# ica_output_serializer

Fig. 1: ica_output_serializer, cell area per tile
The die is cut into 19 by 19 equal tiles; black is low, pale yellow is high, 0 to 100% covered.
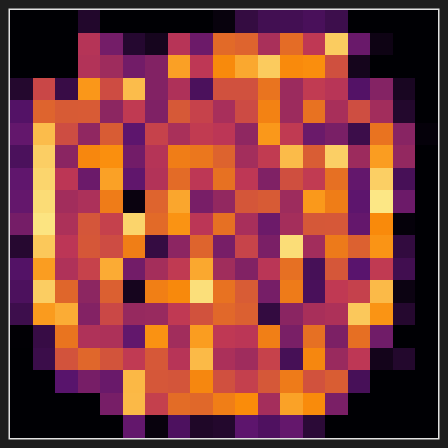

--- config.mk ---
export PLATFORM = sky130hd
export DESIGN_NAME = ica_output_serializer
export DESIGN_NICKNAME = d
export VERILOG_FILES = /design/src/rtl/ica_pkg.sv /design/src/rtl/ica_vec_fifo.sv /design/src/rtl/ica_output_serializer.sv
export SDC_FILE = /design/constraint.sdc
export NUM_CORES = 1
export LEC_CHECK = 0
export CORE_MARGIN = 5
export CORE_UTILIZATION = 40
export DETAILED_ROUTE_END_ITERATION = 12
export DONT_BUFFER_PORTS = 1
export PLACE_DENSITY = 0.52
export SYNTH_ARGS = -nofsm -noshare
export SYNTH_HDL_FRONTEND = slang
export SYNTH_SLANG_ARGS = --single-unit
--- constraint.sdc ---
create_clock -name clk -period 3.2 [get_ports clk]
set_input_delay 0.32 -clock clk [delete_from_list [all_inputs] [get_ports clk]]
set_output_delay 0.32 -clock clk [all_outputs]
set_load 0.02 [all_outputs]
--- src/rtl/ica_pkg.sv ---
// Shared types and widths for the FastICA output path.
package ica_pkg;
    localparam int ICA_DATA_W = 26;
    localparam int ICA_NUM_CH = 4;
    localparam int ICA_VEC_W  = ICA_DATA_W * ICA_NUM_CH;

    typedef enum logic {IDLE, SEND} state_t;
    typedef logic [1:0] ch_t;
endpackage

--- src/rtl/ica_vec_fifo.sv ---
// Register FIFO of packed {y4,y3,y2,y1} vectors with an explicit occupancy counter.
module ica_vec_fifo
    import ica_pkg::*;
#(
    parameter int DEPTH = 4
) (
    input  logic                   clk,
    input  logic                   rst_n,
    input  logic                   push,
    input  logic [ICA_VEC_W-1:0]   push_data,
    input  logic                   pop,
    output logic [ICA_VEC_W-1:0]   head,
    output logic [ICA_VEC_W-1:0]   head_next,
    output logic [$clog2(DEPTH):0] level
);
    localparam int PW = $clog2(DEPTH);
    localparam int LW = PW + 1;

    logic [ICA_VEC_W-1:0] mem [DEPTH];
    logic [PW-1:0]        wr_ptr;
    logic [PW-1:0]        rd_ptr;

    always_ff @(posedge clk) begin
        if (push) mem[wr_ptr] <= push_data;
    end

    // DEPTH is a power of two, so pointers wrap by natural overflow.
    always_ff @(posedge clk or negedge rst_n) begin
        if (!rst_n) begin
            wr_ptr <= '0;
            rd_ptr <= '0;
            level  <= '0;
        end else begin
            if (push) wr_ptr <= wr_ptr + PW'(1);
            if (pop)  rd_ptr <= rd_ptr + PW'(1);
            if (push && !pop)      level <= level + LW'(1);
            else if (pop && !push) level <= level - LW'(1);
        end
    end

    assign head      = mem[rd_ptr];
    assign head_next = mem[rd_ptr + PW'(1)];
endmodule

--- src/rtl/ica_output_serializer.sv ---
// Buffers separated-source vectors and streams them one scaled channel per beat.
// Build option: ICA_OUT_SAT_EN selects saturating narrowing and a sticky sat_flag.
//
// state | meaning
// IDLE  | nothing to send, out_valid low
// SEND  | presenting head vector channel ch_cnt
module ica_output_serializer
    import ica_pkg::*;
#(
    parameter int DEPTH = 4,
    parameter int OUT_W = 16,
    parameter int SHIFT = 10
) (
    input  logic                         clk,
    input  logic                         rst_n,
    input  logic                         in_valid,
    output logic                         in_ready,
    input  logic signed [ICA_DATA_W-1:0] y1,
    input  logic signed [ICA_DATA_W-1:0] y2,
    input  logic signed [ICA_DATA_W-1:0] y3,
    input  logic signed [ICA_DATA_W-1:0] y4,
    output logic                         out_valid,
    input  logic                         out_ready,
    output logic signed [OUT_W-1:0]      out_data,
    output ch_t                          out_ch,
    output logic                         out_last,
    output logic [$clog2(DEPTH):0]       level,
    output logic                         sat_flag
);
    localparam int LW = $clog2(DEPTH) + 1;

    state_t                       state;
    ch_t                          ch_cnt;
    logic [ICA_VEC_W-1:0]         head, head_next, in_vec, next_vec, ld_vec;
    logic                         push, pop, more, ld_en;
    ch_t                          ld_ch;
    logic signed [ICA_DATA_W-1:0] ld_sample, shifted;
    logic signed [OUT_W-1:0]      ld_data;

    ica_vec_fifo #(.DEPTH(DEPTH)) u_fifo (
        .clk       (clk),
        .rst_n     (rst_n),
        .push      (push),
        .push_data (in_vec),
        .pop       (pop),
        .head      (head),
        .head_next (head_next),
        .level     (level)
    );

    assign in_vec   = {y4, y3, y2, y1};
    assign in_ready = (level != LW'(DEPTH));
    assign push     = in_valid && in_ready;
    assign pop      = (state == SEND) && out_ready && (ch_cnt == 2'd3);
    assign more     = (level > LW'(1)) || push;
    // A lone head being popped while a new vector lands: forward it straight from the inputs.
    assign next_vec = (level == LW'(1)) ? in_vec : head_next;
    assign ld_en    = ((state == IDLE) && (level != '0)) || ((state == SEND) && out_ready);
    assign out_ch   = ch_cnt;

    always_comb begin
        ld_vec = head;
        ld_ch  = '0;
        if (state == SEND) begin
            if (ch_cnt == 2'd3) ld_vec = next_vec;
            else                ld_ch  = ch_cnt + 2'd1;
        end
        ld_sample = ld_vec[ICA_DATA_W*ld_ch +: ICA_DATA_W];
        shifted   = ld_sample >>> SHIFT;
    end

`ifdef ICA_OUT_SAT_EN
    localparam logic signed [ICA_DATA_W-1:0] SAT_MAX = ICA_DATA_W'((64'sd1 <<< (OUT_W - 1)) - 64'sd1);
    localparam logic signed [ICA_DATA_W-1:0] SAT_MIN = ~SAT_MAX;

    logic ld_clip, out_clip;

    always_comb begin
        ld_clip = 1'b0;
        ld_data = OUT_W'(shifted);
        if (shifted > SAT_MAX) begin
            ld_clip = 1'b1;
            ld_data = OUT_W'(SAT_MAX);
        end else if (shifted < SAT_MIN) begin
            ld_clip = 1'b1;
            ld_data = OUT_W'(SAT_MIN);
        end
    end

    // The clip bit travels with the beat so only accepted beats set the flag.
    always_ff @(posedge clk or negedge rst_n) begin
        if (!rst_n) begin
            out_clip <= 1'b0;
            sat_flag <= 1'b0;
        end else begin
            if (ld_en) out_clip <= ld_clip;
            if (out_valid && out_ready && out_clip) sat_flag <= 1'b1;
        end
    end
`else
    assign ld_data  = OUT_W'(shifted);
    assign sat_flag = 1'b0;
`endif

    always_ff @(posedge clk or negedge rst_n) begin
        if (!rst_n) begin
            state     <= IDLE;
            ch_cnt    <= '0;
            out_valid <= 1'b0;
            out_data  <= '0;
            out_last  <= 1'b0;
        end else if (pop && !more) begin
            state     <= IDLE;
            ch_cnt    <= '0;
            out_valid <= 1'b0;
            out_data  <= '0;
            out_last  <= 1'b0;
        end else if (ld_en) begin
            state     <= SEND;
            ch_cnt    <= ld_ch;
            out_valid <= 1'b1;
            out_data  <= ld_data;
            out_last  <= (ld_ch == 2'd3);
        end
    end
endmodule

# lms_fir_serial

`config.mk`:
```
export PLATFORM = sky130hd
export DESIGN_NAME = lms_fir_serial
export DESIGN_NICKNAME = d
export VERILOG_FILES = /design/src/rtl/lms_fir_serial.sv
export SDC_FILE = /design/constraint.sdc
export NUM_CORES = 2
export LEC_CHECK = 0
export CORE_MARGIN = 1.5
export CORE_UTILIZATION = 45
export CTS_BUF_LIST = sky130_fd_sc_hd__clkbuf_8
export DETAILED_ROUTE_END_ITERATION = 12
export PLACE_DENSITY_LB_ADDON = 0.3
export SLEW_MARGIN = 10
export SYNTH_ARGS = -nofsm -noshare
export SYNTH_HDL_FRONTEND = slang
export SYNTH_SLANG_ARGS = --single-unit
```
`constraint.sdc`:
```
create_clock -name clk -period 38.2 [get_ports clk]
set_input_delay 5.73 -clock clk [delete_from_list [all_inputs] [get_ports clk]]
set_output_delay 5.73 -clock clk [all_outputs]
set_load 0.02 [all_outputs]
```
`src/rtl/lms_fir_serial.sv`:
```
// ============================================================================
// Module   : lms_fir_serial
// Function : Adaptive LMS FIR filter built around one time-multiplexed MAC,
//            with run-time coefficient load/readback.
// Revision : 1.0 - initial release
// ============================================================================
`default_nettype none

module lms_fir_serial #(
  parameter int DATA_WIDTH  = 16,
  parameter int DATA_FRAC   = 15,
  parameter int COEFF_WIDTH = 16,
  parameter int COEFF_FRAC  = 15,
  parameter int ACC_WIDTH   = 40,
  parameter int TAP_COUNT   = 16,
  parameter int MU_Q        = 164,
  parameter int THRESH_Q    = 1638
) (
  input  logic                         clk,
  input  logic                         rst,
  input  logic                         adapt_en,
  input  logic                         in_valid,
  output logic                         in_ready,
  input  logic [DATA_WIDTH-1:0]        in_x,
  input  logic [DATA_WIDTH-1:0]        in_d,
  output logic                         out_valid,
  input  logic                         out_ready,
  output logic [DATA_WIDTH-1:0]        out_y,
  output logic [DATA_WIDTH-1:0]        out_e,
  output logic                         out_adapted,
  output logic                         out_sat,
  input  logic                         coef_we,
  input  logic [$clog2(TAP_COUNT)-1:0] coef_addr,
  input  logic [COEFF_WIDTH-1:0]       coef_wdata,
  output logic [COEFF_WIDTH-1:0]       coef_rdata
);

  localparam int c_aw = $clog2(TAP_COUNT);
  localparam int c_cw = $clog2(TAP_COUNT + 1);
  localparam int c_pw = COEFF_WIDTH + DATA_WIDTH;
  localparam int c_gw = 2 * DATA_WIDTH;
  localparam int c_sw = ((c_gw > COEFF_WIDTH) ? c_gw : COEFF_WIDTH) + 1;
  localparam logic signed [DATA_WIDTH-1:0] c_mu  = DATA_WIDTH'(MU_Q);
  localparam logic [DATA_WIDTH-1:0]        c_dmax = {1'b0, {(DATA_WIDTH-1){1'b1}}};
  localparam logic [DATA_WIDTH-1:0]        c_dmin = {1'b1, {(DATA_WIDTH-1){1'b0}}};
  localparam logic [COEFF_WIDTH-1:0]       c_cmax = {1'b0, {(COEFF_WIDTH-1){1'b1}}};
  localparam logic [COEFF_WIDTH-1:0]       c_cmin = {1'b1, {(COEFF_WIDTH-1){1'b0}}};

  typedef enum logic [2:0] {S_IDLE, S_MAC, S_ERR, S_UPD, S_OUT} state_t;

  state_t                        r_state;
  logic signed [DATA_WIDTH-1:0]  r_x    [TAP_COUNT];
  logic signed [COEFF_WIDTH-1:0] r_coef [TAP_COUNT];
  logic signed [DATA_WIDTH-1:0]  r_d;
  logic                          r_adapt_en;
  logic signed [ACC_WIDTH-1:0]   r_acc;
  logic signed [c_pw-1:0]        r_prod;
  logic signed [DATA_WIDTH-1:0]  r_g;
  logic [c_cw-1:0]               r_cnt;

  logic [c_aw-1:0]               w_k;
  logic                          w_addr_ok;
  logic signed [c_pw-1:0]        w_mprod;
  logic [ACC_WIDTH-COEFF_FRAC-DATA_WIDTH:0] w_yhi;
  logic                          w_yovf;
  logic signed [DATA_WIDTH-1:0]  w_y;
  logic signed [DATA_WIDTH:0]    w_ediff;
  logic                          w_eovf;
  logic signed [DATA_WIDTH-1:0]  w_e;
  logic [DATA_WIDTH:0]           w_eabs;
  logic                          w_adapt;
  logic signed [c_gw-1:0]        w_gprod;
  logic signed [c_gw-1:0]        w_uprod;
  logic signed [c_gw-1:0]        w_ush;
  logic signed [c_sw-1:0]        w_usum;
  logic [c_sw-COEFF_WIDTH:0]     w_uhi;
  logic [COEFF_WIDTH-1:0]        w_usat;

  assign w_k      = r_cnt[c_aw-1:0];
  assign in_ready = (r_state == S_IDLE);

  if ((1 << c_aw) == TAP_COUNT) begin : g_addr_full
    assign w_addr_ok = 1'b1;
  end else begin : g_addr_part
    assign w_addr_ok = (32'(coef_addr) < TAP_COUNT);
  end

  assign w_mprod = c_pw'(r_coef[w_k]) * c_pw'(r_x[w_k]);

  // y = floor(acc / 2^COEFF_FRAC), clamped when the discarded high bits are not pure sign
  assign w_yhi  = r_acc[ACC_WIDTH-1:COEFF_FRAC+DATA_WIDTH-1];
  assign w_yovf = !((&w_yhi) || !(|w_yhi));
  assign w_y    = w_yovf ? (r_acc[ACC_WIDTH-1] ? c_dmin : c_dmax)
                         : r_acc[COEFF_FRAC +: DATA_WIDTH];

  assign w_ediff = {r_d[DATA_WIDTH-1], r_d} - {w_y[DATA_WIDTH-1], w_y};
  assign w_eovf  = w_ediff[DATA_WIDTH] ^ w_ediff[DATA_WIDTH-1];
  assign w_e     = w_eovf ? (w_ediff[DATA_WIDTH] ? c_dmin : c_dmax)
                          : w_ediff[DATA_WIDTH-1:0];

  // One extra bit so the most negative error yields a positive magnitude
  assign w_eabs  = w_e[DATA_WIDTH-1] ? -{w_e[DATA_WIDTH-1], w_e} : {1'b0, w_e};
  assign w_adapt = r_adapt_en && (w_eabs >= (DATA_WIDTH+1)'(THRESH_Q));
  assign w_gprod = c_gw'(c_mu) * c_gw'(w_e);

  assign w_uprod = c_gw'(r_g) * c_gw'(r_x[w_k]);
  assign w_ush   = w_uprod >>> DATA_FRAC;
  assign w_usum  = c_sw'(w_ush) + c_sw'(r_coef[w_k]);
  assign w_uhi   = w_usum[c_sw-1:COEFF_WIDTH-1];
  assign w_usat  = ((&w_uhi) || !(|w_uhi)) ? w_usum[COEFF_WIDTH-1:0]
                 : (w_usum[c_sw-1] ? c_cmin : c_cmax);

  always_ff @(posedge clk or posedge rst) begin
    if (rst) begin
      r_state     <= S_IDLE;
      r_d         <= '0;
      r_adapt_en  <= 1'b0;
      r_acc       <= '0;
      r_prod      <= '0;
      r_g         <= '0;
      r_cnt       <= '0;
      out_valid   <= 1'b0;
      out_y       <= '0;
      out_e       <= '0;
      out_adapted <= 1'b0;
      out_sat     <= 1'b0;
      for (int i = 0; i < TAP_COUNT; i++) begin
        r_x[i]    <= '0;
        r_coef[i] <= '0;
      end
    end else begin
      case (r_state)
        S_IDLE: begin
          if (in_valid) begin
            r_x[0] <= in_x;
            for (int i = 1; i < TAP_COUNT; i++) r_x[i] <= r_x[i-1];
            r_d        <= in_d;
            r_adapt_en <= adapt_en;
            r_acc      <= '0;
            r_cnt      <= '0;
            r_state    <= S_MAC;
          end else if (coef_we && w_addr_ok) begin
            r_coef[coef_addr] <= coef_wdata;
          end
        end
        // Product is registered, so the accumulate trails the multiply by one cycle
        S_MAC: begin
          if (r_cnt != c_cw'(TAP_COUNT)) r_prod <= w_mprod;
          if (r_cnt != '0) r_acc <= r_acc + ACC_WIDTH'(r_prod);
          if (r_cnt == c_cw'(TAP_COUNT)) r_state <= S_ERR;
          else r_cnt <= r_cnt + 1'b1;
        end
        S_ERR: begin
          out_y       <= w_y;
          out_e       <= w_e;
          out_sat     <= w_yovf || w_eovf;
          out_adapted <= w_adapt;
          r_g         <= w_gprod[DATA_FRAC +: DATA_WIDTH];
          r_cnt       <= '0;
          if (w_adapt) begin
            r_state <= S_UPD;
          end else begin
            out_valid <= 1'b1;
            r_state   <= S_OUT;
          end
        end
        S_UPD: begin
          r_coef[w_k] <= w_usat;
          if (r_cnt == c_cw'(TAP_COUNT - 1)) begin
            out_valid <= 1'b1;
            r_state   <= S_OUT;
          end else begin
            r_cnt <= r_cnt + 1'b1;
          end
        end
        S_OUT: begin
          if (out_ready) begin
            out_valid <= 1'b0;
            r_state   <= S_IDLE;
          end
        end
        default: r_state <= S_IDLE;
      endcase
    end
  end

  always_ff @(posedge clk or posedge rst) begin
    if (rst) coef_rdata <= '0;
    else     coef_rdata <= w_addr_ok ? r_coef[coef_addr] : '0;
  end

endmodule

`default_nettype wire

```
# philv_fetch_unit

[src/rtl/philv_pkg.sv]
// philv_pkg: shared types and helpers for the philosophyVCore fetch front-end.
//   XLEN          - datapath / PC width
//   NOP_INSTR     - canonical no-op encoding (addi x0,x0,0)
//   fetch_entry_t - {instr, pc} pair carried through the prefetch queue
//   imem_word_addr() - byte PC -> instruction-memory word address
package philv_pkg;

  localparam int          XLEN      = 32;
  localparam logic [31:0] NOP_INSTR = 32'h0000_0013;

  typedef struct packed {
    logic [31:0]     instr;
    logic [XLEN-1:0] pc;
  } fetch_entry_t;

  // Word address of a byte PC; callers keep as many low bits as their memory has.
  function automatic logic [XLEN-3:0] imem_word_addr(input logic [XLEN-1:0] pc);
    return pc[XLEN-1:2];
  endfunction

endpackage

[src/rtl/philv_prefetch_fifo.sv]
// philv_prefetch_fifo: DEPTH-entry synchronous FIFO of fetch_entry_t.
//   clk, rstb : clock, async active-low reset (clears storage, so head reads 0)
//   push, din : write din at the tail
//   pop       : drop the head (ignored when empty)
//   flush     : empty the queue; wins over push/pop in the same cycle
//   count     : current occupancy, 0..DEPTH
//   head      : oldest entry (stale value when count==0)
module philv_prefetch_fifo
  import philv_pkg::*;
#(
  parameter  int DEPTH = 2,
  localparam int PW    = $clog2(DEPTH),
  localparam int CW    = PW + 1
) (
  input  logic         clk,
  input  logic         rstb,
  input  logic         push,
  input  logic         pop,
  input  logic         flush,
  input  fetch_entry_t din,
  output logic [CW-1:0] count,
  output fetch_entry_t head
);

  fetch_entry_t  mem [DEPTH];
  logic [PW-1:0] wr_ptr, rd_ptr;
  logic          do_pop;

  assign do_pop = pop && (count != '0);
  assign head   = mem[rd_ptr];

  // DEPTH is a power of two, so the pointers wrap naturally.
  always_ff @(posedge clk or negedge rstb) begin
    if (!rstb) begin
      wr_ptr <= '0;
      rd_ptr <= '0;
      count  <= '0;
      for (int i = 0; i < DEPTH; i++) mem[i] <= '0;
    end else if (flush) begin
      wr_ptr <= '0;
      rd_ptr <= '0;
      count  <= '0;
    end else begin
      if (push) begin
        mem[wr_ptr] <= din;
        wr_ptr      <= wr_ptr + 1'b1;
      end
      if (do_pop) rd_ptr <= rd_ptr + 1'b1;
      count <= count + CW'(push) - CW'(do_pop);
    end
  end

  // The issue logic reserves a slot for every read it launches, so a push
  // into a full queue without a matching pop means that accounting broke.
  a_no_overflow: assert property (@(posedge clk) disable iff (!rstb)
    (push && !do_pop && !flush) |-> (count != CW'(DEPTH)));

endmodule

[src/rtl/philv_fetch_unit.sv]
// philv_fetch_unit: instruction fetch front-end for philosophyVCore.
// Owns the fetch PC, reads a 1-cycle-latency instruction memory, queues the
// returned words with their PCs and hands {instr, pc} to the controller.
//   clk, rstb            : clock, async active-low reset
//   imem_rd_en/imem_addr : word read request (addr = fetch_pc[IMEM_ADDR_W+1:2])
//   imem_rd_data         : read data, valid the cycle after imem_rd_en
//   instr_valid/ready    : head-of-queue handshake; transfer pops the head
//   instr, instr_pc      : head instruction and its PC
//   redirect/redirect_pc : one-cycle flush-and-refetch request
//   misaligned           : one-cycle pulse after a redirect with pc[1:0]!=0
// XLEN must match philv_pkg::XLEN since queue entries use the package type.
module philv_fetch_unit #(
  parameter int              XLEN        = 32,
  parameter logic [XLEN-1:0] RESET_PC    = '0,
  parameter int              IMEM_ADDR_W = 8,
  parameter int              DEPTH       = 2
) (
  input  logic                   clk,
  input  logic                   rstb,
  output logic                   imem_rd_en,
  output logic [IMEM_ADDR_W-1:0] imem_addr,
  input  logic [31:0]            imem_rd_data,
  output logic                   instr_valid,
  input  logic                   instr_ready,
  output logic [31:0]            instr,
  output logic [XLEN-1:0]        instr_pc,
  input  logic                   redirect,
  input  logic [XLEN-1:0]        redirect_pc,
  output logic                   misaligned
);
  import philv_pkg::*;

  localparam int CW = $clog2(DEPTH) + 1;

  logic [XLEN-1:0] fetch_pc, req_pc;
  logic            inflight, squash;
  logic [CW-1:0]   count;
  logic [CW:0]     occ;
  logic            pop, push, issue;
  fetch_entry_t    din, head;
  logic [XLEN-3:0] waddr;
  logic            unused_waddr;

  assign pop = instr_valid && instr_ready;

  // Slots committed after this edge: queued + the read landing now - the pop.
  // Issuing only while that is below DEPTH keeps a free slot for every read.
  assign occ   = {1'b0, count} + (CW+1)'(inflight) - (CW+1)'(pop);
  // rstb gates the strobe so it is low throughout reset, while the state
  // that would otherwise enable it is already cleared.
  assign issue = rstb && !redirect && (occ < (CW+1)'(DEPTH));

  assign waddr        = imem_word_addr(fetch_pc);
  assign imem_addr    = waddr[IMEM_ADDR_W-1:0];
  assign unused_waddr = ^waddr[XLEN-3:IMEM_ADDR_W];
  assign imem_rd_en   = issue;

  assign push      = inflight && !squash;
  assign din.instr = imem_rd_data;
  assign din.pc    = req_pc;

  always_ff @(posedge clk or negedge rstb) begin
    if (!rstb) begin
      fetch_pc   <= RESET_PC;
      req_pc     <= '0;
      inflight   <= 1'b0;
      squash     <= 1'b0;
      misaligned <= 1'b0;
    end else begin
      misaligned <= redirect && (redirect_pc[1:0] != 2'b00);
      if (redirect) begin
        fetch_pc <= {redirect_pc[XLEN-1:2], 2'b00};
        // A response landing in the redirect cycle is dropped by the flush;
        // squash also covers the following cycle so nothing fetched before
        // the redirect can reach the queue.
        squash   <= inflight;
        inflight <= 1'b0;
      end else begin
        squash   <= 1'b0;
        inflight <= issue;
        if (issue) begin
          req_pc   <= fetch_pc;
          fetch_pc <= fetch_pc + XLEN'(4);
        end
      end
    end
  end

  philv_prefetch_fifo #(.DEPTH(DEPTH)) u_fifo (
    .clk   (clk),
    .rstb  (rstb),
    .push  (push),
    .pop   (pop),
    .flush (redirect),
    .din   (din),
    .count (count),
    .head  (head)
  );

  assign instr_valid = (count != '0);
  assign instr       = head.instr;
  assign instr_pc    = head.pc;

endmodule

[config.mk]
export PLATFORM = sky130hd
export DESIGN_NAME = philv_fetch_unit
export DESIGN_NICKNAME = d
export VERILOG_FILES = /design/src/rtl/philv_pkg.sv /design/src/rtl/philv_prefetch_fifo.sv /design/src/rtl/philv_fetch_unit.sv
export SDC_FILE = /design/constraint.sdc
export NUM_CORES = 1
export LEC_CHECK = 0
export ABC_AREA = 1
export CORE_UTILIZATION = 41
export CTS_CLUSTER_SIZE = 16
export DETAILED_ROUTE_END_ITERATION = 10
export PLACE_DENSITY = 0.62
export RECOVER_POWER = 25
export SLEW_MARGIN = 15
export SYNTH_ARGS = -nofsm -noshare
export SYNTH_HDL_FRONTEND = slang
export SYNTH_SLANG_ARGS = --single-unit
[constraint.sdc]
create_clock -name clk -period 2.51 [get_ports clk]
set_input_delay 0.502 -clock clk [delete_from_list [all_inputs] [get_ports clk]]
set_output_delay 0.502 -clock clk [all_outputs]
set_load 0.02 [all_outputs]
Fig. 2: lms_fir_serial, register map, names as in the netlist
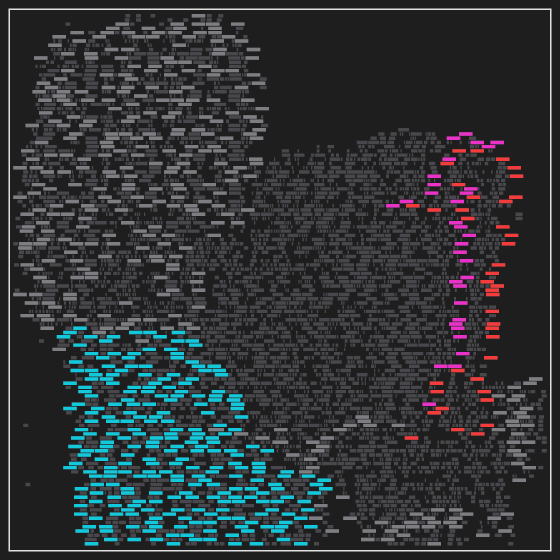
- cyan: r_x (placed flops 256)
- magenta: r_prod (placed flops 32)
- red: r_acc (placed flops 40; where middle right)
- not coloured: 342
sequential cell area: 16800 um2
Layout Utilization: 0.494
sequential cell area share: 0.288

==> results.json, lms_fir_serial <==
{
  "status": "finished clean",
  "top_layer": "met5",
  "gr-usage-met1": 0.320,
  "ys_warn_count": 0,
  "setup_viol": 0,
  "crit_family": "AND-OR/OR-AND gates",
  "critPathMaxFanout": 46,
  "wl_met1_mm": 60.0,
  "worst_slack_ps": 24980,
  "cp_common_cell": "fa_1",
  "use_met2": 0.389,
  "numCtsBuffers": 115,
  "fmax_ghz": 0.0756,
  "synthToLayoutAreaGrowth_pct": 9.02,
  "dpl-instance-area_um2": 55900,
  "relSlewSlack": 0.219,
  "finalHoldViolCount": 0
}
==> lms_fir_serial: layout make-up <==
cell class / count / share of cell area
multi-input cells: 3510 / 0.577
flip-flops and latches: 670 / 0.288
inverters: 547 / 0.0353
clock buffers: 145 / 0.0342
well taps: 1536 / 0.0330
repair buffers: 170 / 0.0266
clock inverters: 56 / 0.00646
diodes: 4 / 0.000172
==> lms_fir_serial: placed cells by master (no fill, tap or decap), drive strengths merged, types with 145 or more instances in the layout <==
cell type,n
a21oi,150
inv,574
o21ai,365
fa,418
clkbuf,145
nor2,191
dfrtp,670
o22a,156
ha,268
mux4,235
mux2,285
nand2,624
==> lms_fir_serial: final timing paths <==
path / startpoint / end / cells after the start
worst max-delay path: r_cnt[0] / r_coef[232] / 36
worst min-delay path: out_y[2] / out_y[2] / 2
worst max register to register: r_cnt[0] / r_coef[232] / 36
worst min register to register: out_y[2] / out_y[2] / 2
max in group asynchronous: rst / r_coef[220] / 4
min in group asynchronous: rst / r_x[247] / 2
==> lms_fir_serial: per-stage QoR <==
stage	hold slack (ps)
global route	503
CTS	484
global placement	462
detailed placement	471
floorplan	453
finish	475
Fig. 3: ica_output_serializer, register map, names as in the netlist
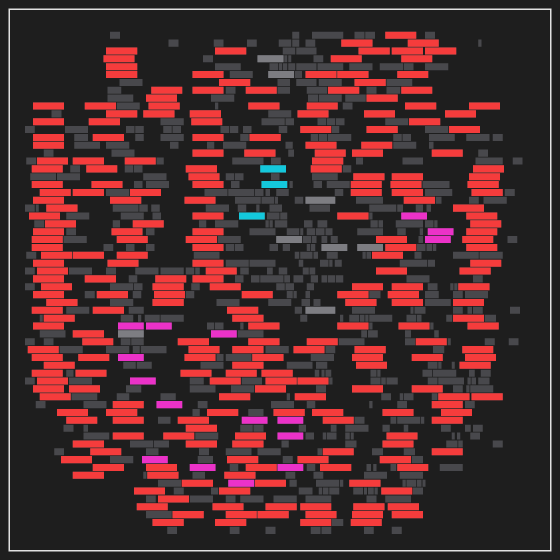
- magenta: out_data (placed flops 16)
- red: u_fifo.mem (placed flops 256; where widely spread)
- cyan: u_fifo.level (placed flops 3)
- not coloured: 8

Fig. 4: ica_output_serializer, track usage over the die
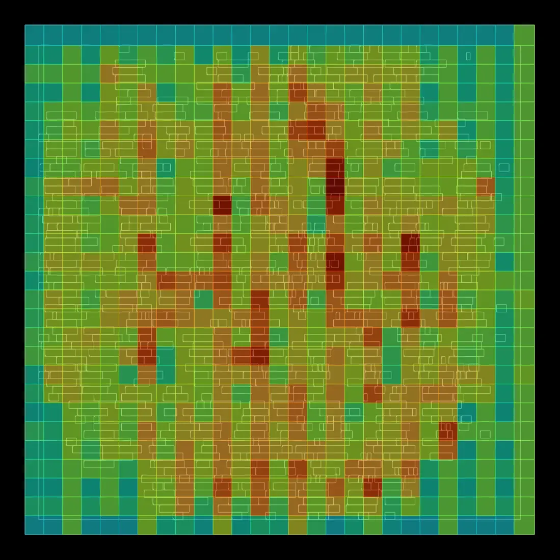
Routed wire per std cell: 26.7 um
GR Util All Layers: 0.174
met1 track demand over resource: 0.233
met2 global-route usage: 0.286

Notes on Fig. 1 above:
- fullest tile: 95%
- tiles over 75% full: 12%
- mean over tiles: 41%
- nearly empty tiles: 18%

==> results.json, ica_output_serializer <==
{
  "status": "finished clean",
  "setup_viol": 0,
  "syn_avg_cell_area_um2": 19.0,
  "synth-seq-cells": 283,
  "logic_area_um2": 3820,
  "num_vias": 6791,
  "nClkBuffers": 46,
  "grt_first_pass_wirelength_mm": 46.7,
  "cts_max_level": 1,
  "numCtsBuffers": 30,
  "routed-wl-met2_mm": 15.1,
  "antenna_found_initial": 2,
  "crit_family": "AND-OR/OR-AND gates",
  "crit_buf_inv": 2,
  "tool_warnings": 72,
  "worstHoldStart": "y3[15]",
  "grt.busiest_layer": "met2",
  "nonClkBufAreaFrac": 0.0670,
  "drt_first_pass_iters": 5,
  "layout_top_cell": "edfxtp_1",
  "fp_util": 0.407,
  "critical_path_depth": 7,
  "nMultiInputCombCells": 322
}
## ica_output_serializer: synth_stat cells, types with 8 or more instances
master    count  area [um2]
nand3_1      16        80.1
nand2_1      23        86.3
ha_1         10         125
mux4_2       76        1710
buf_2        14        70.1
dfrtp_1      27         676
o221ai_1     18         158
a41o_1       13         130
mux2_2       13         146
a211o_1      16         140
edfxtp_1    256        7690
o221ai_2      8         120
and3b_1      16         140
or3_1        13        81.3
a22oi_2       8         100
nor2_1       14        52.6
clkbuf_1     17        63.8
mux2i_1      14         140
## ica_output_serializer: cell families after synthesis
family | Yosys count | share of synthesized area
flops | 283 | 0.668
fa+ha+maj | 10 | 0.0100
simple gates | 101 | 0.0460
compound gates | 94 | 0.0688
other cells | 1 | 0.000300
buf+inv | 53 | 0.0284
mux | 110 | 0.174
xor+xnor | 6 | 0.00420
## ica_output_serializer: through the flow
step	area (um2)	utilization
2_1_floorplan	12500	-
3_3_place_gp	13000	0.422
3_5_place_dp	13000	0.422
4_1_cts	14700	0.477
5_1_grt	14700	0.478
6_report	14700	0.478
Fig. 5: philv_fetch_unit, track usage over the die
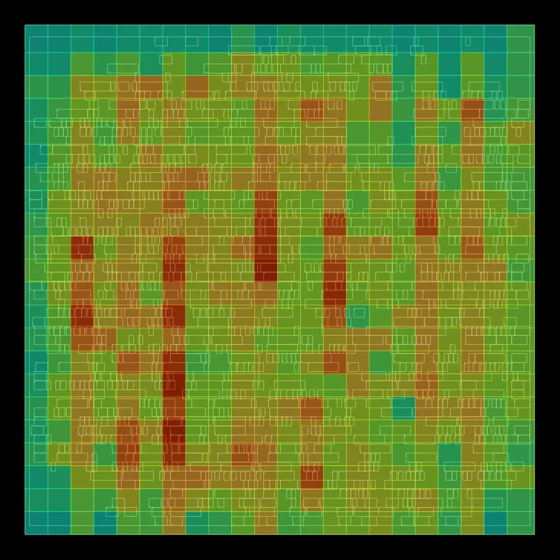
GR Util All Layers: 0.199
gr busiest metal: met2

==> results.json, philv_fetch_unit <==
{
  "status": "complete, but fails checks",
  "violations": "setup timing",
  "ant_nets": 0,
  "syn_area_um2": 9370,
  "fin_skew_ps": 10.2,
  "ys_seq_share": 0.510,
  "drc": 0,
  "cts_root_buffer": "clkbuf_16",
  "setup_viol": 32,
  "antenna_found_initial": 0,
  "syn_avg_cell_area_um2": 7.76,
  "worst_slack_ps": -299
}
philv_fetch_unit: flip-flops by register name (all words and copies together) (netlist names), 2 cells and up:
register and flops:
req_pc 30, fetch_pc 30, u_fifo.count 2, u_fifo.mem 124
philv_fetch_unit: area by class of cell:
| cell class | count | area (um2) | share of cell area |
|---|---|---|---|
| clock buffers | 19 | 443 | 0.0374 |
| clock inverters | 13 | 115 | 0.00973 |
| inverters | 136 | 515 | 0.0436 |
| multi-input cells | 817 | 3720 | 0.314 |
| flip-flops and latches | 191 | 4780 | 0.404 |
| well taps | 280 | 350 | 0.0296 |
| repair buffers | 180 | 1910 | 0.161 |
philv_fetch_unit: layer usage:
layer | share of wire | global-route usage | up-vias
met1 | 0.49 | 0.286 | 3608
met4 | 0.011 | 0.0582 | 0
li1 | - | - | 3992
met2 | 0.45 | 0.309 | 189
met3 | 0.042 | 0.0306 | 16
met5 | 0 | 0 | -
philv_fetch_unit: metrics by stage:
stage	instances	TNS [ps]
2_1_floorplan	1209	0
3_3_place_gp	1600	-39930
3_5_place_dp	1600	-42750
4_1_cts	1635	-3800
5_1_grt	1636	-10020
6_report	1636	-3570

# alu_result_fifo

Fig. 6: alu_result_fifo, register map, names as in the netlist
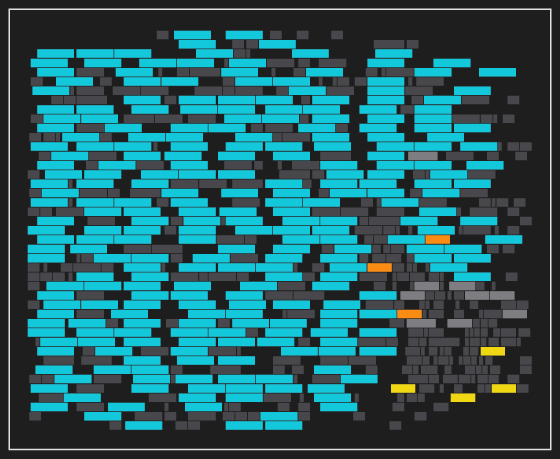

==> src/rtl/alu_pkg.sv <==
// Shared types for the ALU result FIFO: default operand width, result layout
// and occupancy states.
package alu_pkg;

  localparam int NB_BITS_DEF = 32;

  typedef struct packed {
    logic                   carry;
    logic [NB_BITS_DEF-1:0] data;
  } result_t;

  typedef enum logic [1:0] {
    EMPTY   = 2'd0,
    PARTIAL = 2'd1,
    FULL    = 2'd2
  } occ_state_e;

endpackage

==> src/rtl/sum_fifo_ram.sv <==
// FIFO storage: one synchronous write port and one asynchronous read port.
// Contents are not reset.
module sum_fifo_ram #(
  parameter int W     = 33,
  parameter int DEPTH = 8,
  parameter int AW    = $clog2(DEPTH)
) (
  input  logic          clk,
  input  logic          we,
  input  logic [AW-1:0] waddr,
  input  logic [W-1:0]  wdata,
  input  logic [AW-1:0] raddr,
  output logic [W-1:0]  rdata
);

  logic [W-1:0] mem [DEPTH];

  always_ff @(posedge clk) begin
    if (we) mem[waddr] <= wdata;
  end

  assign rdata = mem[raddr];

endmodule

==> src/rtl/alu_result_fifo.sv <==
// Show-ahead FIFO for registered ALU sums with carry; overflowing writes are dropped
// and flagged. Define ALU_CARRY_COUNT_EN to add a saturating carry counter output.
module alu_result_fifo
  import alu_pkg::*;
#(
  parameter int NB_BITS = NB_BITS_DEF,
  parameter int DEPTH   = 8
) (
  input  logic                       clock_i,
  input  logic                       rst_i,
  input  logic [NB_BITS:0]           sum_i,
  input  logic                       sum_valid_i,
  input  logic                       ready_i,
  output logic [NB_BITS-1:0]         data_o,
  output logic                       carry_o,
  output logic                       valid_o,
  output logic                       full_o,
  output logic [$clog2(DEPTH):0]     count_o,
  output logic                       drop_o
`ifdef ALU_CARRY_COUNT_EN
  ,
  output logic [15:0]                carry_cnt_o
`endif
);

  localparam int AW = $clog2(DEPTH);
  localparam int CW = AW + 1;

  typedef struct packed {
    logic               carry;
    logic [NB_BITS-1:0] data;
  } entry_t;

  logic [AW-1:0] wr_ptr, rd_ptr;
  logic [CW-1:0] count;
  occ_state_e    state;
  entry_t        head;
  logic          rd, wr;

  // Flags come straight from the state register, so they are glitch-free.
  assign valid_o = (state != EMPTY);
  assign full_o  = (state == FULL);
  assign rd      = valid_o & ready_i;
  assign wr      = sum_valid_i & (~full_o | rd);
  assign count_o = count;

  sum_fifo_ram #(.W(NB_BITS + 1), .DEPTH(DEPTH)) u_ram (
    .clk   (clock_i),
    .we    (wr),
    .waddr (wr_ptr),
    .wdata (sum_i),
    .raddr (rd_ptr),
    .rdata (head)
  );

  assign data_o  = valid_o ? head.data  : '0;
  assign carry_o = valid_o ? head.carry : 1'b0;

  always_ff @(posedge clock_i) begin
    if (rst_i) begin
      wr_ptr <= '0;
      rd_ptr <= '0;
      count  <= '0;
      state  <= EMPTY;
      drop_o <= 1'b0;
    end else begin
      drop_o <= sum_valid_i & full_o & ~rd;
      if (wr) wr_ptr <= wr_ptr + AW'(1);
      if (rd) rd_ptr <= rd_ptr + AW'(1);
      // Simultaneous read and write leaves count and state alone.
      case (state)
        EMPTY: if (wr) begin
          state <= PARTIAL;
          count <= CW'(1);
        end
        PARTIAL: begin
          if (wr && !rd) begin
            count <= count + CW'(1);
            if (count == CW'(DEPTH - 1)) state <= FULL;
          end else if (rd && !wr) begin
            count <= count - CW'(1);
            if (count == CW'(1)) state <= EMPTY;
          end
        end
        FULL: if (rd && !wr) begin
          state <= PARTIAL;
          count <= count - CW'(1);
        end
        default: state <= EMPTY;
      endcase
    end
  end

`ifdef ALU_CARRY_COUNT_EN
  always_ff @(posedge clock_i) begin
    if (rst_i)
      carry_cnt_o <= '0;
    else if (wr && sum_i[NB_BITS] && carry_cnt_o != 16'hFFFF)
      carry_cnt_o <= carry_cnt_o + 16'd1;
  end
`endif

endmodule

==> config.mk <==
export PLATFORM = sky130hd
export DESIGN_NAME = alu_result_fifo
export DESIGN_NICKNAME = d
export VERILOG_FILES = /design/src/rtl/alu_pkg.sv /design/src/rtl/sum_fifo_ram.sv /design/src/rtl/alu_result_fifo.sv
export SDC_FILE = /design/constraint.sdc
export NUM_CORES = 1
export LEC_CHECK = 0
export CAP_MARGIN = 20
export CORE_ASPECT_RATIO = 0.8
export CORE_MARGIN = 5
export CORE_UTILIZATION = 63
export CTS_CLUSTER_DIAMETER = 200
export CTS_CLUSTER_SIZE = 25
export DETAILED_ROUTE_END_ITERATION = 10
export PLACE_DENSITY = 0.94
export SLEW_MARGIN = 20
export SYNTH_ARGS = -nofsm -noshare
export SYNTH_HDL_FRONTEND = slang
export SYNTH_SLANG_ARGS = --single-unit
==> constraint.sdc <==
create_clock -name clock_i -period 14.94 [get_ports clock_i]
set_input_delay 1.494 -clock clock_i [delete_from_list [all_inputs] [get_ports clock_i]]
set_output_delay 1.494 -clock clock_i [all_outputs]
set_load 0.02 [all_outputs]
# midi_rx_ctrl_flat

[src/rtl/midi_rx_ctrl_if.sv]
// Serial input and shift-register control bundle of the MIDI receive sequencer.
// framing_err is present only when MIDI_RX_FRAMING_ERR_EN is defined.
interface midi_rx_ctrl_if;
  logic rx;
  logic shift_en;
  logic shift_in;
  logic byte_valid;
  logic busy;
`ifdef MIDI_RX_FRAMING_ERR_EN
  logic framing_err;

  modport master (input rx, output shift_en, shift_in, byte_valid, busy, framing_err);
  modport slave  (output rx, input shift_en, shift_in, byte_valid, busy, framing_err);
`else
  modport master (input rx, output shift_en, shift_in, byte_valid, busy);
  modport slave  (output rx, input shift_en, shift_in, byte_valid, busy);
`endif
endinterface

[src/rtl/midi_rx_ctrl.sv]
// MIDI 8N1 receive sequencer: synchronises rx, times bit centres, drives an external right-shift register.
// Optional framing_err output enabled by defining MIDI_RX_FRAMING_ERR_EN.
module midi_rx_ctrl #(
  parameter int CLKS_PER_BIT = 1600
) (
  input  logic           clk,
  input  logic           reset,
  midi_rx_ctrl_if.master bus
);

  localparam int HALF_BIT = CLKS_PER_BIT / 2;
  localparam int CNT_W    = $clog2(CLKS_PER_BIT);

  localparam logic [CNT_W-1:0] BIT_LAST  = CNT_W'(CLKS_PER_BIT - 1);
  localparam logic [CNT_W-1:0] HALF_LAST = CNT_W'(HALF_BIT - 1);
  localparam logic [CNT_W-1:0] CNT_ONE   = CNT_W'(1);

  typedef enum logic [2:0] {
    IDLE,
    START,
    DATA,
    STOP,
    BREAK
  } state_t;

  state_t           state;
  state_t           state_nxt;
  logic [CNT_W-1:0] timer;
  logic [CNT_W-1:0] timer_nxt;
  logic [2:0]       bit_idx;
  logic [2:0]       bit_idx_nxt;
  logic             rx_meta;
  logic             rx_s;
  logic             shift_en;
  logic             byte_valid;

  // Both flops reset to the idle-high line level so reset never looks like a start bit.
  always_ff @(posedge clk or posedge reset) begin
    if (reset) begin
      rx_meta <= 1'b1;
      rx_s    <= 1'b1;
    end else begin
      rx_meta <= bus.rx;
      rx_s    <= rx_meta;
    end
  end

  always_ff @(posedge clk or posedge reset) begin
    if (reset) begin
      state   <= IDLE;
      timer   <= '0;
      bit_idx <= '0;
    end else begin
      state   <= state_nxt;
      timer   <= timer_nxt;
      bit_idx <= bit_idx_nxt;
    end
  end

  always_comb begin
    state_nxt   = state;
    timer_nxt   = timer;
    bit_idx_nxt = bit_idx;
    shift_en    = 1'b0;
    byte_valid  = 1'b0;

    case (state)
      IDLE: begin
        if (!rx_s) begin
          state_nxt = START;
          timer_nxt = '0;
        end
      end

      START: begin
        if (timer == HALF_LAST) begin
          timer_nxt   = '0;
          bit_idx_nxt = '0;
          state_nxt   = rx_s ? IDLE : DATA;
        end else begin
          timer_nxt = timer + CNT_ONE;
        end
      end

      // Timer was re-zeroed at the start-bit centre, so each wrap lands on a data-bit centre.
      DATA: begin
        if (timer == BIT_LAST) begin
          shift_en    = 1'b1;
          timer_nxt   = '0;
          bit_idx_nxt = bit_idx + 3'd1;
          if (bit_idx == 3'd7) begin
            state_nxt = STOP;
          end
        end else begin
          timer_nxt = timer + CNT_ONE;
        end
      end

      STOP: begin
        if (timer == BIT_LAST) begin
          timer_nxt = '0;
          if (rx_s) begin
            byte_valid = 1'b1;
            state_nxt  = IDLE;
          end else begin
            state_nxt = BREAK;
          end
        end else begin
          timer_nxt = timer + CNT_ONE;
        end
      end

      // A line held low must return high before a new start bit can be recognised.
      BREAK: begin
        if (rx_s) begin
          state_nxt = IDLE;
        end
      end

      default: begin
        state_nxt = IDLE;
        timer_nxt = '0;
      end
    endcase
  end

  assign bus.shift_en   = shift_en;
  assign bus.shift_in   = rx_s;
  assign bus.byte_valid = byte_valid;
  assign bus.busy       = (state != IDLE);

`ifdef MIDI_RX_FRAMING_ERR_EN
  assign bus.framing_err = (state == STOP) && (timer == BIT_LAST) && !rx_s;
`endif

endmodule
[src/flat_wrapper.sv]
// flat-port wrapper written by rule: the top's interface ports become plain ports
module midi_rx_ctrl_flat 
#(
  parameter int CLKS_PER_BIT = 1600
)
  (clk, reset, bus_rx, bus_shift_en, bus_shift_in, bus_byte_valid, bus_busy);
  midi_rx_ctrl_if bus_i ();
  input  logic clk;
  input  logic reset;
  input wire logic [$bits(bus_i.rx)-1:0] bus_rx;
  output wire logic [$bits(bus_i.shift_en)-1:0] bus_shift_en;
  output wire logic [$bits(bus_i.shift_in)-1:0] bus_shift_in;
  output wire logic [$bits(bus_i.byte_valid)-1:0] bus_byte_valid;
  output wire logic [$bits(bus_i.busy)-1:0] bus_busy;
  assign bus_i.rx = bus_rx;
  assign bus_shift_en = bus_i.shift_en;
  assign bus_shift_in = bus_i.shift_in;
  assign bus_byte_valid = bus_i.byte_valid;
  assign bus_busy = bus_i.busy;
  midi_rx_ctrl #(.CLKS_PER_BIT(CLKS_PER_BIT)) u_core (.clk(clk), .reset(reset), .bus(bus_i));
endmodule
[config.mk]
export PLATFORM = sky130hd
export DESIGN_NAME = midi_rx_ctrl_flat
export DESIGN_NICKNAME = d
export VERILOG_FILES = /design/src/rtl/midi_rx_ctrl_if.sv /design/src/rtl/midi_rx_ctrl.sv /design/src/flat_wrapper.sv
export SDC_FILE = /design/constraint.sdc
export NUM_CORES = 1
export LEC_CHECK = 0
export ABC_CLOCK_PERIOD_IN_PS = 2490
export CAP_MARGIN = 20
export CORE_ASPECT_RATIO = 0.6
export CORE_MARGIN = 5
export CORE_UTILIZATION = 35
export CTS_CLUSTER_DIAMETER = 40
export DETAILED_ROUTE_END_ITERATION = 10
export MAX_ROUTING_LAYER = met4
export PLACE_DENSITY = 0.49
export SETUP_SLACK_MARGIN = 0.2
export SYNTH_ARGS = -nofsm -noshare
export SYNTH_HDL_FRONTEND = slang
export SYNTH_SLANG_ARGS = --single-unit
export TNS_END_PERCENT = 10
[constraint.sdc]
create_clock -name clk -period 2.49 [get_ports clk]
set_input_delay 0.498 -clock clk [delete_from_list [all_inputs] [get_ports clk]]
set_output_delay 0.498 -clock clk [all_outputs]
set_load 0.1 [all_outputs]
# eq_band_mac_scheduler

File: src/rtl/eq_band_mac_scheduler.sv
// Equalizer gain stage: captures one band/gain set per sample and time-shares one multiplier
// across all bands. The summed band*gain is rounded and saturated to audio_out.
module eq_band_mac_scheduler #(
   parameter int NUM_BANDS = 10,
   parameter int DATA_W    = 24,
   parameter int GAIN_W    = 13,
   parameter int GAIN_FRAC = 9,
   localparam int ACC_W    = DATA_W + GAIN_W + $clog2(NUM_BANDS) + 1
) (
   input  logic                        clk,
   input  logic                        rst_n,
   input  logic [NUM_BANDS*DATA_W-1:0] band_data,
   input  logic [NUM_BANDS*GAIN_W-1:0] gain_bus,
   input  logic                        in_valid,
   output logic                        in_ready,
   output logic                        busy,
   output logic [DATA_W-1:0]           audio_out,
   output logic                        out_valid,
   output logic [7:0]                  overrun_cnt
);
   localparam int IDX_W  = (NUM_BANDS > 1) ? $clog2(NUM_BANDS) : 1;
   localparam int PROD_W = DATA_W + GAIN_W + 1;
   localparam logic signed [ACC_W-1:0] RND_HALF = ACC_W'(1) << (GAIN_FRAC - 1);
   localparam logic signed [ACC_W-1:0] SAT_MAX  = (ACC_W'(1) << (DATA_W - 1)) - ACC_W'(1);
   localparam logic signed [ACC_W-1:0] SAT_MIN  = ~SAT_MAX;

   typedef enum logic [1:0] {IDLE, MAC, SAT} state_t;

   state_t                        state_q, state_d;
   logic signed [ACC_W-1:0]       acc_q, acc_d;
   logic [IDX_W-1:0]              idx_q, idx_d;
   logic [NUM_BANDS*DATA_W-1:0]   band_sh_q, band_sh_d;
   logic [NUM_BANDS*GAIN_W-1:0]   gain_sh_q, gain_sh_d;
   logic [DATA_W-1:0]             audio_out_q, audio_out_d;
   logic                          out_valid_q, out_valid_d;
   logic [7:0]                    overrun_q, overrun_d;
   logic                          iv_prev_q, iv_prev_d;

   logic                          accept;
   logic signed [DATA_W-1:0]      band_sel;
   logic [GAIN_W-1:0]             gain_sel;
   logic signed [PROD_W-1:0]      a_ext, b_ext, prod;
   logic signed [ACC_W-1:0]       rnd_sum, rnd;
   logic [DATA_W-1:0]             sat_val;

   // Operand mux feeding the single shared multiplier
   always_comb begin
      band_sel = '0;
      gain_sel = '0;
      for (int k = 0; k < NUM_BANDS; k++) begin
         if (idx_q == IDX_W'(k)) begin
            band_sel = band_sh_q[k*DATA_W +: DATA_W];
            gain_sel = gain_sh_q[k*GAIN_W +: GAIN_W];
         end
      end
      a_ext = PROD_W'(band_sel);
      b_ext = {{(DATA_W+1){1'b0}}, gain_sel};
      prod  = a_ext * b_ext;
   end

   // Round half toward +inf, then clamp to the output range
   always_comb begin
      rnd_sum = acc_q + RND_HALF;
      rnd     = rnd_sum >>> GAIN_FRAC;
      if (rnd > SAT_MAX)      sat_val = SAT_MAX[DATA_W-1:0];
      else if (rnd < SAT_MIN) sat_val = SAT_MIN[DATA_W-1:0];
      else                    sat_val = rnd[DATA_W-1:0];
   end

   assign accept = in_valid & ~iv_prev_q;

   always_comb begin
      state_d     = state_q;
      acc_d       = acc_q;
      idx_d       = idx_q;
      band_sh_d   = band_sh_q;
      gain_sh_d   = gain_sh_q;
      audio_out_d = audio_out_q;
      out_valid_d = 1'b0;
      overrun_d   = overrun_q;
      iv_prev_d   = in_valid;
      case (state_q)
         IDLE: if (accept) begin
            band_sh_d = band_data;
            gain_sh_d = gain_bus;
            acc_d     = '0;
            idx_d     = '0;
            state_d   = MAC;
         end
         MAC: begin
            acc_d = acc_q + ACC_W'(prod);
            idx_d = idx_q + IDX_W'(1);
            if (idx_q == IDX_W'(NUM_BANDS - 1)) state_d = SAT;
         end
         SAT: begin
            audio_out_d = sat_val;
            out_valid_d = 1'b1;
            state_d     = IDLE;
         end
         default: state_d = IDLE;
      endcase
      // A sample arriving while busy (including the SAT edge) is dropped
      if (accept && state_q != IDLE && overrun_q != 8'hFF) overrun_d = overrun_q + 8'd1;
   end

   always_ff @(posedge clk) begin
      if (!rst_n) begin
         state_q     <= IDLE;
         acc_q       <= '0;
         idx_q       <= '0;
         band_sh_q   <= '0;
         gain_sh_q   <= '0;
         audio_out_q <= '0;
         out_valid_q <= 1'b0;
         overrun_q   <= '0;
         iv_prev_q   <= 1'b1;
      end else begin
         state_q     <= state_d;
         acc_q       <= acc_d;
         idx_q       <= idx_d;
         band_sh_q   <= band_sh_d;
         gain_sh_q   <= gain_sh_d;
         audio_out_q <= audio_out_d;
         out_valid_q <= out_valid_d;
         overrun_q   <= overrun_d;
         iv_prev_q   <= iv_prev_d;
      end
   end

   assign in_ready    = (state_q == IDLE);
   assign busy        = ~in_ready;
   assign audio_out   = audio_out_q;
   assign out_valid   = out_valid_q;
   assign overrun_cnt = overrun_q;
endmodule

File: config.mk
export PLATFORM = sky130hd
export DESIGN_NAME = eq_band_mac_scheduler
export DESIGN_NICKNAME = d
export VERILOG_FILES = /design/src/rtl/eq_band_mac_scheduler.sv
export SDC_FILE = /design/constraint.sdc
export NUM_CORES = 2
export LEC_CHECK = 0
export CORE_ASPECT_RATIO = 1.2
export CORE_MARGIN = 3
export CORE_UTILIZATION = 58
export CTS_CLUSTER_SIZE = 12
export DETAILED_ROUTE_END_ITERATION = 6
export PLACE_DENSITY = 0.83
export SETUP_SLACK_MARGIN = 0.1
export SKIP_CTS_REPAIR_TIMING = 1
export SYNTH_ARGS = -nofsm -noshare
export SYNTH_HDL_FRONTEND = slang
export SYNTH_SLANG_ARGS = --single-unit
File: constraint.sdc
create_clock -name clk -period 8.9 [get_ports clk]
set_input_delay 0.89 -clock clk [delete_from_list [all_inputs] [get_ports clk]]
set_output_delay 0.89 -clock clk [all_outputs]
set_load 0.01 [all_outputs]
# parity_arb_ctrl

--- src/rtl/parity_arb_pkg.sv ---
// Shared constants and types for parity_arb_ctrl; optional statistics are enabled by PARITY_ARB_STATS_EN.
// Holds no logic, so it adds no latency and has no backpressure behaviour.
package parity_arb_pkg;

  localparam int DATA_W_DEF = 8;
  localparam int CNT_W_DEF  = 16;

  localparam logic REQ0 = 1'b0;
  localparam logic REQ1 = 1'b1;

  localparam logic PAR_EVEN = 1'b0;
  localparam logic PAR_ODD  = 1'b1;

  typedef enum logic {
    OUT_EMPTY = 1'b0,
    OUT_FULL  = 1'b1
  } out_state_e;

  // Round-robin preference: the requester that did not win last time.
  function automatic logic rr_other(input logic id);
    return ~id;
  endfunction

endpackage

--- src/rtl/parity_arb_ctrl_parity_unit.sv ---
// Shared parity generator: combinational, zero latency, never stalls.
// Even mode makes the total ones count even; odd mode makes it odd.
module parity_unit
  import parity_arb_pkg::*;
#(
  parameter int DATA_W = DATA_W_DEF
) (
  input  logic [DATA_W-1:0] data,
  input  logic              odd,
  output logic              parity_bit
);

  assign parity_bit = (odd == PAR_ODD) ? ~^data : ^data;

endmodule

--- src/rtl/parity_arb_ctrl.sv ---
// Two-way round-robin arbiter feeding one parity unit into a single-entry output register (1-cycle latency).
// Requesters see ready only when the register is empty or draining; PARITY_ARB_STATS_EN adds saturating accept counters.
module parity_arb_ctrl
  import parity_arb_pkg::*;
#(
  parameter int DATA_W = DATA_W_DEF
`ifdef PARITY_ARB_STATS_EN
  ,
  parameter int CNT_W  = CNT_W_DEF
`endif
) (
  input  logic              clk,
  input  logic              rst,
  input  logic              req0_valid,
  input  logic [DATA_W-1:0] req0_data,
  input  logic              req0_odd,
  output logic              req0_ready,
  input  logic              req1_valid,
  input  logic [DATA_W-1:0] req1_data,
  input  logic              req1_odd,
  output logic              req1_ready,
  output logic              out_valid,
  output logic [DATA_W:0]   out_word,
  output logic              out_id,
  input  logic              out_ready
`ifdef PARITY_ARB_STATS_EN
  ,
  output logic [CNT_W-1:0]  stat_cnt0,
  output logic [CNT_W-1:0]  stat_cnt1
`endif
);

  typedef struct packed {
    logic            id;
    logic [DATA_W:0] word;
  } out_reg_t;

  out_state_e state_q, state_d;
  out_reg_t   out_q, out_d;
  logic       last_q, last_d;

  logic              load;
  logic              grant_vld;
  logic              grant_id;
  logic              accept;
  logic [DATA_W-1:0] sel_data;
  logic              sel_odd;
  logic              par_bit;

  always_comb begin
    grant_vld = 1'b0;
    grant_id  = last_q;
    unique case ({req1_valid, req0_valid})
      2'b01: begin
        grant_vld = 1'b1;
        grant_id  = REQ0;
      end
      2'b10: begin
        grant_vld = 1'b1;
        grant_id  = REQ1;
      end
      2'b11: begin
        grant_vld = 1'b1;
        grant_id  = rr_other(last_q);
      end
      default: begin
        grant_vld = 1'b0;
        grant_id  = last_q;
      end
    endcase
  end

  // Reset gates accept so nothing is taken in the cycle the register is being cleared.
  assign load       = (state_q == OUT_EMPTY) || out_ready;
  assign accept     = !rst && load && grant_vld;
  assign req0_ready = accept && (grant_id == REQ0);
  assign req1_ready = accept && (grant_id == REQ1);

  assign sel_data = (grant_id == REQ1) ? req1_data : req0_data;
  assign sel_odd  = (grant_id == REQ1) ? req1_odd  : req0_odd;

  parity_unit #(
    .DATA_W (DATA_W)
  ) u_parity (
    .data       (sel_data),
    .odd        (sel_odd),
    .parity_bit (par_bit)
  );

  always_comb begin
    state_d = state_q;
    out_d   = out_q;
    last_d  = last_q;
    if (accept) begin
      out_d.word = {par_bit, sel_data};
      out_d.id   = grant_id;
      last_d     = grant_id;
    end
    unique case (state_q)
      OUT_EMPTY: begin
        if (accept) state_d = OUT_FULL;
      end
      OUT_FULL: begin
        if (out_ready && !accept) state_d = OUT_EMPTY;
      end
      default: state_d = OUT_EMPTY;
    endcase
  end

  always_ff @(posedge clk) begin
    if (rst) begin
      state_q <= OUT_EMPTY;
      out_q   <= '0;
      last_q  <= REQ1;
    end else begin
      state_q <= state_d;
      out_q   <= out_d;
      last_q  <= last_d;
    end
  end

  assign out_valid = (state_q == OUT_FULL);
  assign out_word  = out_q.word;
  assign out_id    = out_q.id;

`ifdef PARITY_ARB_STATS_EN
  logic [CNT_W-1:0] cnt0_q, cnt0_d;
  logic [CNT_W-1:0] cnt1_q, cnt1_d;

  // Counters stick at all-ones rather than wrapping.
  always_comb begin
    cnt0_d = cnt0_q;
    cnt1_d = cnt1_q;
    if (req0_ready && (cnt0_q != '1)) cnt0_d = cnt0_q + CNT_W'(1);
    if (req1_ready && (cnt1_q != '1)) cnt1_d = cnt1_q + CNT_W'(1);
  end

  always_ff @(posedge clk) begin
    if (rst) begin
      cnt0_q <= '0;
      cnt1_q <= '0;
    end else begin
      cnt0_q <= cnt0_d;
      cnt1_q <= cnt1_d;
    end
  end

  assign stat_cnt0 = cnt0_q;
  assign stat_cnt1 = cnt1_q;
`endif

  a_one_grant: assert property (@(posedge clk) !(req0_ready && req1_ready));

endmodule

--- config.mk ---
export PLATFORM = sky130hd
export DESIGN_NAME = parity_arb_ctrl
export DESIGN_NICKNAME = d
export VERILOG_FILES = /design/src/rtl/parity_arb_pkg.sv /design/src/rtl/parity_arb_ctrl_parity_unit.sv /design/src/rtl/parity_arb_ctrl.sv
export SDC_FILE = /design/constraint.sdc
export NUM_CORES = 1
export LEC_CHECK = 0
export CAP_MARGIN = 30
export CORE_ASPECT_RATIO = 0.9
export CORE_MARGIN = 3
export CORE_UTILIZATION = 39
export CTS_BUF_LIST = sky130_fd_sc_hd__clkbuf_2
export CTS_CLUSTER_DIAMETER = 200
export DETAILED_ROUTE_END_ITERATION = 10
export GPL_ROUTABILITY_DRIVEN = 0
export PLACE_DENSITY = 0.82
export SYNTH_ARGS = -nofsm -noshare
export SYNTH_HDL_FRONTEND = slang
export SYNTH_SLANG_ARGS = --single-unit
--- constraint.sdc ---
create_clock -name clk -period 1.43 [get_ports clk]
set_input_delay 0.286 -clock clk [delete_from_list [all_inputs] [get_ports clk]]
set_output_delay 0.286 -clock clk [all_outputs]
set_load 0.05 [all_outputs]

==> screenshots <==
Track usage over the die.
(a)
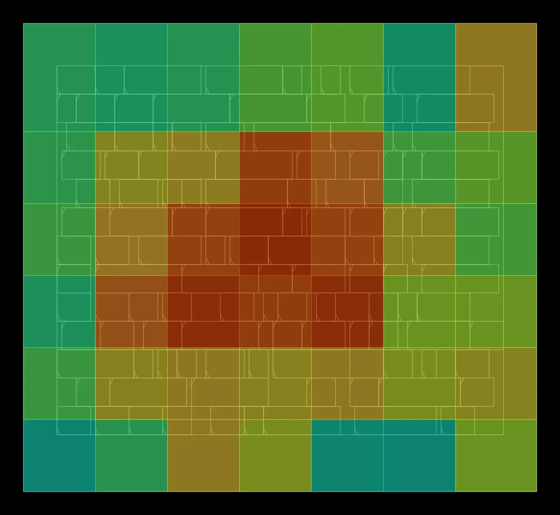
(b)
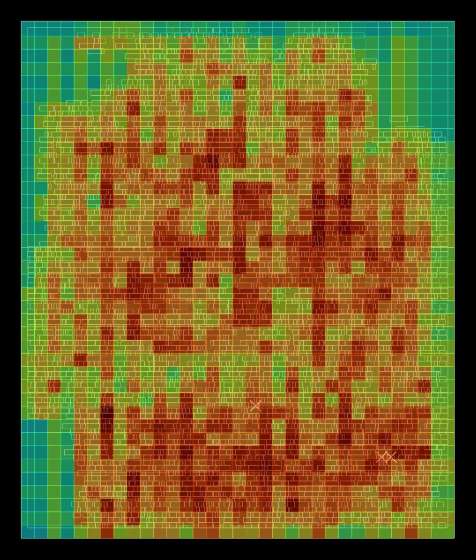
(c)
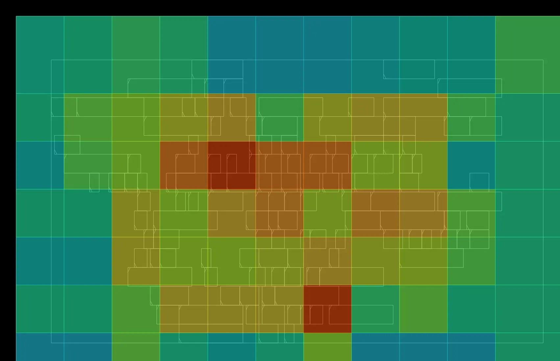
(d)
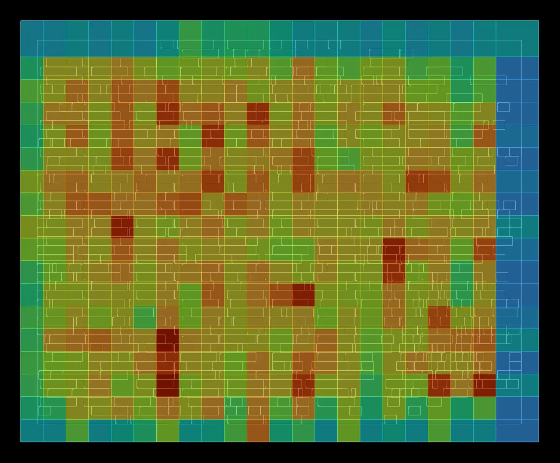
(b) -> eq_band_mac_scheduler
(c) -> midi_rx_ctrl_flat
(a) -> parity_arb_ctrl
(d) -> alu_result_fifo

Fig. 7: eq_band_mac_scheduler, cell area per tile
The die is cut into 23 by 27 equal tiles; black is low, pale yellow is high, 0 to 100% covered.
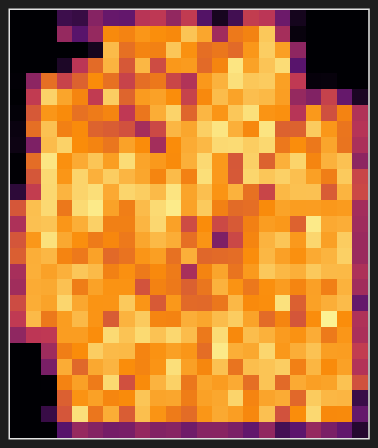
- fullest tile: 97%
- mean over tiles: 65%
- tiles over 75% full: 49%
- nearly empty tiles: 8.7%

==> results.json, eq_band_mac_scheduler <==
{
  "status": "complete, but fails checks",
  "violations": "DRC",
  "cp-end-kind": "register",
  "wl_met1_mm": 39.3,
  "syn_inst": 4085,
  "worst_slack_ps": 375,
  "dp_cells": 5045,
  "comb-cell-share": 0.550,
  "setup_viol": 0,
  "clkPwrFrac": 0.407,
  "ant_nets": 0,
  "period_minus_slack_ps": 8520,
  "dieArea_um2": 61000,
  "wl_per_cell_um": 20.1,
  "diodes": 8,
  "slew_viol_final": 0,
  "drc": 12,
  "ys_cells": 4085
}
-- eq_band_mac_scheduler: logic make-up (layout without fill, tap and decap cells) --
family / Yosys count / after routing / synth area share
buffers and inverters: 715 / 1033 / 0.0847
other: 0 / 8 / 0
xor gates and xnor gates: 76 / 76 / 0.0198
DFF: 452 / 452 / 0.269
AOI/OAI and AO/OA: 853 / 853 / 0.181
and+or+nand+nor: 1487 / 1487 / 0.182
adders and majority gates: 464 / 464 / 0.253
muxes: 38 / 38 / 0.0113
-- eq_band_mac_scheduler: state kept, by name, indices dropped and copies added (netlist names) --
name         cells
state_q          2
iv_prev_q        1
out_valid        1
idx_q            4
band_sh_q      240
acc_q           42
audio_out       24
overrun_cnt      8
gain_sh_q      130
-- eq_band_mac_scheduler: worst paths after layout --
path | from | endpoint | slack, ps | cells after the start
worst max-delay path | idx_q[3] | acc_q[32] | 380 | 33
worst min-delay path | band_sh_q[187] | band_sh_q[187] | 460 | 2
worst max register to register | idx_q[3] | acc_q[32] | 380 | 33
worst min register to register | band_sh_q[187] | band_sh_q[187] | 460 | 2
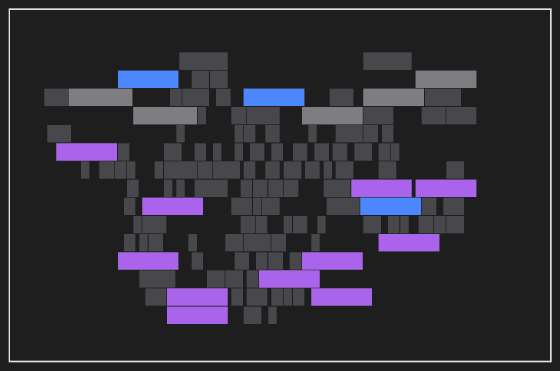
Fig. 8. Register map, names as in the netlist (midi_rx_ctrl_flat).
- blue: u_core.state (placed flops 3)
- purple: u_core.timer (placed flops 11)
- not coloured: 5

Fig. 9: midi_rx_ctrl_flat, cells by drive strength
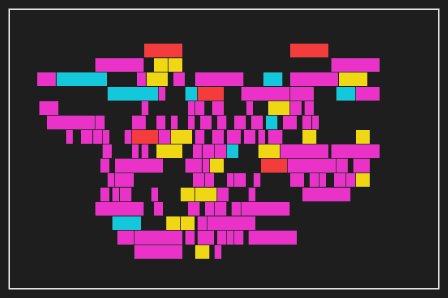
- magenta: x1 and smaller (cells 97)
- cyan: x2 (cells 8)
- red: x6 and larger (cells 5)
- yellow: x3 and x4 (cells 17)
Non-clock buffers: 14
Setup WS post-layout: 112 ps
Finished Cell Area: 1280 um2
Area growth, synth to finish: 21.2%

==> results.json, midi_rx_ctrl_flat <==
{
  "place_congestion": 0.863,
  "ff_type": "dfrtp_1",
  "numCtsBuffers": 3,
  "top_cell": "dfrtp_1",
  "whs_path_depth": 0,
  "ctsResizeCount": 1,
  "nonClkBufAreaFrac": 0.106,
  "inverters": 6,
  "fmax_ghz": 0.421,
  "nets": 134,
  "grt_overflow": 0,
  "postCtsSetupBuffers": 5,
  "cp-start-kind": "register",
  "worstHoldStart": "u_core.rx_meta",
  "cts.sinks": 19,
  "arrival_ps": 1880,
  "io_buffers": 6,
  "cts_tree": "done",
  "setup_viol": 0,
  "ys_cells": 113,
  "final_cell_mix": "17 x dfrtp_1, 11 x nand2_1, 10 x buf_4",
  "status": "finished clean",
  "wl_met1_mm": 1.27,
  "ant_nets": 0,
  "fill_cells": 281,
  "drive_gt1_frac": 0.236,
  "ys_sh_mux": 0.0237,
  "hp-class": "register to register",
  "cp-end-kind": "output port",
  "yosys.area.top_type": "dfrtp_1"
}
[midi_rx_ctrl_flat: registers in the layout, summed over array words and instances, names as in the netlist]
| signal | flops |
|---|---|
| u_core.bit_idx | 3 |
| u_core.rx_meta | 1 |
| u_core.timer | 11 |
| u_core.bus.shift_in | 1 |
| u_core.state | 3 |
[midi_rx_ctrl_flat: routing by layer]
metal  vias up  track usage
met2        35        0.150
li1        444            -
met3         3       0.0447
met4         0       0.0281
met5         -            -
met1       451        0.215
[midi_rx_ctrl_flat: where the power goes]
group	internal, mW	total (mW)	switching [mW]
registers	0.312	0.313	0.00144
clock network	0.114	0.216	0.102
logic	0.00433	0.0185	0.0142
total	0.430	0.548	0.118
[midi_rx_ctrl_flat: per-stage QoR]
stage	worst slack [ps]	utilization	cells
6_report	112	0.443	169
5_1_grt	40.0	0.443	169
4_1_cts	109	0.440	168
3_5_place_dp	241	0.410	159
3_3_place_gp	288	0.410	159
2_1_floorplan	144	-	113
[midi_rx_ctrl_flat: critical path, stage by stage (launching register included)]
cell and delay, ps:
dfrtp_1 360, ha_2 190, and4_4 240, nand2_2 50
or3_4 330, nand2b_4 160, nor2_4 110, buf_12 180
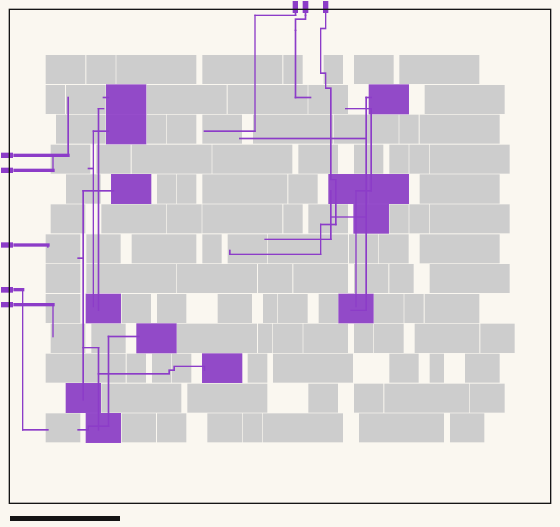
Fig. 10. Port wiring (parity_arb_ctrl).
The bar under the picture is 10 um long.
- purple: req1_data (direction input; edge 5 left, 3 top; end cells 13; buffers 8; wire 264 um)

==> results.json, parity_arb_ctrl <==
{
  "status": "complete, but fails checks",
  "violations": "setup timing",
  "ff_type": "dfxtp_1",
  "worst_slack_ps": -17.0,
  "topCombFamilyByArea": "XOR/XNOR gates",
  "core_area_um2": 1510,
  "syn_inst": 68,
  "ys_cells": 68,
  "setup_viol": 2,
  "fill_cells": 76,
  "whs_path_depth": 3,
  "edf_count": 0,
  "detail_route.iter0.violations": 12,
  "maxPowerGroup": "combinational logic",
  "synth-seq-cells": 12
}
[parity_arb_ctrl: how the worst max path moves through the flow]
stage | from | endpoint | slack [ps] | cells past startpoint
after floorplan | out_valid | req0_ready | -8 | 3
after global routing | last_q | req1_ready | -70 | 5
after global placement | req0_data[4] | out_word[8] | -420 | 6
after CTS | last_q | req1_ready | -40 | 5
after detailed placement | req0_data[7] | out_word[8] | -470 | 6
final | last_q | req1_ready | -20 | 5
[parity_arb_ctrl: area by class of cell]
type	count	area [um2]	share of cell area
Clock inverter	1	3.75	0.00280
Tap cell	22	27.5	0.0205
Multi-Input combinational cell	52	455	0.339
Sequential cell	12	243	0.181
Timing Repair Buffer	50	593	0.442
Clock buffer	3	15.0	0.0112
Inverter	1	5.00	0.00373
[parity_arb_ctrl: routing by layer]
layer / vias to the layer above / wire [um] / GRT usage / share of wire
li1: 342 / - / - / -
met1: 359 / 914 / 0.209 / 0.38
met2: 33 / 1300 / 0.417 / 0.55
met3: 5 / 108 / 0.0231 / 0.045
met4: 0 / 48 / 0.119 / 0.020
met5: - / 0 / 0 / 0
[parity_arb_ctrl: registers in the layout, summed over array words and instances (netlist names)]
name,cells
out_id,1
out_word,9
out_valid,1
last_q,1
Fig. 11: alu_result_fifo, cell area per tile
The die is cut into 16 by 13 equal tiles; black is low, pale yellow is high, 0 to 100% covered.
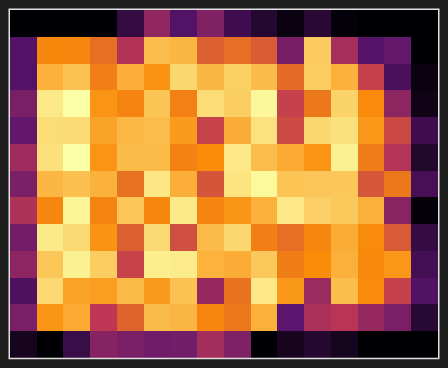
- mean over tiles: 60%
- fullest tile: 100%
- tiles over 75% full: 44%
- nearly empty tiles: 7.2%
core footprint: 17300 um2
Layout Utilization: 0.724

Fig. 12: alu_result_fifo, cells by drive strength
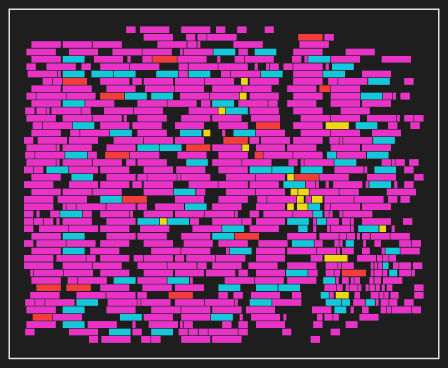
- yellow: x3 and x4 (cells 17)
- red: x6 and larger (cells 18)
- magenta: x1 and smaller (cells 505)
- cyan: x2 (cells 82)

Notes on Fig. 6 above:
- orange: wr_ptr (placed flops 3)
- cyan: u_ram.mem (placed flops 264; where widely spread)
- yellow: count_o (placed flops 4; where lower right)

==> results.json, alu_result_fifo <==
{
  "topCombFamilyByArea": "multiplexers",
  "ys_sh_mux": 0.165,
  "regMostFlops": "u_ram.mem",
  "arrival_ps": 3160,
  "cp.required_ps": 13450,
  "grt_max_degree": 67,
  "grt_usage": 0.218,
  "cp-start-kind": "register",
  "wl_met3_mm": 1.46,
  "crit_chain": "buf_6 -> mux4_2 -> mux2i_1 -> nor2_1 -> clkdlybuf4s50_1",
  "fin_area_um2": 12500,
  "worstMarginPinSlew_ps": 1010,
  "status": "finished clean",
  "dpl-instance-area_um2": 12100,
  "routed_wl_mm": 21.6,
  "r2r-end": "count_o[1]",
  "r2r_slack_ps": 11120,
  "ctsResizeCount": 0,
  "clk_latency_ps": 490,
  "syn_area_um2": 11000,
  "grt.busiest_layer": "met2",
  "numCtsBuffers": 15,
  "tns_ps": 0,
  "drive_gt1_frac": 0.188,
  "syn_avg_cell_area_um2": 20.5,
  "ios": 77,
  "leakage_nw": 3.81,
  "hold_buffers": 0
}
## alu_result_fifo: power by group
part	leakage (nW)	total (mW)	switching, mW	internal (mW)
combinational	1.07	0.223	0.118	0.106
clock	0.204	0.423	0.233	0.190
sequential	2.53	0.894	0.0142	0.880
## alu_result_fifo: tightest hold or removal path, cell delays in order (launching register included)
cell     delay, ps
dfxtp_1        330
nand2_1         50
a21oi_1         70
## alu_result_fifo: area by class of cell
type,count,area [um2],share of cell area
Clock buffer,19,390,0.0312
Clock inverter,2,28.8,0.00230
Inverter,9,33.8,0.00270
Multi-Input combinational cell,224,2650,0.212
Sequential cell,280,8260,0.661
Tap cell,225,282,0.0225
Timing Repair Buffer,88,855,0.0684
## alu_result_fifo: synthesized netlist by cell type (all sizes together) (5+ instances only)
library cell / count
buf: 16
clkbuf: 8
a21oi: 6
dfxtp: 16
inv: 7
mux2i: 33
edfxtp: 264
mux4: 66
ha: 12
nand2: 12
nor2: 43
nand2b: 5
## alu_result_fifo: logic make-up after synthesis
logic type,count (synthesis)
xor+xnor,6
mux,99
flops,280
compound gates,27
fa+ha+maj,12
simple gates,80
buf+inv,33

# subckt_stim_resp

Fig. 13: subckt_stim_resp, placed cells, one colour a class
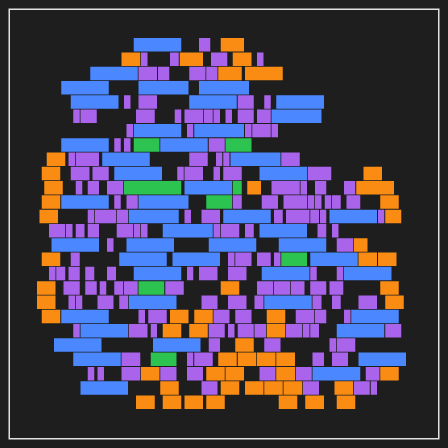

### config.mk
export PLATFORM = sky130hd
export DESIGN_NAME = subckt_stim_resp
export DESIGN_NICKNAME = d
export VERILOG_FILES = /design/src/rtl/subckt_stim_resp.sv
export SDC_FILE = /design/constraint.sdc
export NUM_CORES = 1
export LEC_CHECK = 0
export CAP_MARGIN = 20
export CORE_MARGIN = 5
export CORE_UTILIZATION = 45
export DETAILED_ROUTE_END_ITERATION = 8
export PLACE_DENSITY = 0.77
export SLEW_MARGIN = 25
export SYNTH_ARGS = -nofsm -noshare
export SYNTH_HDL_FRONTEND = slang
export SYNTH_SLANG_ARGS = --single-unit
### constraint.sdc
create_clock -name I1470_clk -period 2.3 [get_ports I1470_clk]
set_input_delay 0.46 -clock I1470_clk [delete_from_list [all_inputs] [get_ports I1470_clk]]
set_output_delay 0.46 -clock I1470_clk [all_outputs]
set_load 0.02 [all_outputs]
### src/rtl/subckt_stim_resp.sv
// Stimulus/response engine for extracted single-output subcircuits: a Galois LFSR drives the
// subcircuit inputs, and a MISR compacts its output, delayed by LAT, into a pass/fail signature.
module subckt_stim_resp #(
  parameter int                IN_W         = 3,
  parameter int                LFSR_W       = 16,
  parameter logic [LFSR_W-1:0] POLY         = 16'hB400,
  parameter logic [LFSR_W-1:0] SEED         = 16'hACE1,
  parameter int                NUM_PATTERNS = 1000,
  parameter int                LAT          = 2
) (
  input  logic                                 I1470_clk,
  input  logic                                 I1477_rst,
  input  logic                                 start,
  input  logic [LFSR_W-1:0]                    golden_sig,
  input  logic                                 resp_in,
  output logic [IN_W-1:0]                      stim_out,
  output logic                                 busy,
  output logic                                 done,
  output logic                                 pass,
  output logic [LFSR_W-1:0]                    signature,
  output logic [$clog2(NUM_PATTERNS+1)-1:0]    pat_cnt
);

  localparam int              CNT_W    = $clog2(NUM_PATTERNS + 1);
  localparam logic [CNT_W-1:0] LAST_CNT = CNT_W'(NUM_PATTERNS - 1);

  typedef enum logic [1:0] {S_IDLE, S_RUN, S_DRAIN, S_DONE} state_t;

  state_t            state;
  state_t            state_nxt;
  logic [LFSR_W-1:0] lfsr;
  logic [LFSR_W-1:0] misr;
  logic [LAT-1:0]    tok_vld;
  logic              arm;
  logic              tok_out;
  logic              tok_empty;

  function automatic logic [LFSR_W-1:0] step(input logic [LFSR_W-1:0] x);
    return (x >> 1) ^ (x[0] ? POLY : '0);
  endfunction

  function automatic logic [LFSR_W-1:0] compact(input logic [LFSR_W-1:0] m, input logic r);
    return step(m) ^ {{(LFSR_W-1){1'b0}}, r};
  endfunction

  assign arm       = ((state == S_IDLE) || (state == S_DONE)) && start;
  assign tok_out   = tok_vld[LAT-1];
  assign tok_empty = (tok_vld == '0);

  always_ff @(posedge I1470_clk or posedge I1477_rst) begin
    if (I1477_rst) state <= S_IDLE;
    else           state <= state_nxt;
  end

  always_comb begin
    state_nxt = state;
    case (state)
      S_IDLE:  if (start)               state_nxt = S_RUN;
      S_RUN:   if (pat_cnt == LAST_CNT) state_nxt = S_DRAIN;
      S_DRAIN: if (tok_empty)           state_nxt = S_DONE;
      S_DONE:  if (start)               state_nxt = S_RUN;
      default:                          state_nxt = S_IDLE;
    endcase
  end

  // Each applied pattern launches a token; the response is compacted when its token
  // falls out of the LAT-deep shift register, aligning it with the subcircuit pipeline.
  always_ff @(posedge I1470_clk or posedge I1477_rst) begin
    if (I1477_rst) begin
      lfsr    <= SEED;
      misr    <= '0;
      pat_cnt <= '0;
      pass    <= 1'b0;
      tok_vld <= '0;
    end else if (arm) begin
      lfsr    <= SEED;
      misr    <= '0;
      pat_cnt <= '0;
      pass    <= 1'b0;
      tok_vld <= '0;
    end else begin
      if (state == S_RUN) begin
        lfsr    <= step(lfsr);
        pat_cnt <= pat_cnt + CNT_W'(1);
      end
      if ((state == S_RUN) || (state == S_DRAIN))
        tok_vld <= (tok_vld << 1) | LAT'(state == S_RUN);
      if (tok_out)
        misr <= compact(misr, resp_in);
      if ((state == S_DRAIN) && tok_empty)
        pass <= (misr == golden_sig);
    end
  end

  // Outputs decode registered state only, so stim_out is 0 outside RUN.
  assign stim_out  = (state == S_RUN) ? lfsr[IN_W-1:0] : '0;
  assign busy      = (state == S_RUN) || (state == S_DRAIN);
  assign done      = (state == S_DONE);
  assign signature = misr;

endmodule
# muldiv_unit

===== config.mk =====
export PLATFORM = sky130hd
export DESIGN_NAME = muldiv_unit
export DESIGN_NICKNAME = d
export VERILOG_FILES = /design/src/rtl/muldiv_unit.sv
export SDC_FILE = /design/constraint.sdc
export NUM_CORES = 1
export LEC_CHECK = 0
export CORE_MARGIN = 3
export CORE_UTILIZATION = 55
export DETAILED_ROUTE_END_ITERATION = 6
export PLACE_DENSITY_LB_ADDON = 0.05
export RECOVER_POWER = 25
export SYNTH_ARGS = -nofsm -noshare
export SYNTH_HDL_FRONTEND = slang
export SYNTH_SLANG_ARGS = --single-unit

===== constraint.sdc =====
create_clock -name clk -period 5.25 [get_ports clk]
set_input_delay 0.7875 -clock clk [delete_from_list [all_inputs] [get_ports clk]]
set_output_delay 0.7875 -clock clk [all_outputs]
set_load 0.01 [all_outputs]

===== src/rtl/muldiv_unit.sv =====
// Iterative multiply/divide unit: one shift-add or restoring shift-subtract step per cycle,
// sign fix-up in a dedicated cycle, single-cycle completion strobes for the HI/LO registers.
module muldiv_unit #(
    parameter int unsigned WIDTH = 32
) (
    input  logic             clk,
    input  logic             reset,
    input  logic             start,
    input  logic [1:0]       op,
    input  logic [WIDTH-1:0] rs,
    input  logic [WIDTH-1:0] rt,
    output logic             busy,
    output logic             done,
    output logic [WIDTH-1:0] hi,
    output logic [WIDTH-1:0] lo,
    output logic             hi_write,
    output logic             lo_write,
    output logic             div_by_zero
);

    localparam int unsigned CW = (WIDTH > 1) ? $clog2(WIDTH) : 1;

    typedef enum logic [1:0] {IDLE, RUN, FIX, DONE} state_t;

    state_t state, state_next;

    logic [CW-1:0]      count;
    logic               is_div;
    logic               neg_q;
    logic               neg_r;
    logic               zero_div;
    logic [WIDTH-1:0]   mag_a;
    logic [WIDTH-1:0]   mag_b;
    logic [2*WIDTH-1:0] prod;
    logic [WIDTH:0]     rem;
    logic [WIDTH-1:0]   quo;

    logic               rs_neg, rt_neg;
    logic [WIDTH-1:0]   rs_abs, rt_abs;
    logic [WIDTH:0]     mul_sum;
    logic [WIDTH:0]     div_shift;
    logic [WIDTH:0]     div_diff;
    logic               div_ge;
    logic [2*WIDTH-1:0] prod_fix;
    logic [WIDTH-1:0]   quo_fix;
    logic [WIDTH-1:0]   rem_fix;

    always_comb begin
        rs_neg    = op[0] & rs[WIDTH-1];
        rt_neg    = op[0] & rt[WIDTH-1];
        rs_abs    = rs_neg ? -rs : rs;
        rt_abs    = rt_neg ? -rt : rt;
        mul_sum   = {1'b0, prod[2*WIDTH-1:WIDTH]} + (prod[0] ? {1'b0, mag_a} : '0);
        div_shift = {rem[WIDTH-1:0], quo[WIDTH-1]};
        div_ge    = div_shift >= {1'b0, mag_b};
        div_diff  = div_shift - {1'b0, mag_b};
        prod_fix  = neg_q ? -prod : prod;
        quo_fix   = neg_q ? -quo : quo;
        // Remainder takes the dividend's sign; with a zero divisor this rebuilds the raw dividend.
        rem_fix   = neg_r ? -rem[WIDTH-1:0] : rem[WIDTH-1:0];
    end

    always_ff @(posedge clk) begin
        if (reset) state <= IDLE;
        else       state <= state_next;
    end

    always_comb begin
        state_next = state;
        busy       = 1'b0;
        done       = 1'b0;
        case (state)
            IDLE: if (start) state_next = RUN;
            RUN: begin
                busy = 1'b1;
                if (count == CW'(WIDTH - 1)) state_next = FIX;
            end
            FIX: begin
                busy       = 1'b1;
                state_next = DONE;
            end
            DONE: begin
                done       = 1'b1;
                state_next = IDLE;
            end
            default: state_next = IDLE;
        endcase
        hi_write = done;
        lo_write = done;
    end

    always_ff @(posedge clk) begin
        if (reset) begin
            count       <= '0;
            is_div      <= 1'b0;
            neg_q       <= 1'b0;
            neg_r       <= 1'b0;
            zero_div    <= 1'b0;
            mag_a       <= '0;
            mag_b       <= '0;
            prod        <= '0;
            rem         <= '0;
            quo         <= '0;
            hi          <= '0;
            lo          <= '0;
            div_by_zero <= 1'b0;
        end else begin
            case (state)
                IDLE: if (start) begin
                    count       <= '0;
                    is_div      <= op[1];
                    neg_q       <= rs_neg ^ rt_neg;
                    neg_r       <= rs_neg;
                    zero_div    <= op[1] && (rt == '0);
                    mag_a       <= rs_abs;
                    mag_b       <= rt_abs;
                    prod        <= {{WIDTH{1'b0}}, rt_abs};
                    rem         <= '0;
                    quo         <= rs_abs;
                    div_by_zero <= 1'b0;
                end
                RUN: begin
                    count <= count + 1'b1;
                    if (is_div) begin
                        rem <= div_ge ? div_diff : div_shift;
                        quo <= {quo[WIDTH-2:0], div_ge};
                    end else begin
                        prod <= {mul_sum, prod[WIDTH-1:1]};
                    end
                end
                FIX: begin
                    if (!is_div) begin
                        hi <= prod_fix[2*WIDTH-1:WIDTH];
                        lo <= prod_fix[WIDTH-1:0];
                    end else if (zero_div) begin
                        hi          <= rem_fix;
                        lo          <= '1;
                        div_by_zero <= 1'b1;
                    end else begin
                        hi <= rem_fix;
                        lo <= quo_fix;
                    end
                end
                default: ;
            endcase
        end
    end

endmodule


# shift_register_tx_arbiter

[src/rtl/shift_register_tx_arbiter.sv]
// Round-robin arbiter sharing one PISO shift register between requesters A and B; grant->LOAD next cycle,
// then WIDTH shift strobes every CLK_DIV clocks; requests are only sampled in IDLE and wait while busy.
module shift_register_tx_arbiter #(
    parameter int WIDTH   = 8,
    parameter int CLK_DIV = 4
) (
    input  logic             clk,
    input  logic             reset,
    input  logic             req_a,
    input  logic [WIDTH-1:0] din_a,
    input  logic             req_b,
    input  logic [WIDTH-1:0] din_b,
    output logic             ack_a,
    output logic             ack_b,
    output logic [WIDTH-1:0] sr_pin,
    output logic             sr_ps,
    output logic             sr_en,
    output logic             busy,
    output logic             done,
    output logic             owner
);

    localparam int DW = (CLK_DIV > 1) ? $clog2(CLK_DIV) : 1;
    localparam int BW = $clog2(WIDTH + 1);
    localparam logic [DW-1:0] DIV_LAST = DW'(CLK_DIV - 1);
    localparam logic [BW-1:0] BIT_LAST = BW'(WIDTH - 1);

    typedef enum logic [1:0] {IDLE, LOAD, SHIFT, DONE} state_t;

    state_t           state, state_nxt;
    logic [DW-1:0]    div_cnt, div_nxt;
    logic [BW-1:0]    bit_cnt, bit_nxt;
    logic [WIDTH-1:0] pin_q, pin_nxt;
    logic             owner_q, owner_nxt;
    logic             last_owner, last_nxt;
    logic             winner;
    logic             div_wrap;

    // On a tie the requester not served last wins; otherwise whoever is asking.
    assign winner   = (req_a && req_b) ? ~last_owner : req_b;
    assign div_wrap = (div_cnt == DIV_LAST);

    always_ff @(posedge clk) begin
        if (!reset) begin
            state      <= IDLE;
            div_cnt    <= '0;
            bit_cnt    <= '0;
            pin_q      <= '0;
            owner_q    <= 1'b0;
            last_owner <= 1'b1;
        end else begin
            state      <= state_nxt;
            div_cnt    <= div_nxt;
            bit_cnt    <= bit_nxt;
            pin_q      <= pin_nxt;
            owner_q    <= owner_nxt;
            last_owner <= last_nxt;
        end
    end

    always_comb begin
        state_nxt = state;
        div_nxt   = div_cnt;
        bit_nxt   = bit_cnt;
        pin_nxt   = pin_q;
        owner_nxt = owner_q;
        last_nxt  = last_owner;
        case (state)
            IDLE: begin
                if (req_a || req_b) begin
                    state_nxt = LOAD;
                    owner_nxt = winner;
                    pin_nxt   = winner ? din_b : din_a;
                end
            end
            LOAD: begin
                div_nxt   = '0;
                bit_nxt   = '0;
                state_nxt = SHIFT;
            end
            SHIFT: begin
                if (div_wrap) begin
                    div_nxt = '0;
                    bit_nxt = bit_cnt + BW'(1);
                    if (bit_cnt == BIT_LAST) begin
                        state_nxt = DONE;
                    end
                end else begin
                    div_nxt = div_cnt + DW'(1);
                end
            end
            DONE: begin
                last_nxt  = owner_q;
                state_nxt = IDLE;
            end
            default: state_nxt = IDLE;
        endcase
    end

    // Every output decodes from registered state, so no input reaches an output combinationally.
    assign sr_pin = pin_q;
    assign owner  = owner_q;
    assign sr_ps  = (state == LOAD);
    assign sr_en  = (state == LOAD) || ((state == SHIFT) && div_wrap);
    assign ack_a  = (state == LOAD) && !owner_q;
    assign ack_b  = (state == LOAD) && owner_q;
    assign busy   = (state != IDLE);
    assign done   = (state == DONE);

endmodule
[config.mk]
export PLATFORM = sky130hd
export DESIGN_NAME = shift_register_tx_arbiter
export DESIGN_NICKNAME = d
export VERILOG_FILES = /design/src/rtl/shift_register_tx_arbiter.sv
export SDC_FILE = /design/constraint.sdc
export NUM_CORES = 1
export LEC_CHECK = 0
export ABC_AREA = 1
export CAP_MARGIN = 20
export CORE_UTILIZATION = 40
export CTS_BUF_LIST = sky130_fd_sc_hd__clkbuf_8
export CTS_CLUSTER_SIZE = 24
export DETAILED_ROUTE_END_ITERATION = 10
export PLACE_DENSITY = 0.77
export SYNTH_ARGS = -nofsm -noshare
export SYNTH_HDL_FRONTEND = slang
export SYNTH_SLANG_ARGS = --single-unit
[constraint.sdc]
create_clock -name clk -period 1.3 [get_ports clk]
set_input_delay 0.26 -clock clk [delete_from_list [all_inputs] [get_ports clk]]
set_output_delay 0.26 -clock clk [all_outputs]
set_load 0.05 [all_outputs]
# shift_tx_ctrl_flat

### config.mk
export PLATFORM = sky130hd
export DESIGN_NAME = shift_tx_ctrl_flat
export DESIGN_NICKNAME = d
export VERILOG_FILES = /design/src/rtl/shift_tx_ctrl_if.sv /design/src/rtl/shift_tx_ctrl.sv /design/src/flat_wrapper.sv
export SDC_FILE = /design/constraint.sdc
export NUM_CORES = 1
export LEC_CHECK = 0
export ABC_AREA = 0
export CORE_AREA = 2 2 51 53
export CTS_CLUSTER_DIAMETER = 40
export DETAILED_ROUTE_END_ITERATION = 16
export DIE_AREA = 0 0 53 55
export SLEW_MARGIN = 20
export SYNTH_ARGS = -nofsm -noshare
export SYNTH_HDL_FRONTEND = slang
export SYNTH_SLANG_ARGS = --single-unit
### constraint.sdc
create_clock -name clk_2 -period 2.1 [get_ports clk_2]
set_clock_uncertainty 0.1 [all_clocks]
set_input_delay 0.63 -clock clk_2 [delete_from_list [all_inputs] [get_ports clk_2]]
set_output_delay 0.63 -clock clk_2 [all_outputs]
set_load 0.02 [all_outputs]
### src/rtl/shift_tx_ctrl_if.sv
// ---------------------------------------------------------------------------
// shift_tx_ctrl_if
//   Bundles the frame request, the shift-register control/readback lines and
//   the status outputs of shift_tx_ctrl.
//
//   Handshake: start acts as a level request. The controller accepts it on
//   any rising edge of clk_2 where it sits in IDLE (busy=0), including the
//   done cycle. data_in is captured on that same edge. While busy=1, start
//   and data_in are ignored. done pulses for one cycle once the stop bit has
//   been sent.
//
//   Signals (direction seen from the controller / slave modport):
//     start      in   frame request
//     data_in    in   word to send
//     reg_q      in   parallel output of the controlled shift register
//     reg_pdata  out  captured word for the register's parallel input
//     reg_load   out  register parallel-load enable
//     reg_shift  out  register shift-right enable
//     reg_ser_in out  serial fill bit (constant 0)
//     tx         out  serial line, idles high
//     busy       out  frame in progress
//     done       out  one-cycle pulse after the stop bit
//     bit_idx    out  data bits already sent in the current frame
// ---------------------------------------------------------------------------
interface shift_tx_ctrl_if #(
  parameter int NBITS = 4
);
  localparam int IW = $clog2(NBITS + 1);

  logic             start;
  logic [NBITS-1:0] data_in;
  logic [NBITS-1:0] reg_q;
  logic [NBITS-1:0] reg_pdata;
  logic             reg_load;
  logic             reg_shift;
  logic             reg_ser_in;
  logic             tx;
  logic             busy;
  logic             done;
  logic [IW-1:0]    bit_idx;

  // Requester / register-block side.
  modport master (
    output start, data_in, reg_q,
    input  reg_pdata, reg_load, reg_shift, reg_ser_in, tx, busy, done, bit_idx
  );

  // Controller side.
  modport slave (
    input  start, data_in, reg_q,
    output reg_pdata, reg_load, reg_shift, reg_ser_in, tx, busy, done, bit_idx
  );
endinterface

### src/rtl/shift_tx_ctrl.sv
// ---------------------------------------------------------------------------
// shift_tx_ctrl
//   Sequences an external NBITS-wide load/shift register to serialise a
//   parallel word: start bit (0), LSB-first data, optional even parity, stop
//   bit (1). Each serial bit lasts BIT_CYCLES clk_2 cycles.
//
//   Ports:
//     clk_2        in   clock
//     reset        in   synchronous, active-high reset
//     bus          slave modport of shift_tx_ctrl_if (request, register
//                  control/readback, tx, busy/done, bit_idx)
//     o_dbg_state  out  current FSM state code
//
//   All outputs decode registered state, counters and the register readback;
//   start and data_in only influence the next state.
// ---------------------------------------------------------------------------
module shift_tx_ctrl #(
  parameter int NBITS      = 4,
  parameter int BIT_CYCLES = 1,
  parameter int PARITY     = 1
) (
  input  logic           clk_2,
  input  logic           reset,
  shift_tx_ctrl_if.slave bus,
  output logic [2:0]     o_dbg_state
);

  localparam logic [2:0] S_IDLE  = 3'd0;
  localparam logic [2:0] S_LOAD  = 3'd1;
  localparam logic [2:0] S_START = 3'd2;
  localparam logic [2:0] S_DATA  = 3'd3;
  localparam logic [2:0] S_PAR   = 3'd4;
  localparam logic [2:0] S_STOP  = 3'd5;

  // Cycle counter needs at least one bit even when BIT_CYCLES is 1.
  localparam int CW = (BIT_CYCLES > 1) ? $clog2(BIT_CYCLES) : 1;
  localparam int BW = $clog2(NBITS + 1);

  localparam logic [CW-1:0] CYC_LAST = CW'(BIT_CYCLES - 1);
  localparam logic [BW-1:0] BIT_LAST = BW'(NBITS - 1);

  logic [2:0]       r_state;
  logic [CW-1:0]    r_cyc_cnt;
  logic [BW-1:0]    r_bit_cnt;
  logic [NBITS-1:0] r_pdata;
  logic             r_parity;
  logic             r_done;

  logic             w_bit_end;
  logic             w_tx;
  logic             w_load;
  logic             w_shift;
  logic             w_unused_reg_q;

  // Last clk_2 cycle of the current serial bit.
  assign w_bit_end = (r_cyc_cnt == CYC_LAST);

  // Only reg_q[0] feeds the line; the rest of the readback is not needed.
  assign w_unused_reg_q = ^bus.reg_q;

  always_ff @(posedge clk_2) begin
    if (reset) begin
      r_state   <= S_IDLE;
      r_cyc_cnt <= '0;
      r_bit_cnt <= '0;
      r_pdata   <= '0;
      r_parity  <= 1'b0;
      r_done    <= 1'b0;
    end else begin
      r_done <= 1'b0;
      case (r_state)
        S_IDLE: begin
          r_cyc_cnt <= '0;
          r_bit_cnt <= '0;
          if (bus.start) begin
            r_pdata  <= bus.data_in;
            // Even parity: the parity bit makes the total count of ones even.
            r_parity <= ^bus.data_in;
            r_state  <= S_LOAD;
          end
        end

        // Single cycle in which the register takes the captured word.
        S_LOAD: begin
          r_cyc_cnt <= '0;
          r_state   <= S_START;
        end

        S_START: begin
          if (w_bit_end) begin
            r_cyc_cnt <= '0;
            r_state   <= S_DATA;
          end else begin
            r_cyc_cnt <= r_cyc_cnt + CW'(1);
          end
        end

        // The shift pulse and the bit count advance together on the last
        // cycle of each data bit, so reg_q[0] presents the next bit
        // at the start of the following bit period.
        S_DATA: begin
          if (w_bit_end) begin
            r_cyc_cnt <= '0;
            r_bit_cnt <= r_bit_cnt + BW'(1);
            if (r_bit_cnt == BIT_LAST) begin
              r_state <= (PARITY != 0) ? S_PAR : S_STOP;
            end
          end else begin
            r_cyc_cnt <= r_cyc_cnt + CW'(1);
          end
        end

        S_PAR: begin
          if (w_bit_end) begin
            r_cyc_cnt <= '0;
            r_state   <= S_STOP;
          end else begin
            r_cyc_cnt <= r_cyc_cnt + CW'(1);
          end
        end

        // done is registered so it appears in the first IDLE cycle, which is
        // also the cycle in which a back-to-back request can be accepted.
        S_STOP: begin
          if (w_bit_end) begin
            r_cyc_cnt <= '0;
            r_bit_cnt <= '0;
            r_done    <= 1'b1;
            r_state   <= S_IDLE;
          end else begin
            r_cyc_cnt <= r_cyc_cnt + CW'(1);
          end
        end

        default: begin
          r_cyc_cnt <= '0;
          r_bit_cnt <= '0;
          r_state   <= S_IDLE;
        end
      endcase
    end
  end

  // Moore decode of line level and register controls.
  always_comb begin
    w_tx    = 1'b1;
    w_load  = 1'b0;
    w_shift = 1'b0;
    case (r_state)
      S_LOAD:  w_load = 1'b1;
      S_START: w_tx   = 1'b0;
      S_DATA: begin
        w_tx    = bus.reg_q[0];
        w_shift = w_bit_end;
      end
      S_PAR:   w_tx = r_parity;
      default: begin
        w_tx    = 1'b1;
        w_load  = 1'b0;
        w_shift = 1'b0;
      end
    endcase
  end

  assign bus.tx         = w_tx;
  assign bus.reg_load   = w_load;
  assign bus.reg_shift  = w_shift;
  assign bus.reg_ser_in = 1'b0;
  assign bus.reg_pdata  = r_pdata;
  assign bus.busy       = (r_state != S_IDLE);
  assign bus.done       = r_done;
  assign bus.bit_idx    = r_bit_cnt;
  assign o_dbg_state    = r_state;

endmodule

### src/flat_wrapper.sv
// flat-port wrapper written by rule: the top's interface ports become plain ports
module shift_tx_ctrl_flat 
#(
  parameter int NBITS      = 4,
  parameter int BIT_CYCLES = 1,
  parameter int PARITY     = 1
)
  (clk_2, reset, o_dbg_state, bus_start, bus_data_in, bus_reg_q, bus_reg_pdata, bus_reg_load, bus_reg_shift, bus_reg_ser_in, bus_tx, bus_busy, bus_done, bus_bit_idx);
  shift_tx_ctrl_if #(.NBITS(NBITS)) bus_i ();
  input  logic clk_2;
  input  logic reset;
  output logic [2:0] o_dbg_state;
  input wire logic [$bits(bus_i.start)-1:0] bus_start;
  input wire logic [$bits(bus_i.data_in)-1:0] bus_data_in;
  input wire logic [$bits(bus_i.reg_q)-1:0] bus_reg_q;
  output wire logic [$bits(bus_i.reg_pdata)-1:0] bus_reg_pdata;
  output wire logic [$bits(bus_i.reg_load)-1:0] bus_reg_load;
  output wire logic [$bits(bus_i.reg_shift)-1:0] bus_reg_shift;
  output wire logic [$bits(bus_i.reg_ser_in)-1:0] bus_reg_ser_in;
  output wire logic [$bits(bus_i.tx)-1:0] bus_tx;
  output wire logic [$bits(bus_i.busy)-1:0] bus_busy;
  output wire logic [$bits(bus_i.done)-1:0] bus_done;
  output wire logic [$bits(bus_i.bit_idx)-1:0] bus_bit_idx;
  assign bus_i.start = bus_start;
  assign bus_i.data_in = bus_data_in;
  assign bus_i.reg_q = bus_reg_q;
  assign bus_reg_pdata = bus_i.reg_pdata;
  assign bus_reg_load = bus_i.reg_load;
  assign bus_reg_shift = bus_i.reg_shift;
  assign bus_reg_ser_in = bus_i.reg_ser_in;
  assign bus_tx = bus_i.tx;
  assign bus_busy = bus_i.busy;
  assign bus_done = bus_i.done;
  assign bus_bit_idx = bus_i.bit_idx;
  shift_tx_ctrl #(.NBITS(NBITS), .BIT_CYCLES(BIT_CYCLES), .PARITY(PARITY)) u_core (.clk_2(clk_2), .reset(reset), .bus(bus_i), .o_dbg_state(o_dbg_state));
endmodule
# checksum_append

$ cat src/rtl/checksum_append.sv
// Streaming stage: forwards payload words unchanged, then appends one modular-sum
// checksum word (optionally negated) after the last word of every packet.
//
// state  | meaning
// PASS   | forwarding payload words, accumulating their sum
// APPEND | last word accepted; waiting to load the checksum beat
module checksum_append #(
  parameter int WIDTH     = 8,
  parameter int CSUM_MODE = 0,
  parameter int CNT_WIDTH = 16
) (
  input  logic                 clk,
  input  logic                 rst_n,
  input  logic                 s_valid,
  output logic                 s_ready,
  input  logic [WIDTH-1:0]     s_data,
  input  logic                 s_last,
  output logic                 m_valid,
  input  logic                 m_ready,
  output logic [WIDTH-1:0]     m_data,
  output logic                 m_last,
  output logic [CNT_WIDTH-1:0] pkt_count
);

  typedef enum logic {ST_PASS, ST_APPEND} state_t;

  state_t           state;
  state_t           state_nxt;
  logic             out_free;
  logic             s_accept;
  logic             load_csum;
  logic [WIDTH-1:0] acc;
  logic [WIDTH-1:0] csum_hold;
  logic [WIDTH-1:0] sum;
  logic [WIDTH-1:0] csum_nxt;

  assign out_free = !m_valid || m_ready;
  assign sum      = acc + s_data;
  assign csum_nxt = (CSUM_MODE == 1) ? (~sum + 1'b1) : sum;

  always_ff @(posedge clk) begin
    if (!rst_n) begin
      state <= ST_PASS;
    end else begin
      state <= state_nxt;
    end
  end

  always_comb begin
    state_nxt = state;
    case (state)
      ST_PASS:   if (s_accept && s_last) state_nxt = ST_APPEND;
      ST_APPEND: if (out_free)           state_nxt = ST_PASS;
      default:                           state_nxt = ST_PASS;
    endcase
  end

  always_comb begin
    s_ready   = 1'b0;
    load_csum = 1'b0;
    case (state)
      ST_PASS:   s_ready   = rst_n && out_free;
      ST_APPEND: load_csum = out_free;
      default:   s_ready   = 1'b0;
    endcase
    s_accept = s_valid && s_ready;
  end

  // Single output stage; payload and checksum loads are mutually exclusive by state.
  always_ff @(posedge clk) begin
    if (!rst_n) begin
      m_valid   <= 1'b0;
      m_data    <= '0;
      m_last    <= 1'b0;
      acc       <= '0;
      csum_hold <= '0;
      pkt_count <= '0;
    end else begin
      if (s_accept) begin
        m_valid <= 1'b1;
        m_data  <= s_data;
        m_last  <= 1'b0;
        if (s_last) begin
          acc       <= '0;
          csum_hold <= csum_nxt;
        end else begin
          acc <= sum;
        end
      end else if (load_csum) begin
        m_valid <= 1'b1;
        m_data  <= csum_hold;
        m_last  <= 1'b1;
      end else if (m_ready) begin
        m_valid <= 1'b0;
      end
      if (m_valid && m_ready && m_last) begin
        pkt_count <= pkt_count + 1'b1;
      end
    end
  end

endmodule

$ cat config.mk
export PLATFORM = sky130hd
export DESIGN_NAME = checksum_append
export DESIGN_NICKNAME = d
export VERILOG_FILES = /design/src/rtl/checksum_append.sv
export SDC_FILE = /design/constraint.sdc
export NUM_CORES = 1
export LEC_CHECK = 0
export CAP_MARGIN = 20
export CORE_UTILIZATION = 54
export CTS_BUF_LIST = sky130_fd_sc_hd__clkbuf_8
export CTS_CLUSTER_DIAMETER = 60
export DETAILED_ROUTE_END_ITERATION = 10
export PLACE_DENSITY = 0.82
export SYNTH_ARGS = -nofsm -noshare
export SYNTH_HDL_FRONTEND = slang
export SYNTH_SLANG_ARGS = --single-unit
$ cat constraint.sdc
create_clock -name clk -period 2.1 [get_ports clk]
set_input_delay 0.315 -clock clk [delete_from_list [all_inputs] [get_ports clk]]
set_output_delay 0.315 -clock clk [all_outputs]
set_load 0.05 [all_outputs]
Fig. 14: muldiv_unit, cell area per tile
The die is cut into 19 by 19 equal tiles; black is low, pale yellow is high, 0 to 100% covered.
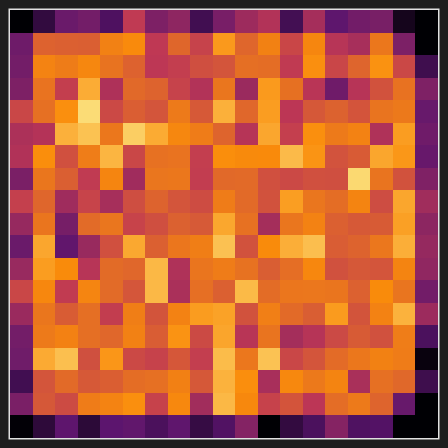
- nearly empty tiles: 2.2%
- tiles over 75% full: 15%
- fullest tile: 93%
- mean over tiles: 57%
core footprint: 32900 um2
Init Core Util: 0.563
Layout Utilization: 0.642

==> results.json, muldiv_unit <==
{
  "r2r_slack_ps": 1120,
  "yosys.area.top_type": "dfxtp_1",
  "pre_cts_ws_ps": 1230,
  "nets": 2648,
  "fp_nets": 2620,
  "die_w_um": 189,
  "violations": "capacitance limit, slew limit",
  "dp_cells": 2908,
  "cts.sinks": 268,
  "numCtsBuffers": 34,
  "worstSetupPathType": "register to register",
  "slew_viol_final": 160,
  "r2r-end": "prod[54]",
  "hold_buffers": 0,
  "cts_root_buffer": "clkbuf_16",
  "seq_area_um2": 5370,
  "maxCapViolations": 2,
  "yosys-top-cells-area": "dfxtp_1 29%, nand2_1 7.2%, xnor2_1 5.3%, ha_1 5.1%, o21ai_0 5.0%",
  "grt.busiest_layer": "met2",
  "wl_met3_mm": 3.63,
  "diodes": 0,
  "grt_first_pass_wirelength_mm": 91.4,
  "status": "complete, but fails checks",
  "n_tap_cell": 442,
  "place_congestion": 0.985,
  "finalHoldViolCount": 0
}
muldiv_unit: critical path: cells and delay by family (launching register included):
| family | cells | cell delay (ps) |
|---|---|---|
| AOI/OAI and AO/OA | 8 | 2230 |
| DFF | 1 | 960 |
| and+or+nand+nor | 1 | 250 |
| adders and majority gates | 1 | 240 |
| xor gates and xnor gates | 1 | 170 |
| buffers and inverters | 1 | 110 |
muldiv_unit: cell usage in the layout, fill, tap and decap left out, types with 72 or more instances in the layout:
cell type,count
nand2_1,356
dfxtp_1,266
nor2_1,238
o21ai_0,186
a21oi_1,173
xnor2_1,113
xor2_1,81
clkdlybuf4s50_1,75
ha_1,73
inv_1,72
muldiv_unit: flip-flops by register name, indices dropped and copies added (netlist names), 2 cells and up:
| register | cells |
|---|---|
| prod | 64 |
| hi | 32 |
| count | 5 |
| mag_b | 32 |
| lo | 32 |
| state | 2 |
| rem | 32 |
| quo | 32 |
| mag_a | 32 |
muldiv_unit: where the power goes:
| part | switching, mW | internal [mW] |
|---|---|---|
| logic | 2.92 | 1.77 |
| clock network | 0.928 | 1.37 |
| registers | 0.739 | 2.54 |
| total | 4.59 | 5.68 |
Fig. 15: shift_tx_ctrl_flat, register map, names as in the netlist
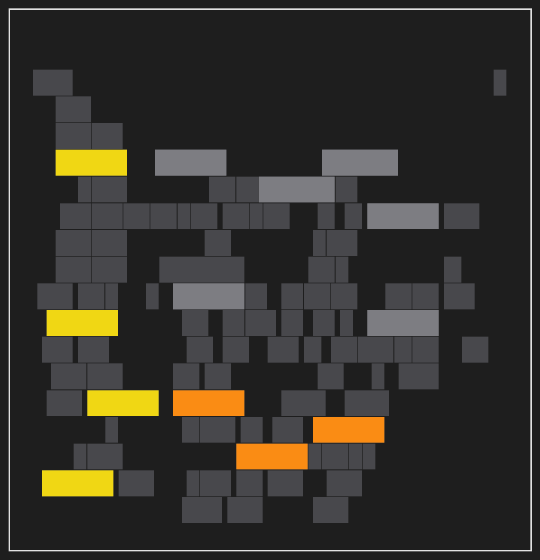
- orange: u_core.bus.bit_idx (placed flops 3)
- yellow: u_core.bus.reg_pdata (placed flops 4)
- not coloured: 6
P_seq: 272 uW
sequential cell area share: 0.263
sequential cell area: 263 um2
Layout Utilization: 0.423

Fig. 16: shift_tx_ctrl_flat, cell area per tile
The die is cut into 11 by 11 equal tiles; black is low, pale yellow is high, 0 to 100% covered.
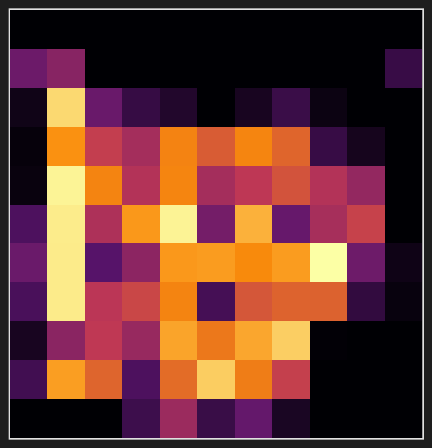
- mean over tiles: 33%
- densest ninth of the die: centre
- emptiest ninth of the die: upper right

==> results.json, shift_tx_ctrl_flat <==
{
  "worstHoldStart": "u_core.bus.bit_idx[2]",
  "status": "complete, but fails checks",
  "nClkBuffers": 4,
  "grt_first_pass_wirelength_mm": 2.70,
  "wl_per_cell_um": 11.7,
  "ios": 27,
  "place_congestion": 0.807,
  "violations": "setup timing",
  "setup_viol": 1,
  "fmax_ghz": 0.473,
  "comb_cell_power_uw": 183,
  "vdd.ir_drop.worst_mv": 0.435,
  "hold_buffers": 0,
  "worst_slack_ps": -15.5,
  "crit_chain": "clkdlybuf4s50_1 -> o22a_1 -> buf_6",
  "synthArstFlopShare": 0,
  "detail_route.iter0.violations": 13
}
[shift_tx_ctrl_flat: layout by cell type, fill, tap and decap left out, types with 2 or more instances in the layout]
cell type / instances
nor2_1: 9
conb_1: 2
o211ai_1: 2
dfxtp_1: 11
clkdlybuf4s50_1: 15
mux2i_1: 4
inv_1: 2
clkbuf_4: 3
nand2_1: 2
a21oi_1: 4
nand3b_1: 3
ha_1: 2
dlygate4sd2_1: 3
nand2b_1: 5
xnor2_1: 3
dfxtp_2: 2
buf_4: 11
[shift_tx_ctrl_flat: worst register-to-register path, delay by kind of cell, from the launching register on]
kind	cells	cell delay, ps
compound gates	2	310
buf+inv	2	310
flops	1	330
simple gates	1	370
[shift_tx_ctrl_flat: logic make-up after synthesis]
group | count (synthesis) | synth area share
adders and majority gates | 2 | 0.0373
xor gates and xnor gates | 3 | 0.0392
other | 1 | 0.00559
DFF | 13 | 0.388
AOI/OAI and AO/OA | 14 | 0.149
and+or+nand+nor | 28 | 0.257
muxes | 4 | 0.0597
buffers and inverters | 7 | 0.0634
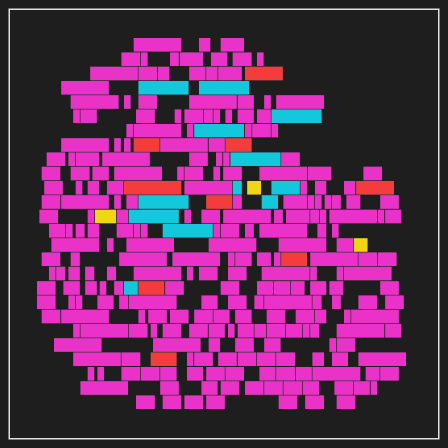
Fig. 17. Cells by drive strength (subckt_stim_resp).
- cyan: x2 (cells 12)
- magenta: x1 and smaller (cells 246)
- red: x6 and larger (cells 9)
- yellow: x3 and x4 (cells 3)
Non-clock buffers: 55
Finished Cell Area: 3030 um2

About Fig. 13:
- purple: remaining logic cells (cells 160; share of their area 36%)
- orange: remaining buffers and delay cells (cells 55; share of their area 19%)
- blue: registers (cells 47; share of their area 40%)
- green: clock drivers and dummy loads (cells 8; share of their area 4.0%)
Row Count: 26
Layout Utilization: 0.600

==> results.json, subckt_stim_resp <==
{
  "syn_avg_cell_area_um2": 10.6,
  "finalHoldViolCount": 0,
  "rsz0062_at_grt": "no",
  "top_area_frac": 0.425,
  "p_clk_uw": 621,
  "drc": 0,
  "cp-start-kind": "register",
  "vias_per_cell": 4.99,
  "status": "finished clean",
  "xor_share": 0.114,
  "die_y_um": 81.4,
  "powerDensity_nw_per_um2": 1140,
  "hp-class": "input pin to async pin",
  "dp_cells": 332,
  "tool_warnings": 29,
  "worstMarginPinSlew_ps": 612,
  "topCombFamilyByArea": "simple AND/OR/NAND/NOR gates",
  "grt_first_pass_wirelength_mm": 8.34
}
-- subckt_stim_resp: worst max-delay path: stages, from the launching register on --
cell,delay [ps]
dfrtp_1,430
inv_1,60
ha_1,370
inv_1,70
dlygate4sd2_1,320
-- subckt_stim_resp: layout make-up --
class	instances	area [um2]	area share
Tap cell	70	87.6	0.0289
Inverter	6	22.5	0.00744
Clock buffer	6	82.6	0.0273
Multi-Input combinational cell	154	1040	0.344
Sequential cell	47	1190	0.392
Timing Repair Buffer	55	572	0.189
Clock inverter	2	35.0	0.0116
-- subckt_stim_resp: worst paths after layout --
path / endpoint / slack [ps] / cells after the start
setup / recovery: busy / 290 / 4
min in group I1470_clk: lfsr[1] / 510 / 2
max in group asynchronous: lfsr[5] / 1250 / 3
hold reg to reg: lfsr[1] / 510 / 2
setup reg to reg: pat_cnt[6] / 560 / 5
hold / removal: signature[3] / 460 / 2
-- subckt_stim_resp: routing by layer --
metal	vias up	routed length (um)
li1	833	-
met1	827	2370
met2	30	2380
met3	7	133
met4	0	76
met5	-	0
-- subckt_stim_resp: registers in the layout, summed over array words and instances (netlist names) --
name       count
lfsr          16
signature     16
pat_cnt       10
state          2
tok_vld        2
pass           1
Fig. 18: shift_register_tx_arbiter, placed cells, one colour a class
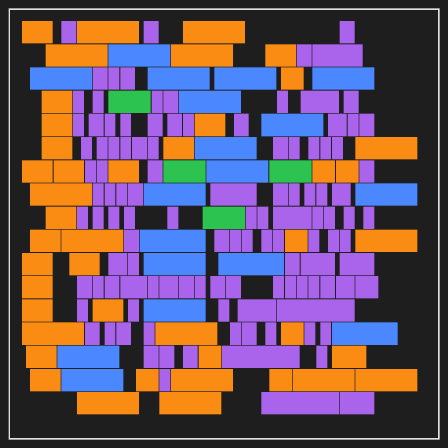
- purple: remaining logic cells (cells 116; share of their area 39%)
- blue: registers (cells 18; share of their area 23%)
- orange: remaining buffers and delay cells (cells 43; share of their area 35%)
- green: clock drivers and dummy loads (cells 4; share of their area 3.4%)
Row Count: 17
sequential cell area share: 0.220

==> results.json, shift_register_tx_arbiter <==
{
  "antenna_found_initial": 0,
  "ff2ff_path_depth": 8,
  "place_congestion": 0.802,
  "hp-class": "register to register",
  "grt_max_degree": 17,
  "tool_warnings": 33,
  "yosys.area.top_type": "dfxtp_1",
  "status": "complete, but fails checks",
  "die_w_um": 50.2,
  "setup_viol": 7,
  "synthSimpleGateAreaFrac": 0.254,
  "violations": "setup timing",
  "vdd.ir_drop.worst_mv": 1.62,
  "worst_slack_ps": -152,
  "grt_overflow": 0,
  "synth_cell_types": 15
}
-- shift_register_tx_arbiter: where the power goes --
| group | internal, mW | switching (mW) |
|---|---|---|
| Clock | 0.269 | 0.196 |
| Combinational | 1.09 | 1.26 |
| Sequential | 0.700 | 0.151 |
| Total | 2.06 | 1.60 |
-- shift_register_tx_arbiter: stage by stage --
| stage | setup TNS, ps | hold slack [ps] | utilization | instances |
|---|---|---|---|---|
| 2_1_floorplan | -124 | 396 | - | 136 |
| 3_3_place_gp | -1280 | 453 | 0.694 | 203 |
| 3_5_place_dp | -1280 | 468 | 0.694 | 203 |
| 4_1_cts | -869 | 480 | 0.740 | 209 |
| 5_1_grt | -1140 | 502 | 0.754 | 209 |
| 6_report | -736 | 479 | 0.754 | 209 |
-- shift_register_tx_arbiter: worst reg2reg max path, cell delays in order (launching register included) --
cell,delay [ps]
dfxtp_2,330
inv_2,100
ha_4,190
inv_4,50
buf_4,140
o21ai_4,160
inv_1,90
o21ai_1,140
nor2_1,60
-- shift_register_tx_arbiter: per-layer routing --
layer  vias to the layer above  routed length (um)  global-route usage
li1                        524                   -                   -
met1                       464                 972               0.206
met2                        41                1460               0.444
met3                         8                 137              0.0606
met4                         0                  51              0.0762
met5                         -                   0                   0
Fig. 19: checksum_append, track usage over the die
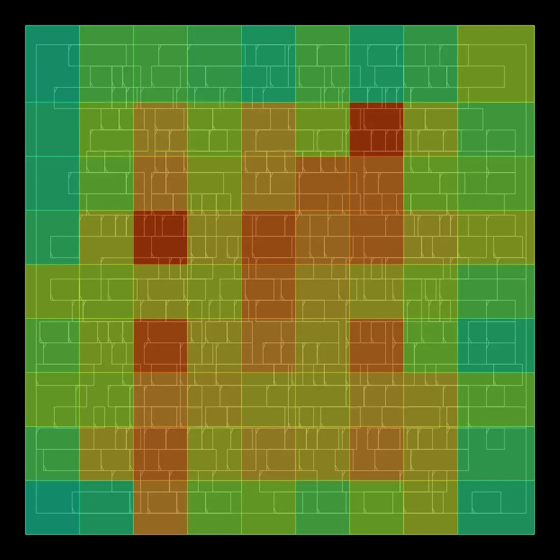
GR Util All Layers: 0.249
gr busiest metal: met2
met3 Resource Use GR: 0.0423

Fig. 20: checksum_append, placed cells, one colour a class
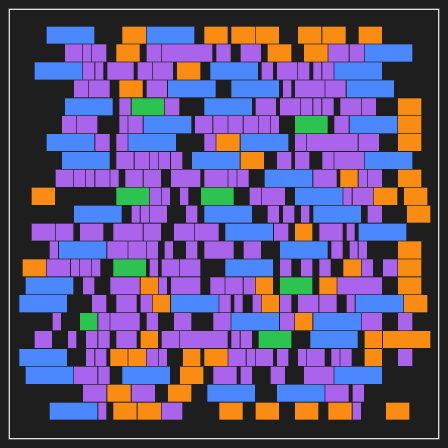
- orange: remaining buffers and delay cells (cells 54; share of their area 19%)
- green: clock drivers and dummy loads (cells 8; share of their area 3.8%)
- blue: registers (cells 43; share of their area 32%)
- purple: remaining logic cells (cells 184; share of their area 46%)
Layout Utilization: 0.742
sequential cell area share: 0.310
Finished Cell Area: 2780 um2
Row Count: 22
core footprint: 3740 um2

==> results.json, checksum_append <==
{
  "fill_cells": 293,
  "grt_max_degree": 43,
  "inverters": 5,
  "fp_util": 0.573,
  "adder_share": 0.0560,
  "status": "finished clean",
  "crit_path_max_incr_delay_ps": 430,
  "cts_max_level": 2,
  "relSlewSlack": 0.657,
  "synthToLayoutAreaGrowth_pct": 29.5,
  "worstSetupPathType": "input pin to register",
  "syn_area_um2": 2140,
  "ff_type": "dfxtp_1",
  "cp.required_ps": 2290,
  "r2r_slack_ps": 210,
  "timing.hold.ws_ps": 467,
  "leakage_nw": 1.19,
  "flops": 43,
  "grt_pass1_vias": 1732,
  "xor_share": 0.0694,
  "logic_area_um2": 1220,
  "tool_warnings": 26,
  "dieArea_um2": 4230
}
## checksum_append: stage by stage
step	TNS, ps	cells	power (mW)	utilization
2_1_floorplan	0	239	1.06	-
3_3_place_gp	-1190	329	1.17	0.713
3_5_place_dp	-1350	329	1.17	0.713
4_1_cts	0	337	1.75	0.741
5_1_grt	-29.5	337	1.82	0.742
6_report	0	337	1.74	0.742
## checksum_append: power groups by stage
| stage | Clock [mW] | Combinational (mW) | Sequential (mW) |
|---|---|---|---|
| finish | 0.588 | 0.294 | 0.863 |
| global placement | 0 | 0.285 | 0.881 |
| floorplan | 0 | 0.141 | 0.923 |
| detailed placement | 0 | 0.289 | 0.882 |
| global route | 0.633 | 0.320 | 0.867 |
| CTS | 0.596 | 0.291 | 0.863 |
## checksum_append: tightest hold or removal path, delay by kind of cell (launching register included)
family,cells,cell delay [ps]
and+or+nand+nor,1,50
DFF,1,320
AOI/OAI and AO/OA,1,60
## checksum_append: worst paths after layout
kind                        to
hold / removal    csum_hold[0]
setup reg to reg        acc[6]
hold reg to reg   csum_hold[0]
setup / recovery        acc[6]
## checksum_append: flip-flops by register name, summed over array words and instances, names as in the netlist
register,flops
pkt_count,16
m_valid,1
m_last,1
acc,8
csum_hold,8
m_data,8
state,1

# tree_path_matcher

Fig. 21: tree_path_matcher, track usage over the die
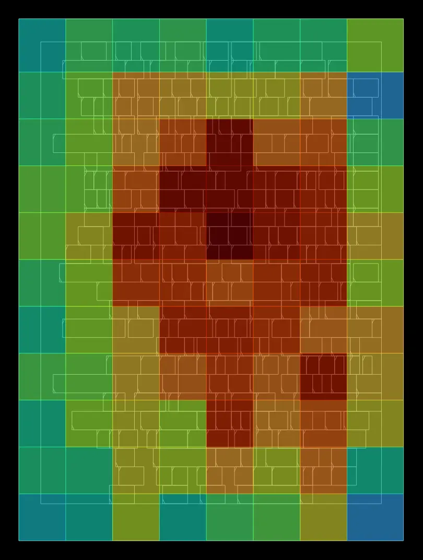
Fig. 22: tree_path_matcher, register map, names as in the netlist
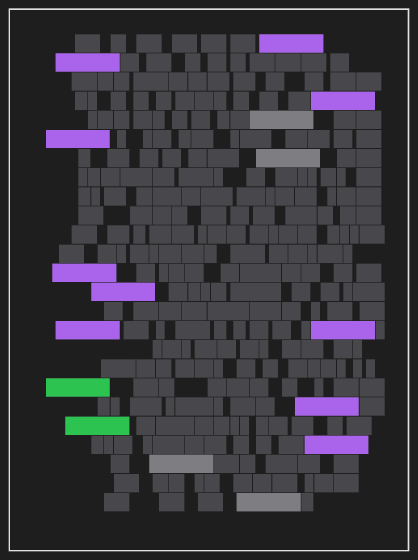
## config.mk

```make
export PLATFORM = sky130hd
export DESIGN_NAME = tree_path_matcher
export DESIGN_NICKNAME = d
export VERILOG_FILES = /design/src/rtl/tree_path_matcher.sv
export SDC_FILE = /design/constraint.sdc
export NUM_CORES = 1
export LEC_CHECK = 0
export CORE_ASPECT_RATIO = 1.4
export CORE_MARGIN = 3
export CORE_UTILIZATION = 45
export CTS_CLUSTER_DIAMETER = 120
export DETAILED_ROUTE_END_ITERATION = 8
export PLACE_DENSITY = 0.85
export SYNTH_ARGS = -nofsm -noshare
export SYNTH_HDL_FRONTEND = slang
export SYNTH_SLANG_ARGS = --single-unit
export TNS_END_PERCENT = 100
```

## constraint.sdc

```tcl
create_clock -name clk -period 2.7 [get_ports clk]
set_input_delay 0.54 -clock clk [delete_from_list [all_inputs] [get_ports clk]]
set_output_delay 0.54 -clock clk [all_outputs]
set_load 0.005 [all_outputs]
```

## src/rtl/tree_path_matcher.sv

```systemverilog
`default_nettype none
// ============================================================================
// tree_path_matcher: identifier path stack matched against a dependency table
// Revision: 1.0
// ============================================================================
module tree_path_matcher #(
   parameter int NUM_MSG_HIERARCHY = 2,
   parameter int NUM_MSGS          = 2,
   parameter int IDENTIFIER_SIZE   = 5,
   parameter int IW = (NUM_MSGS > 1) ? $clog2(NUM_MSGS) : 1,
   parameter int DW = $clog2(NUM_MSG_HIERARCHY + 1)
) (
   input  logic                                              clk,
   input  logic                                              rst_n,
   input  logic                                              in_valid,
   output logic                                              in_ready,
   input  logic [1:0]                                        in_op,
   input  logic [IDENTIFIER_SIZE-1:0]                        in_id,
   input  logic [NUM_MSGS*NUM_MSG_HIERARCHY*IDENTIFIER_SIZE-1:0] dep_table,
   output logic                                              out_valid,
   input  logic                                              out_ready,
   output logic                                              out_hit,
   output logic [IW-1:0]                                     out_idx,
   output logic [DW-1:0]                                     out_depth,
   output logic                                              out_err
);

   localparam logic [1:0] C_OP_LOOKUP = 2'b00;
   localparam logic [1:0] C_OP_PUSH   = 2'b01;
   localparam logic [1:0] C_OP_POP    = 2'b10;
   localparam logic [1:0] C_OP_CLEAR  = 2'b11;

   logic [IDENTIFIER_SIZE-1:0] stack_q [NUM_MSG_HIERARCHY];
   logic [IDENTIFIER_SIZE-1:0] stack_d [NUM_MSG_HIERARCHY];
   logic [DW-1:0]              depth_q, depth_d;

   logic          out_valid_q, out_hit_q, out_err_q;
   logic [IW-1:0] out_idx_q;
   logic [DW-1:0] out_depth_q;

   logic                w_accept;
   logic                w_err;
   logic [NUM_MSGS-1:0] w_entry_hit;
   logic                w_any_hit;
   logic [IW-1:0]       w_hit_idx;

   assign in_ready = !out_valid_q || out_ready;
   assign w_accept = in_valid && in_ready;

   assign w_err = ((in_op == C_OP_PUSH) &&
                   ((depth_q == DW'(NUM_MSG_HIERARCHY)) || (in_id == '0))) ||
                  ((in_op == C_OP_POP) && (depth_q == '0));

   // Path as it will stand after the offered op; rejected ops leave it untouched.
   always_comb begin
      stack_d = stack_q;
      depth_d = depth_q;
      if (!w_err) begin
         case (in_op)
            C_OP_PUSH: begin
               for (int k = 0; k < NUM_MSG_HIERARCHY; k++) begin
                  if (DW'(k) == depth_q) stack_d[k] = in_id;
               end
               depth_d = depth_q + DW'(1);
            end
            C_OP_POP: begin
               for (int k = 0; k < NUM_MSG_HIERARCHY; k++) begin
                  if (DW'(k) == depth_q - DW'(1)) stack_d[k] = '0;
               end
               depth_d = depth_q - DW'(1);
            end
            C_OP_CLEAR: begin
               for (int k = 0; k < NUM_MSG_HIERARCHY; k++) stack_d[k] = '0;
               depth_d = '0;
            end
            default: ;
         endcase
      end
   end

   for (genvar j = 0; j < NUM_MSGS; j++) begin : g_entry
      logic w_hit;
      always_comb begin
         w_hit = (depth_d != '0);
         for (int k = 0; k < NUM_MSG_HIERARCHY; k++) begin
            if (DW'(k) < depth_d) begin
               if (dep_table[(j*NUM_MSG_HIERARCHY+k)*IDENTIFIER_SIZE +: IDENTIFIER_SIZE]
                   != stack_d[k]) w_hit = 1'b0;
            end else begin
               if (dep_table[(j*NUM_MSG_HIERARCHY+k)*IDENTIFIER_SIZE +: IDENTIFIER_SIZE]
                   != '0) w_hit = 1'b0;
            end
         end
      end
      assign w_entry_hit[j] = w_hit;
   end

   // Descending scan so the lowest matching index is the one left standing.
   always_comb begin
      w_any_hit = 1'b0;
      w_hit_idx = '0;
      for (int j = NUM_MSGS - 1; j >= 0; j--) begin
         if (w_entry_hit[j]) begin
            w_any_hit = 1'b1;
            w_hit_idx = IW'(j);
         end
      end
   end

   always_ff @(posedge clk or negedge rst_n) begin
      if (!rst_n) begin
         for (int k = 0; k < NUM_MSG_HIERARCHY; k++) stack_q[k] <= '0;
         depth_q     <= '0;
         out_valid_q <= 1'b0;
         out_hit_q   <= 1'b0;
         out_idx_q   <= '0;
         out_depth_q <= '0;
         out_err_q   <= 1'b0;
      end else if (w_accept) begin
         stack_q     <= stack_d;
         depth_q     <= depth_d;
         out_valid_q <= 1'b1;
         out_hit_q   <= w_any_hit && !w_err;
         out_idx_q   <= w_err ? '0 : w_hit_idx;
         out_depth_q <= depth_d;
         out_err_q   <= w_err;
      end else if (out_ready) begin
         out_valid_q <= 1'b0;
      end
   end

   assign out_valid = out_valid_q;
   assign out_hit   = out_hit_q;
   assign out_idx   = out_idx_q;
   assign out_depth = out_depth_q;
   assign out_err   = out_err_q;

endmodule
`default_nettype wire

```

==> results.json <==
{
  "cp-start-kind": "input pin",
  "grt_overflow": 0,
  "status": "finished clean",
  "period_minus_slack_ps": 2690,
  "tool_warnings": 29,
  "synth-seq-cells": 16,
  "arrival_ps": 2820,
  "nets": 312,
  "fp_nets": 236,
  "yosys_area_um2": 1610,
  "wl_met3_um": 406,
  "die_w_um": 56.6,
  "leakage_nw": 1.04,
  "fp_util": 0.473,
  "whs_endpoint": "out_err",
  "layout_top_cell": "buf_4",
  "intPower_uw": 945,
  "fmax_ghz": 0.372,
  "routed_wl_mm": 6.22,
  "synth_cell_types": 56,
  "diodes": 0,
  "synthTopCellsByCount": "26 x nand2_1, 16 x dfrtp_1, 15 x inv_1",
  "maxPowerGroup": "combinational logic",
  "nMultiInputCombCells": 159
}
About Fig. 21:
met2 global-route usage: 0.524
met1 track demand over resource: 0.301
GR Util All Layers: 0.285
Layout Utilization: 0.710
gr busiest metal: met2

About Fig. 22:
- purple: stack_q (placed flops 10; where widely spread)
- green: out_depth (placed flops 2)
- not coloured: 4
sequential cell area share: 0.165
sequential cell area: 400 um2
P_seq: 378 uW

==> cells by family after synthesis <==
logic type,synth area share
muxes,0.0124
xor gates and xnor gates,0.0272
AOI/OAI and AO/OA,0.376
and+or+nand+nor,0.233
buffers and inverters,0.0721
adders and majority gates,0.0310
DFF,0.248
==> metrics by stage <==
stage | cell area, um2 | setup WS, ps | hold slack, ps | setup TNS (ps)
finish | 2420 | 10.8 | 496 | 0
CTS | 2350 | 12.4 | 497 | 0
global placement | 2300 | -207 | 473 | -413
global route | 2420 | -128 | 540 | -181
detailed placement | 2300 | -280 | 479 | -528
floorplan | 1610 | 126 | 244 | 0
==> state kept, by name, summed over array words and instances (netlist names) <==
signal	count
stack_q	10
out_err	1
out_valid	1
out_idx	1
out_depth	2
out_hit	1
==> repair_timing <==
action,in CTS,in global routing
resized,1,18
setup endpoints to repair,2,2
pin swaps,0,6
setup buffers,0,1
==> how the worst max path moves through the flow <==
stage	from	endpoint	slack, ps	cells after the start
after global placement	in_op[1]	out_hit	-210	8
after floorplan	out_depth[0]	out_hit	130	10
final	in_id[2]	out_hit	10	10
after CTS	in_op[0]	out_hit	10	10
after detailed placement	in_op[1]	out_hit	-280	8
after global routing	in_id[0]	out_hit	-130	9


==> gallery <==
Cell area per tile.
Plate I
The die is cut into 15 by 15 equal tiles; black is low, pale yellow is high, 0 to 100% covered.
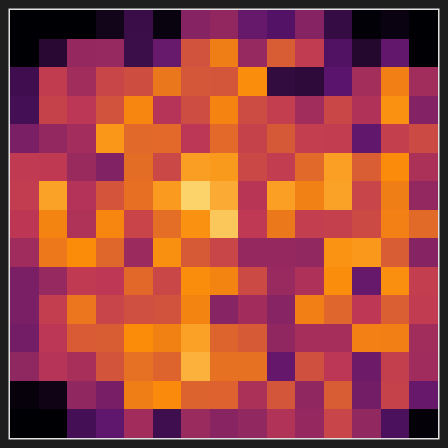
Plate II
The die is cut into 8 by 5 equal tiles; black is low, pale yellow is high, 0 to 100% covered.
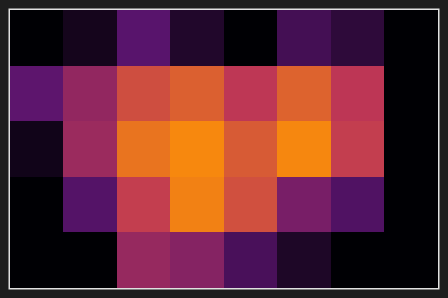
Plate III
The die is cut into 8 by 8 equal tiles; black is low, pale yellow is high, 0 to 100% covered.
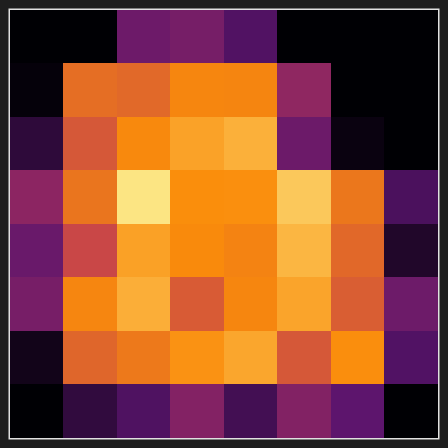
Plate IV
The die is cut into 6 by 8 equal tiles; black is low, pale yellow is high, 0 to 100% covered.
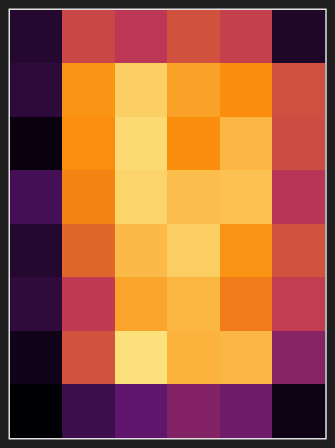
Plate V
The die is cut into 10 by 9 equal tiles; black is low, pale yellow is high, 0 to 100% covered.
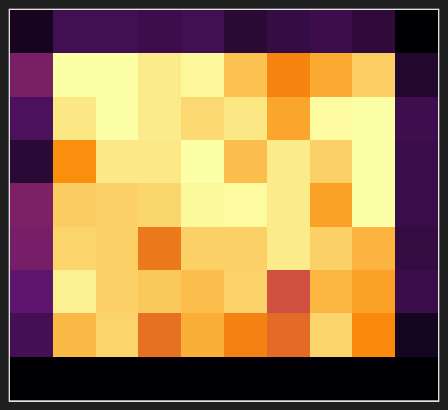
Plate VI
The die is cut into 7 by 7 equal tiles; black is low, pale yellow is high, 0 to 100% covered.
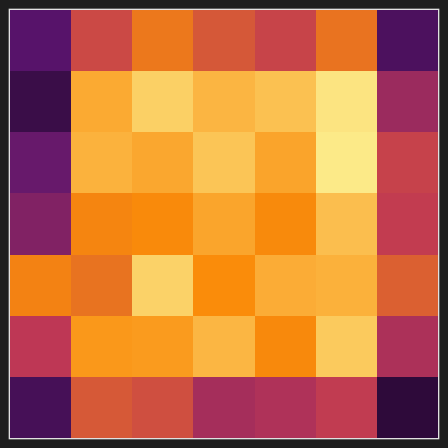
The one with the lowest utilization is Plate II.
The one with the highest utilization is Plate V.
midi_rx_ctrl_flat is Plate II.
parity_arb_ctrl is Plate V.
tree_path_matcher is Plate IV.
subckt_stim_resp is Plate III.
checksum_append is Plate VI.
philv_fetch_unit is Plate I.

Key to Plate V:
- emptiest ninth of the die: lower right
- tiles over 75% full: 54%
- nearly empty tiles: 12%


==> notes/layouts.md <==
Pictures saved along the way, in no particular order.

Placed cells, one colour a class.
image #1
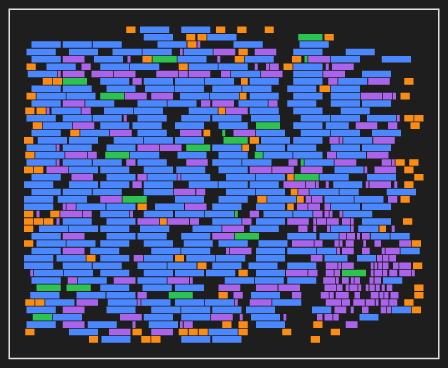
image #2
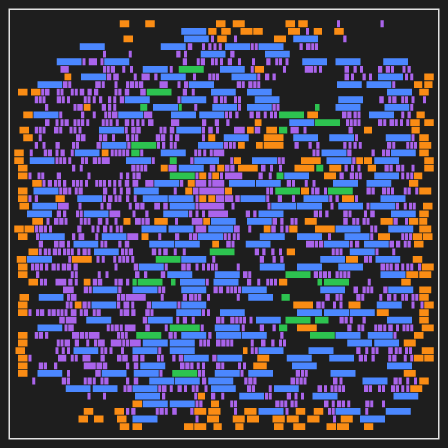
image #3
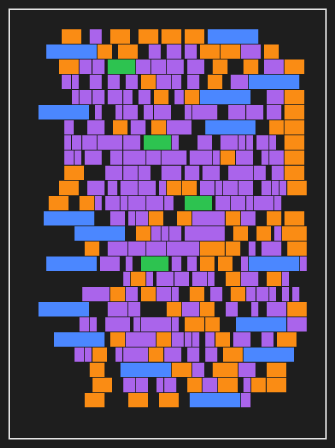
image #4
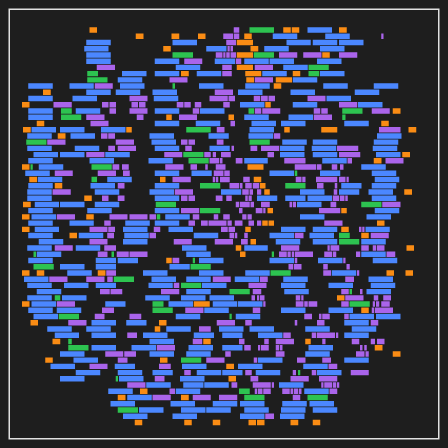
image #5
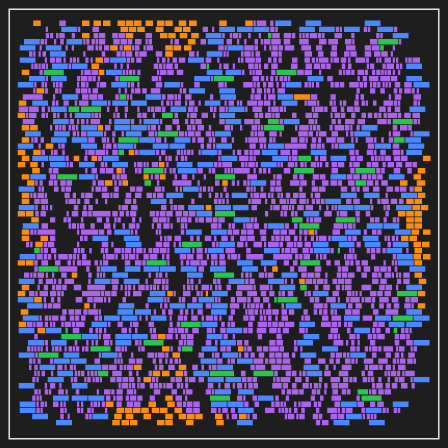
image #6
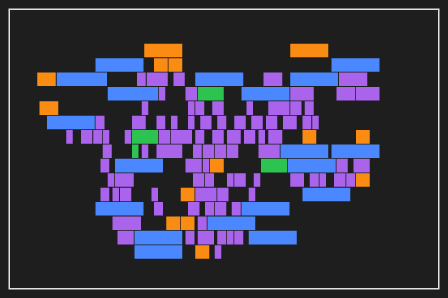
| from | picture |
|---|---|
| muldiv_unit | image #5 |
| philv_fetch_unit | image #2 |
| midi_rx_ctrl_flat | image #6 |
| ica_output_serializer | image #4 |
| alu_result_fifo | image #1 |
| tree_path_matcher | image #3 |

No activity file was given, so power comes from the tool's default toggle rates.
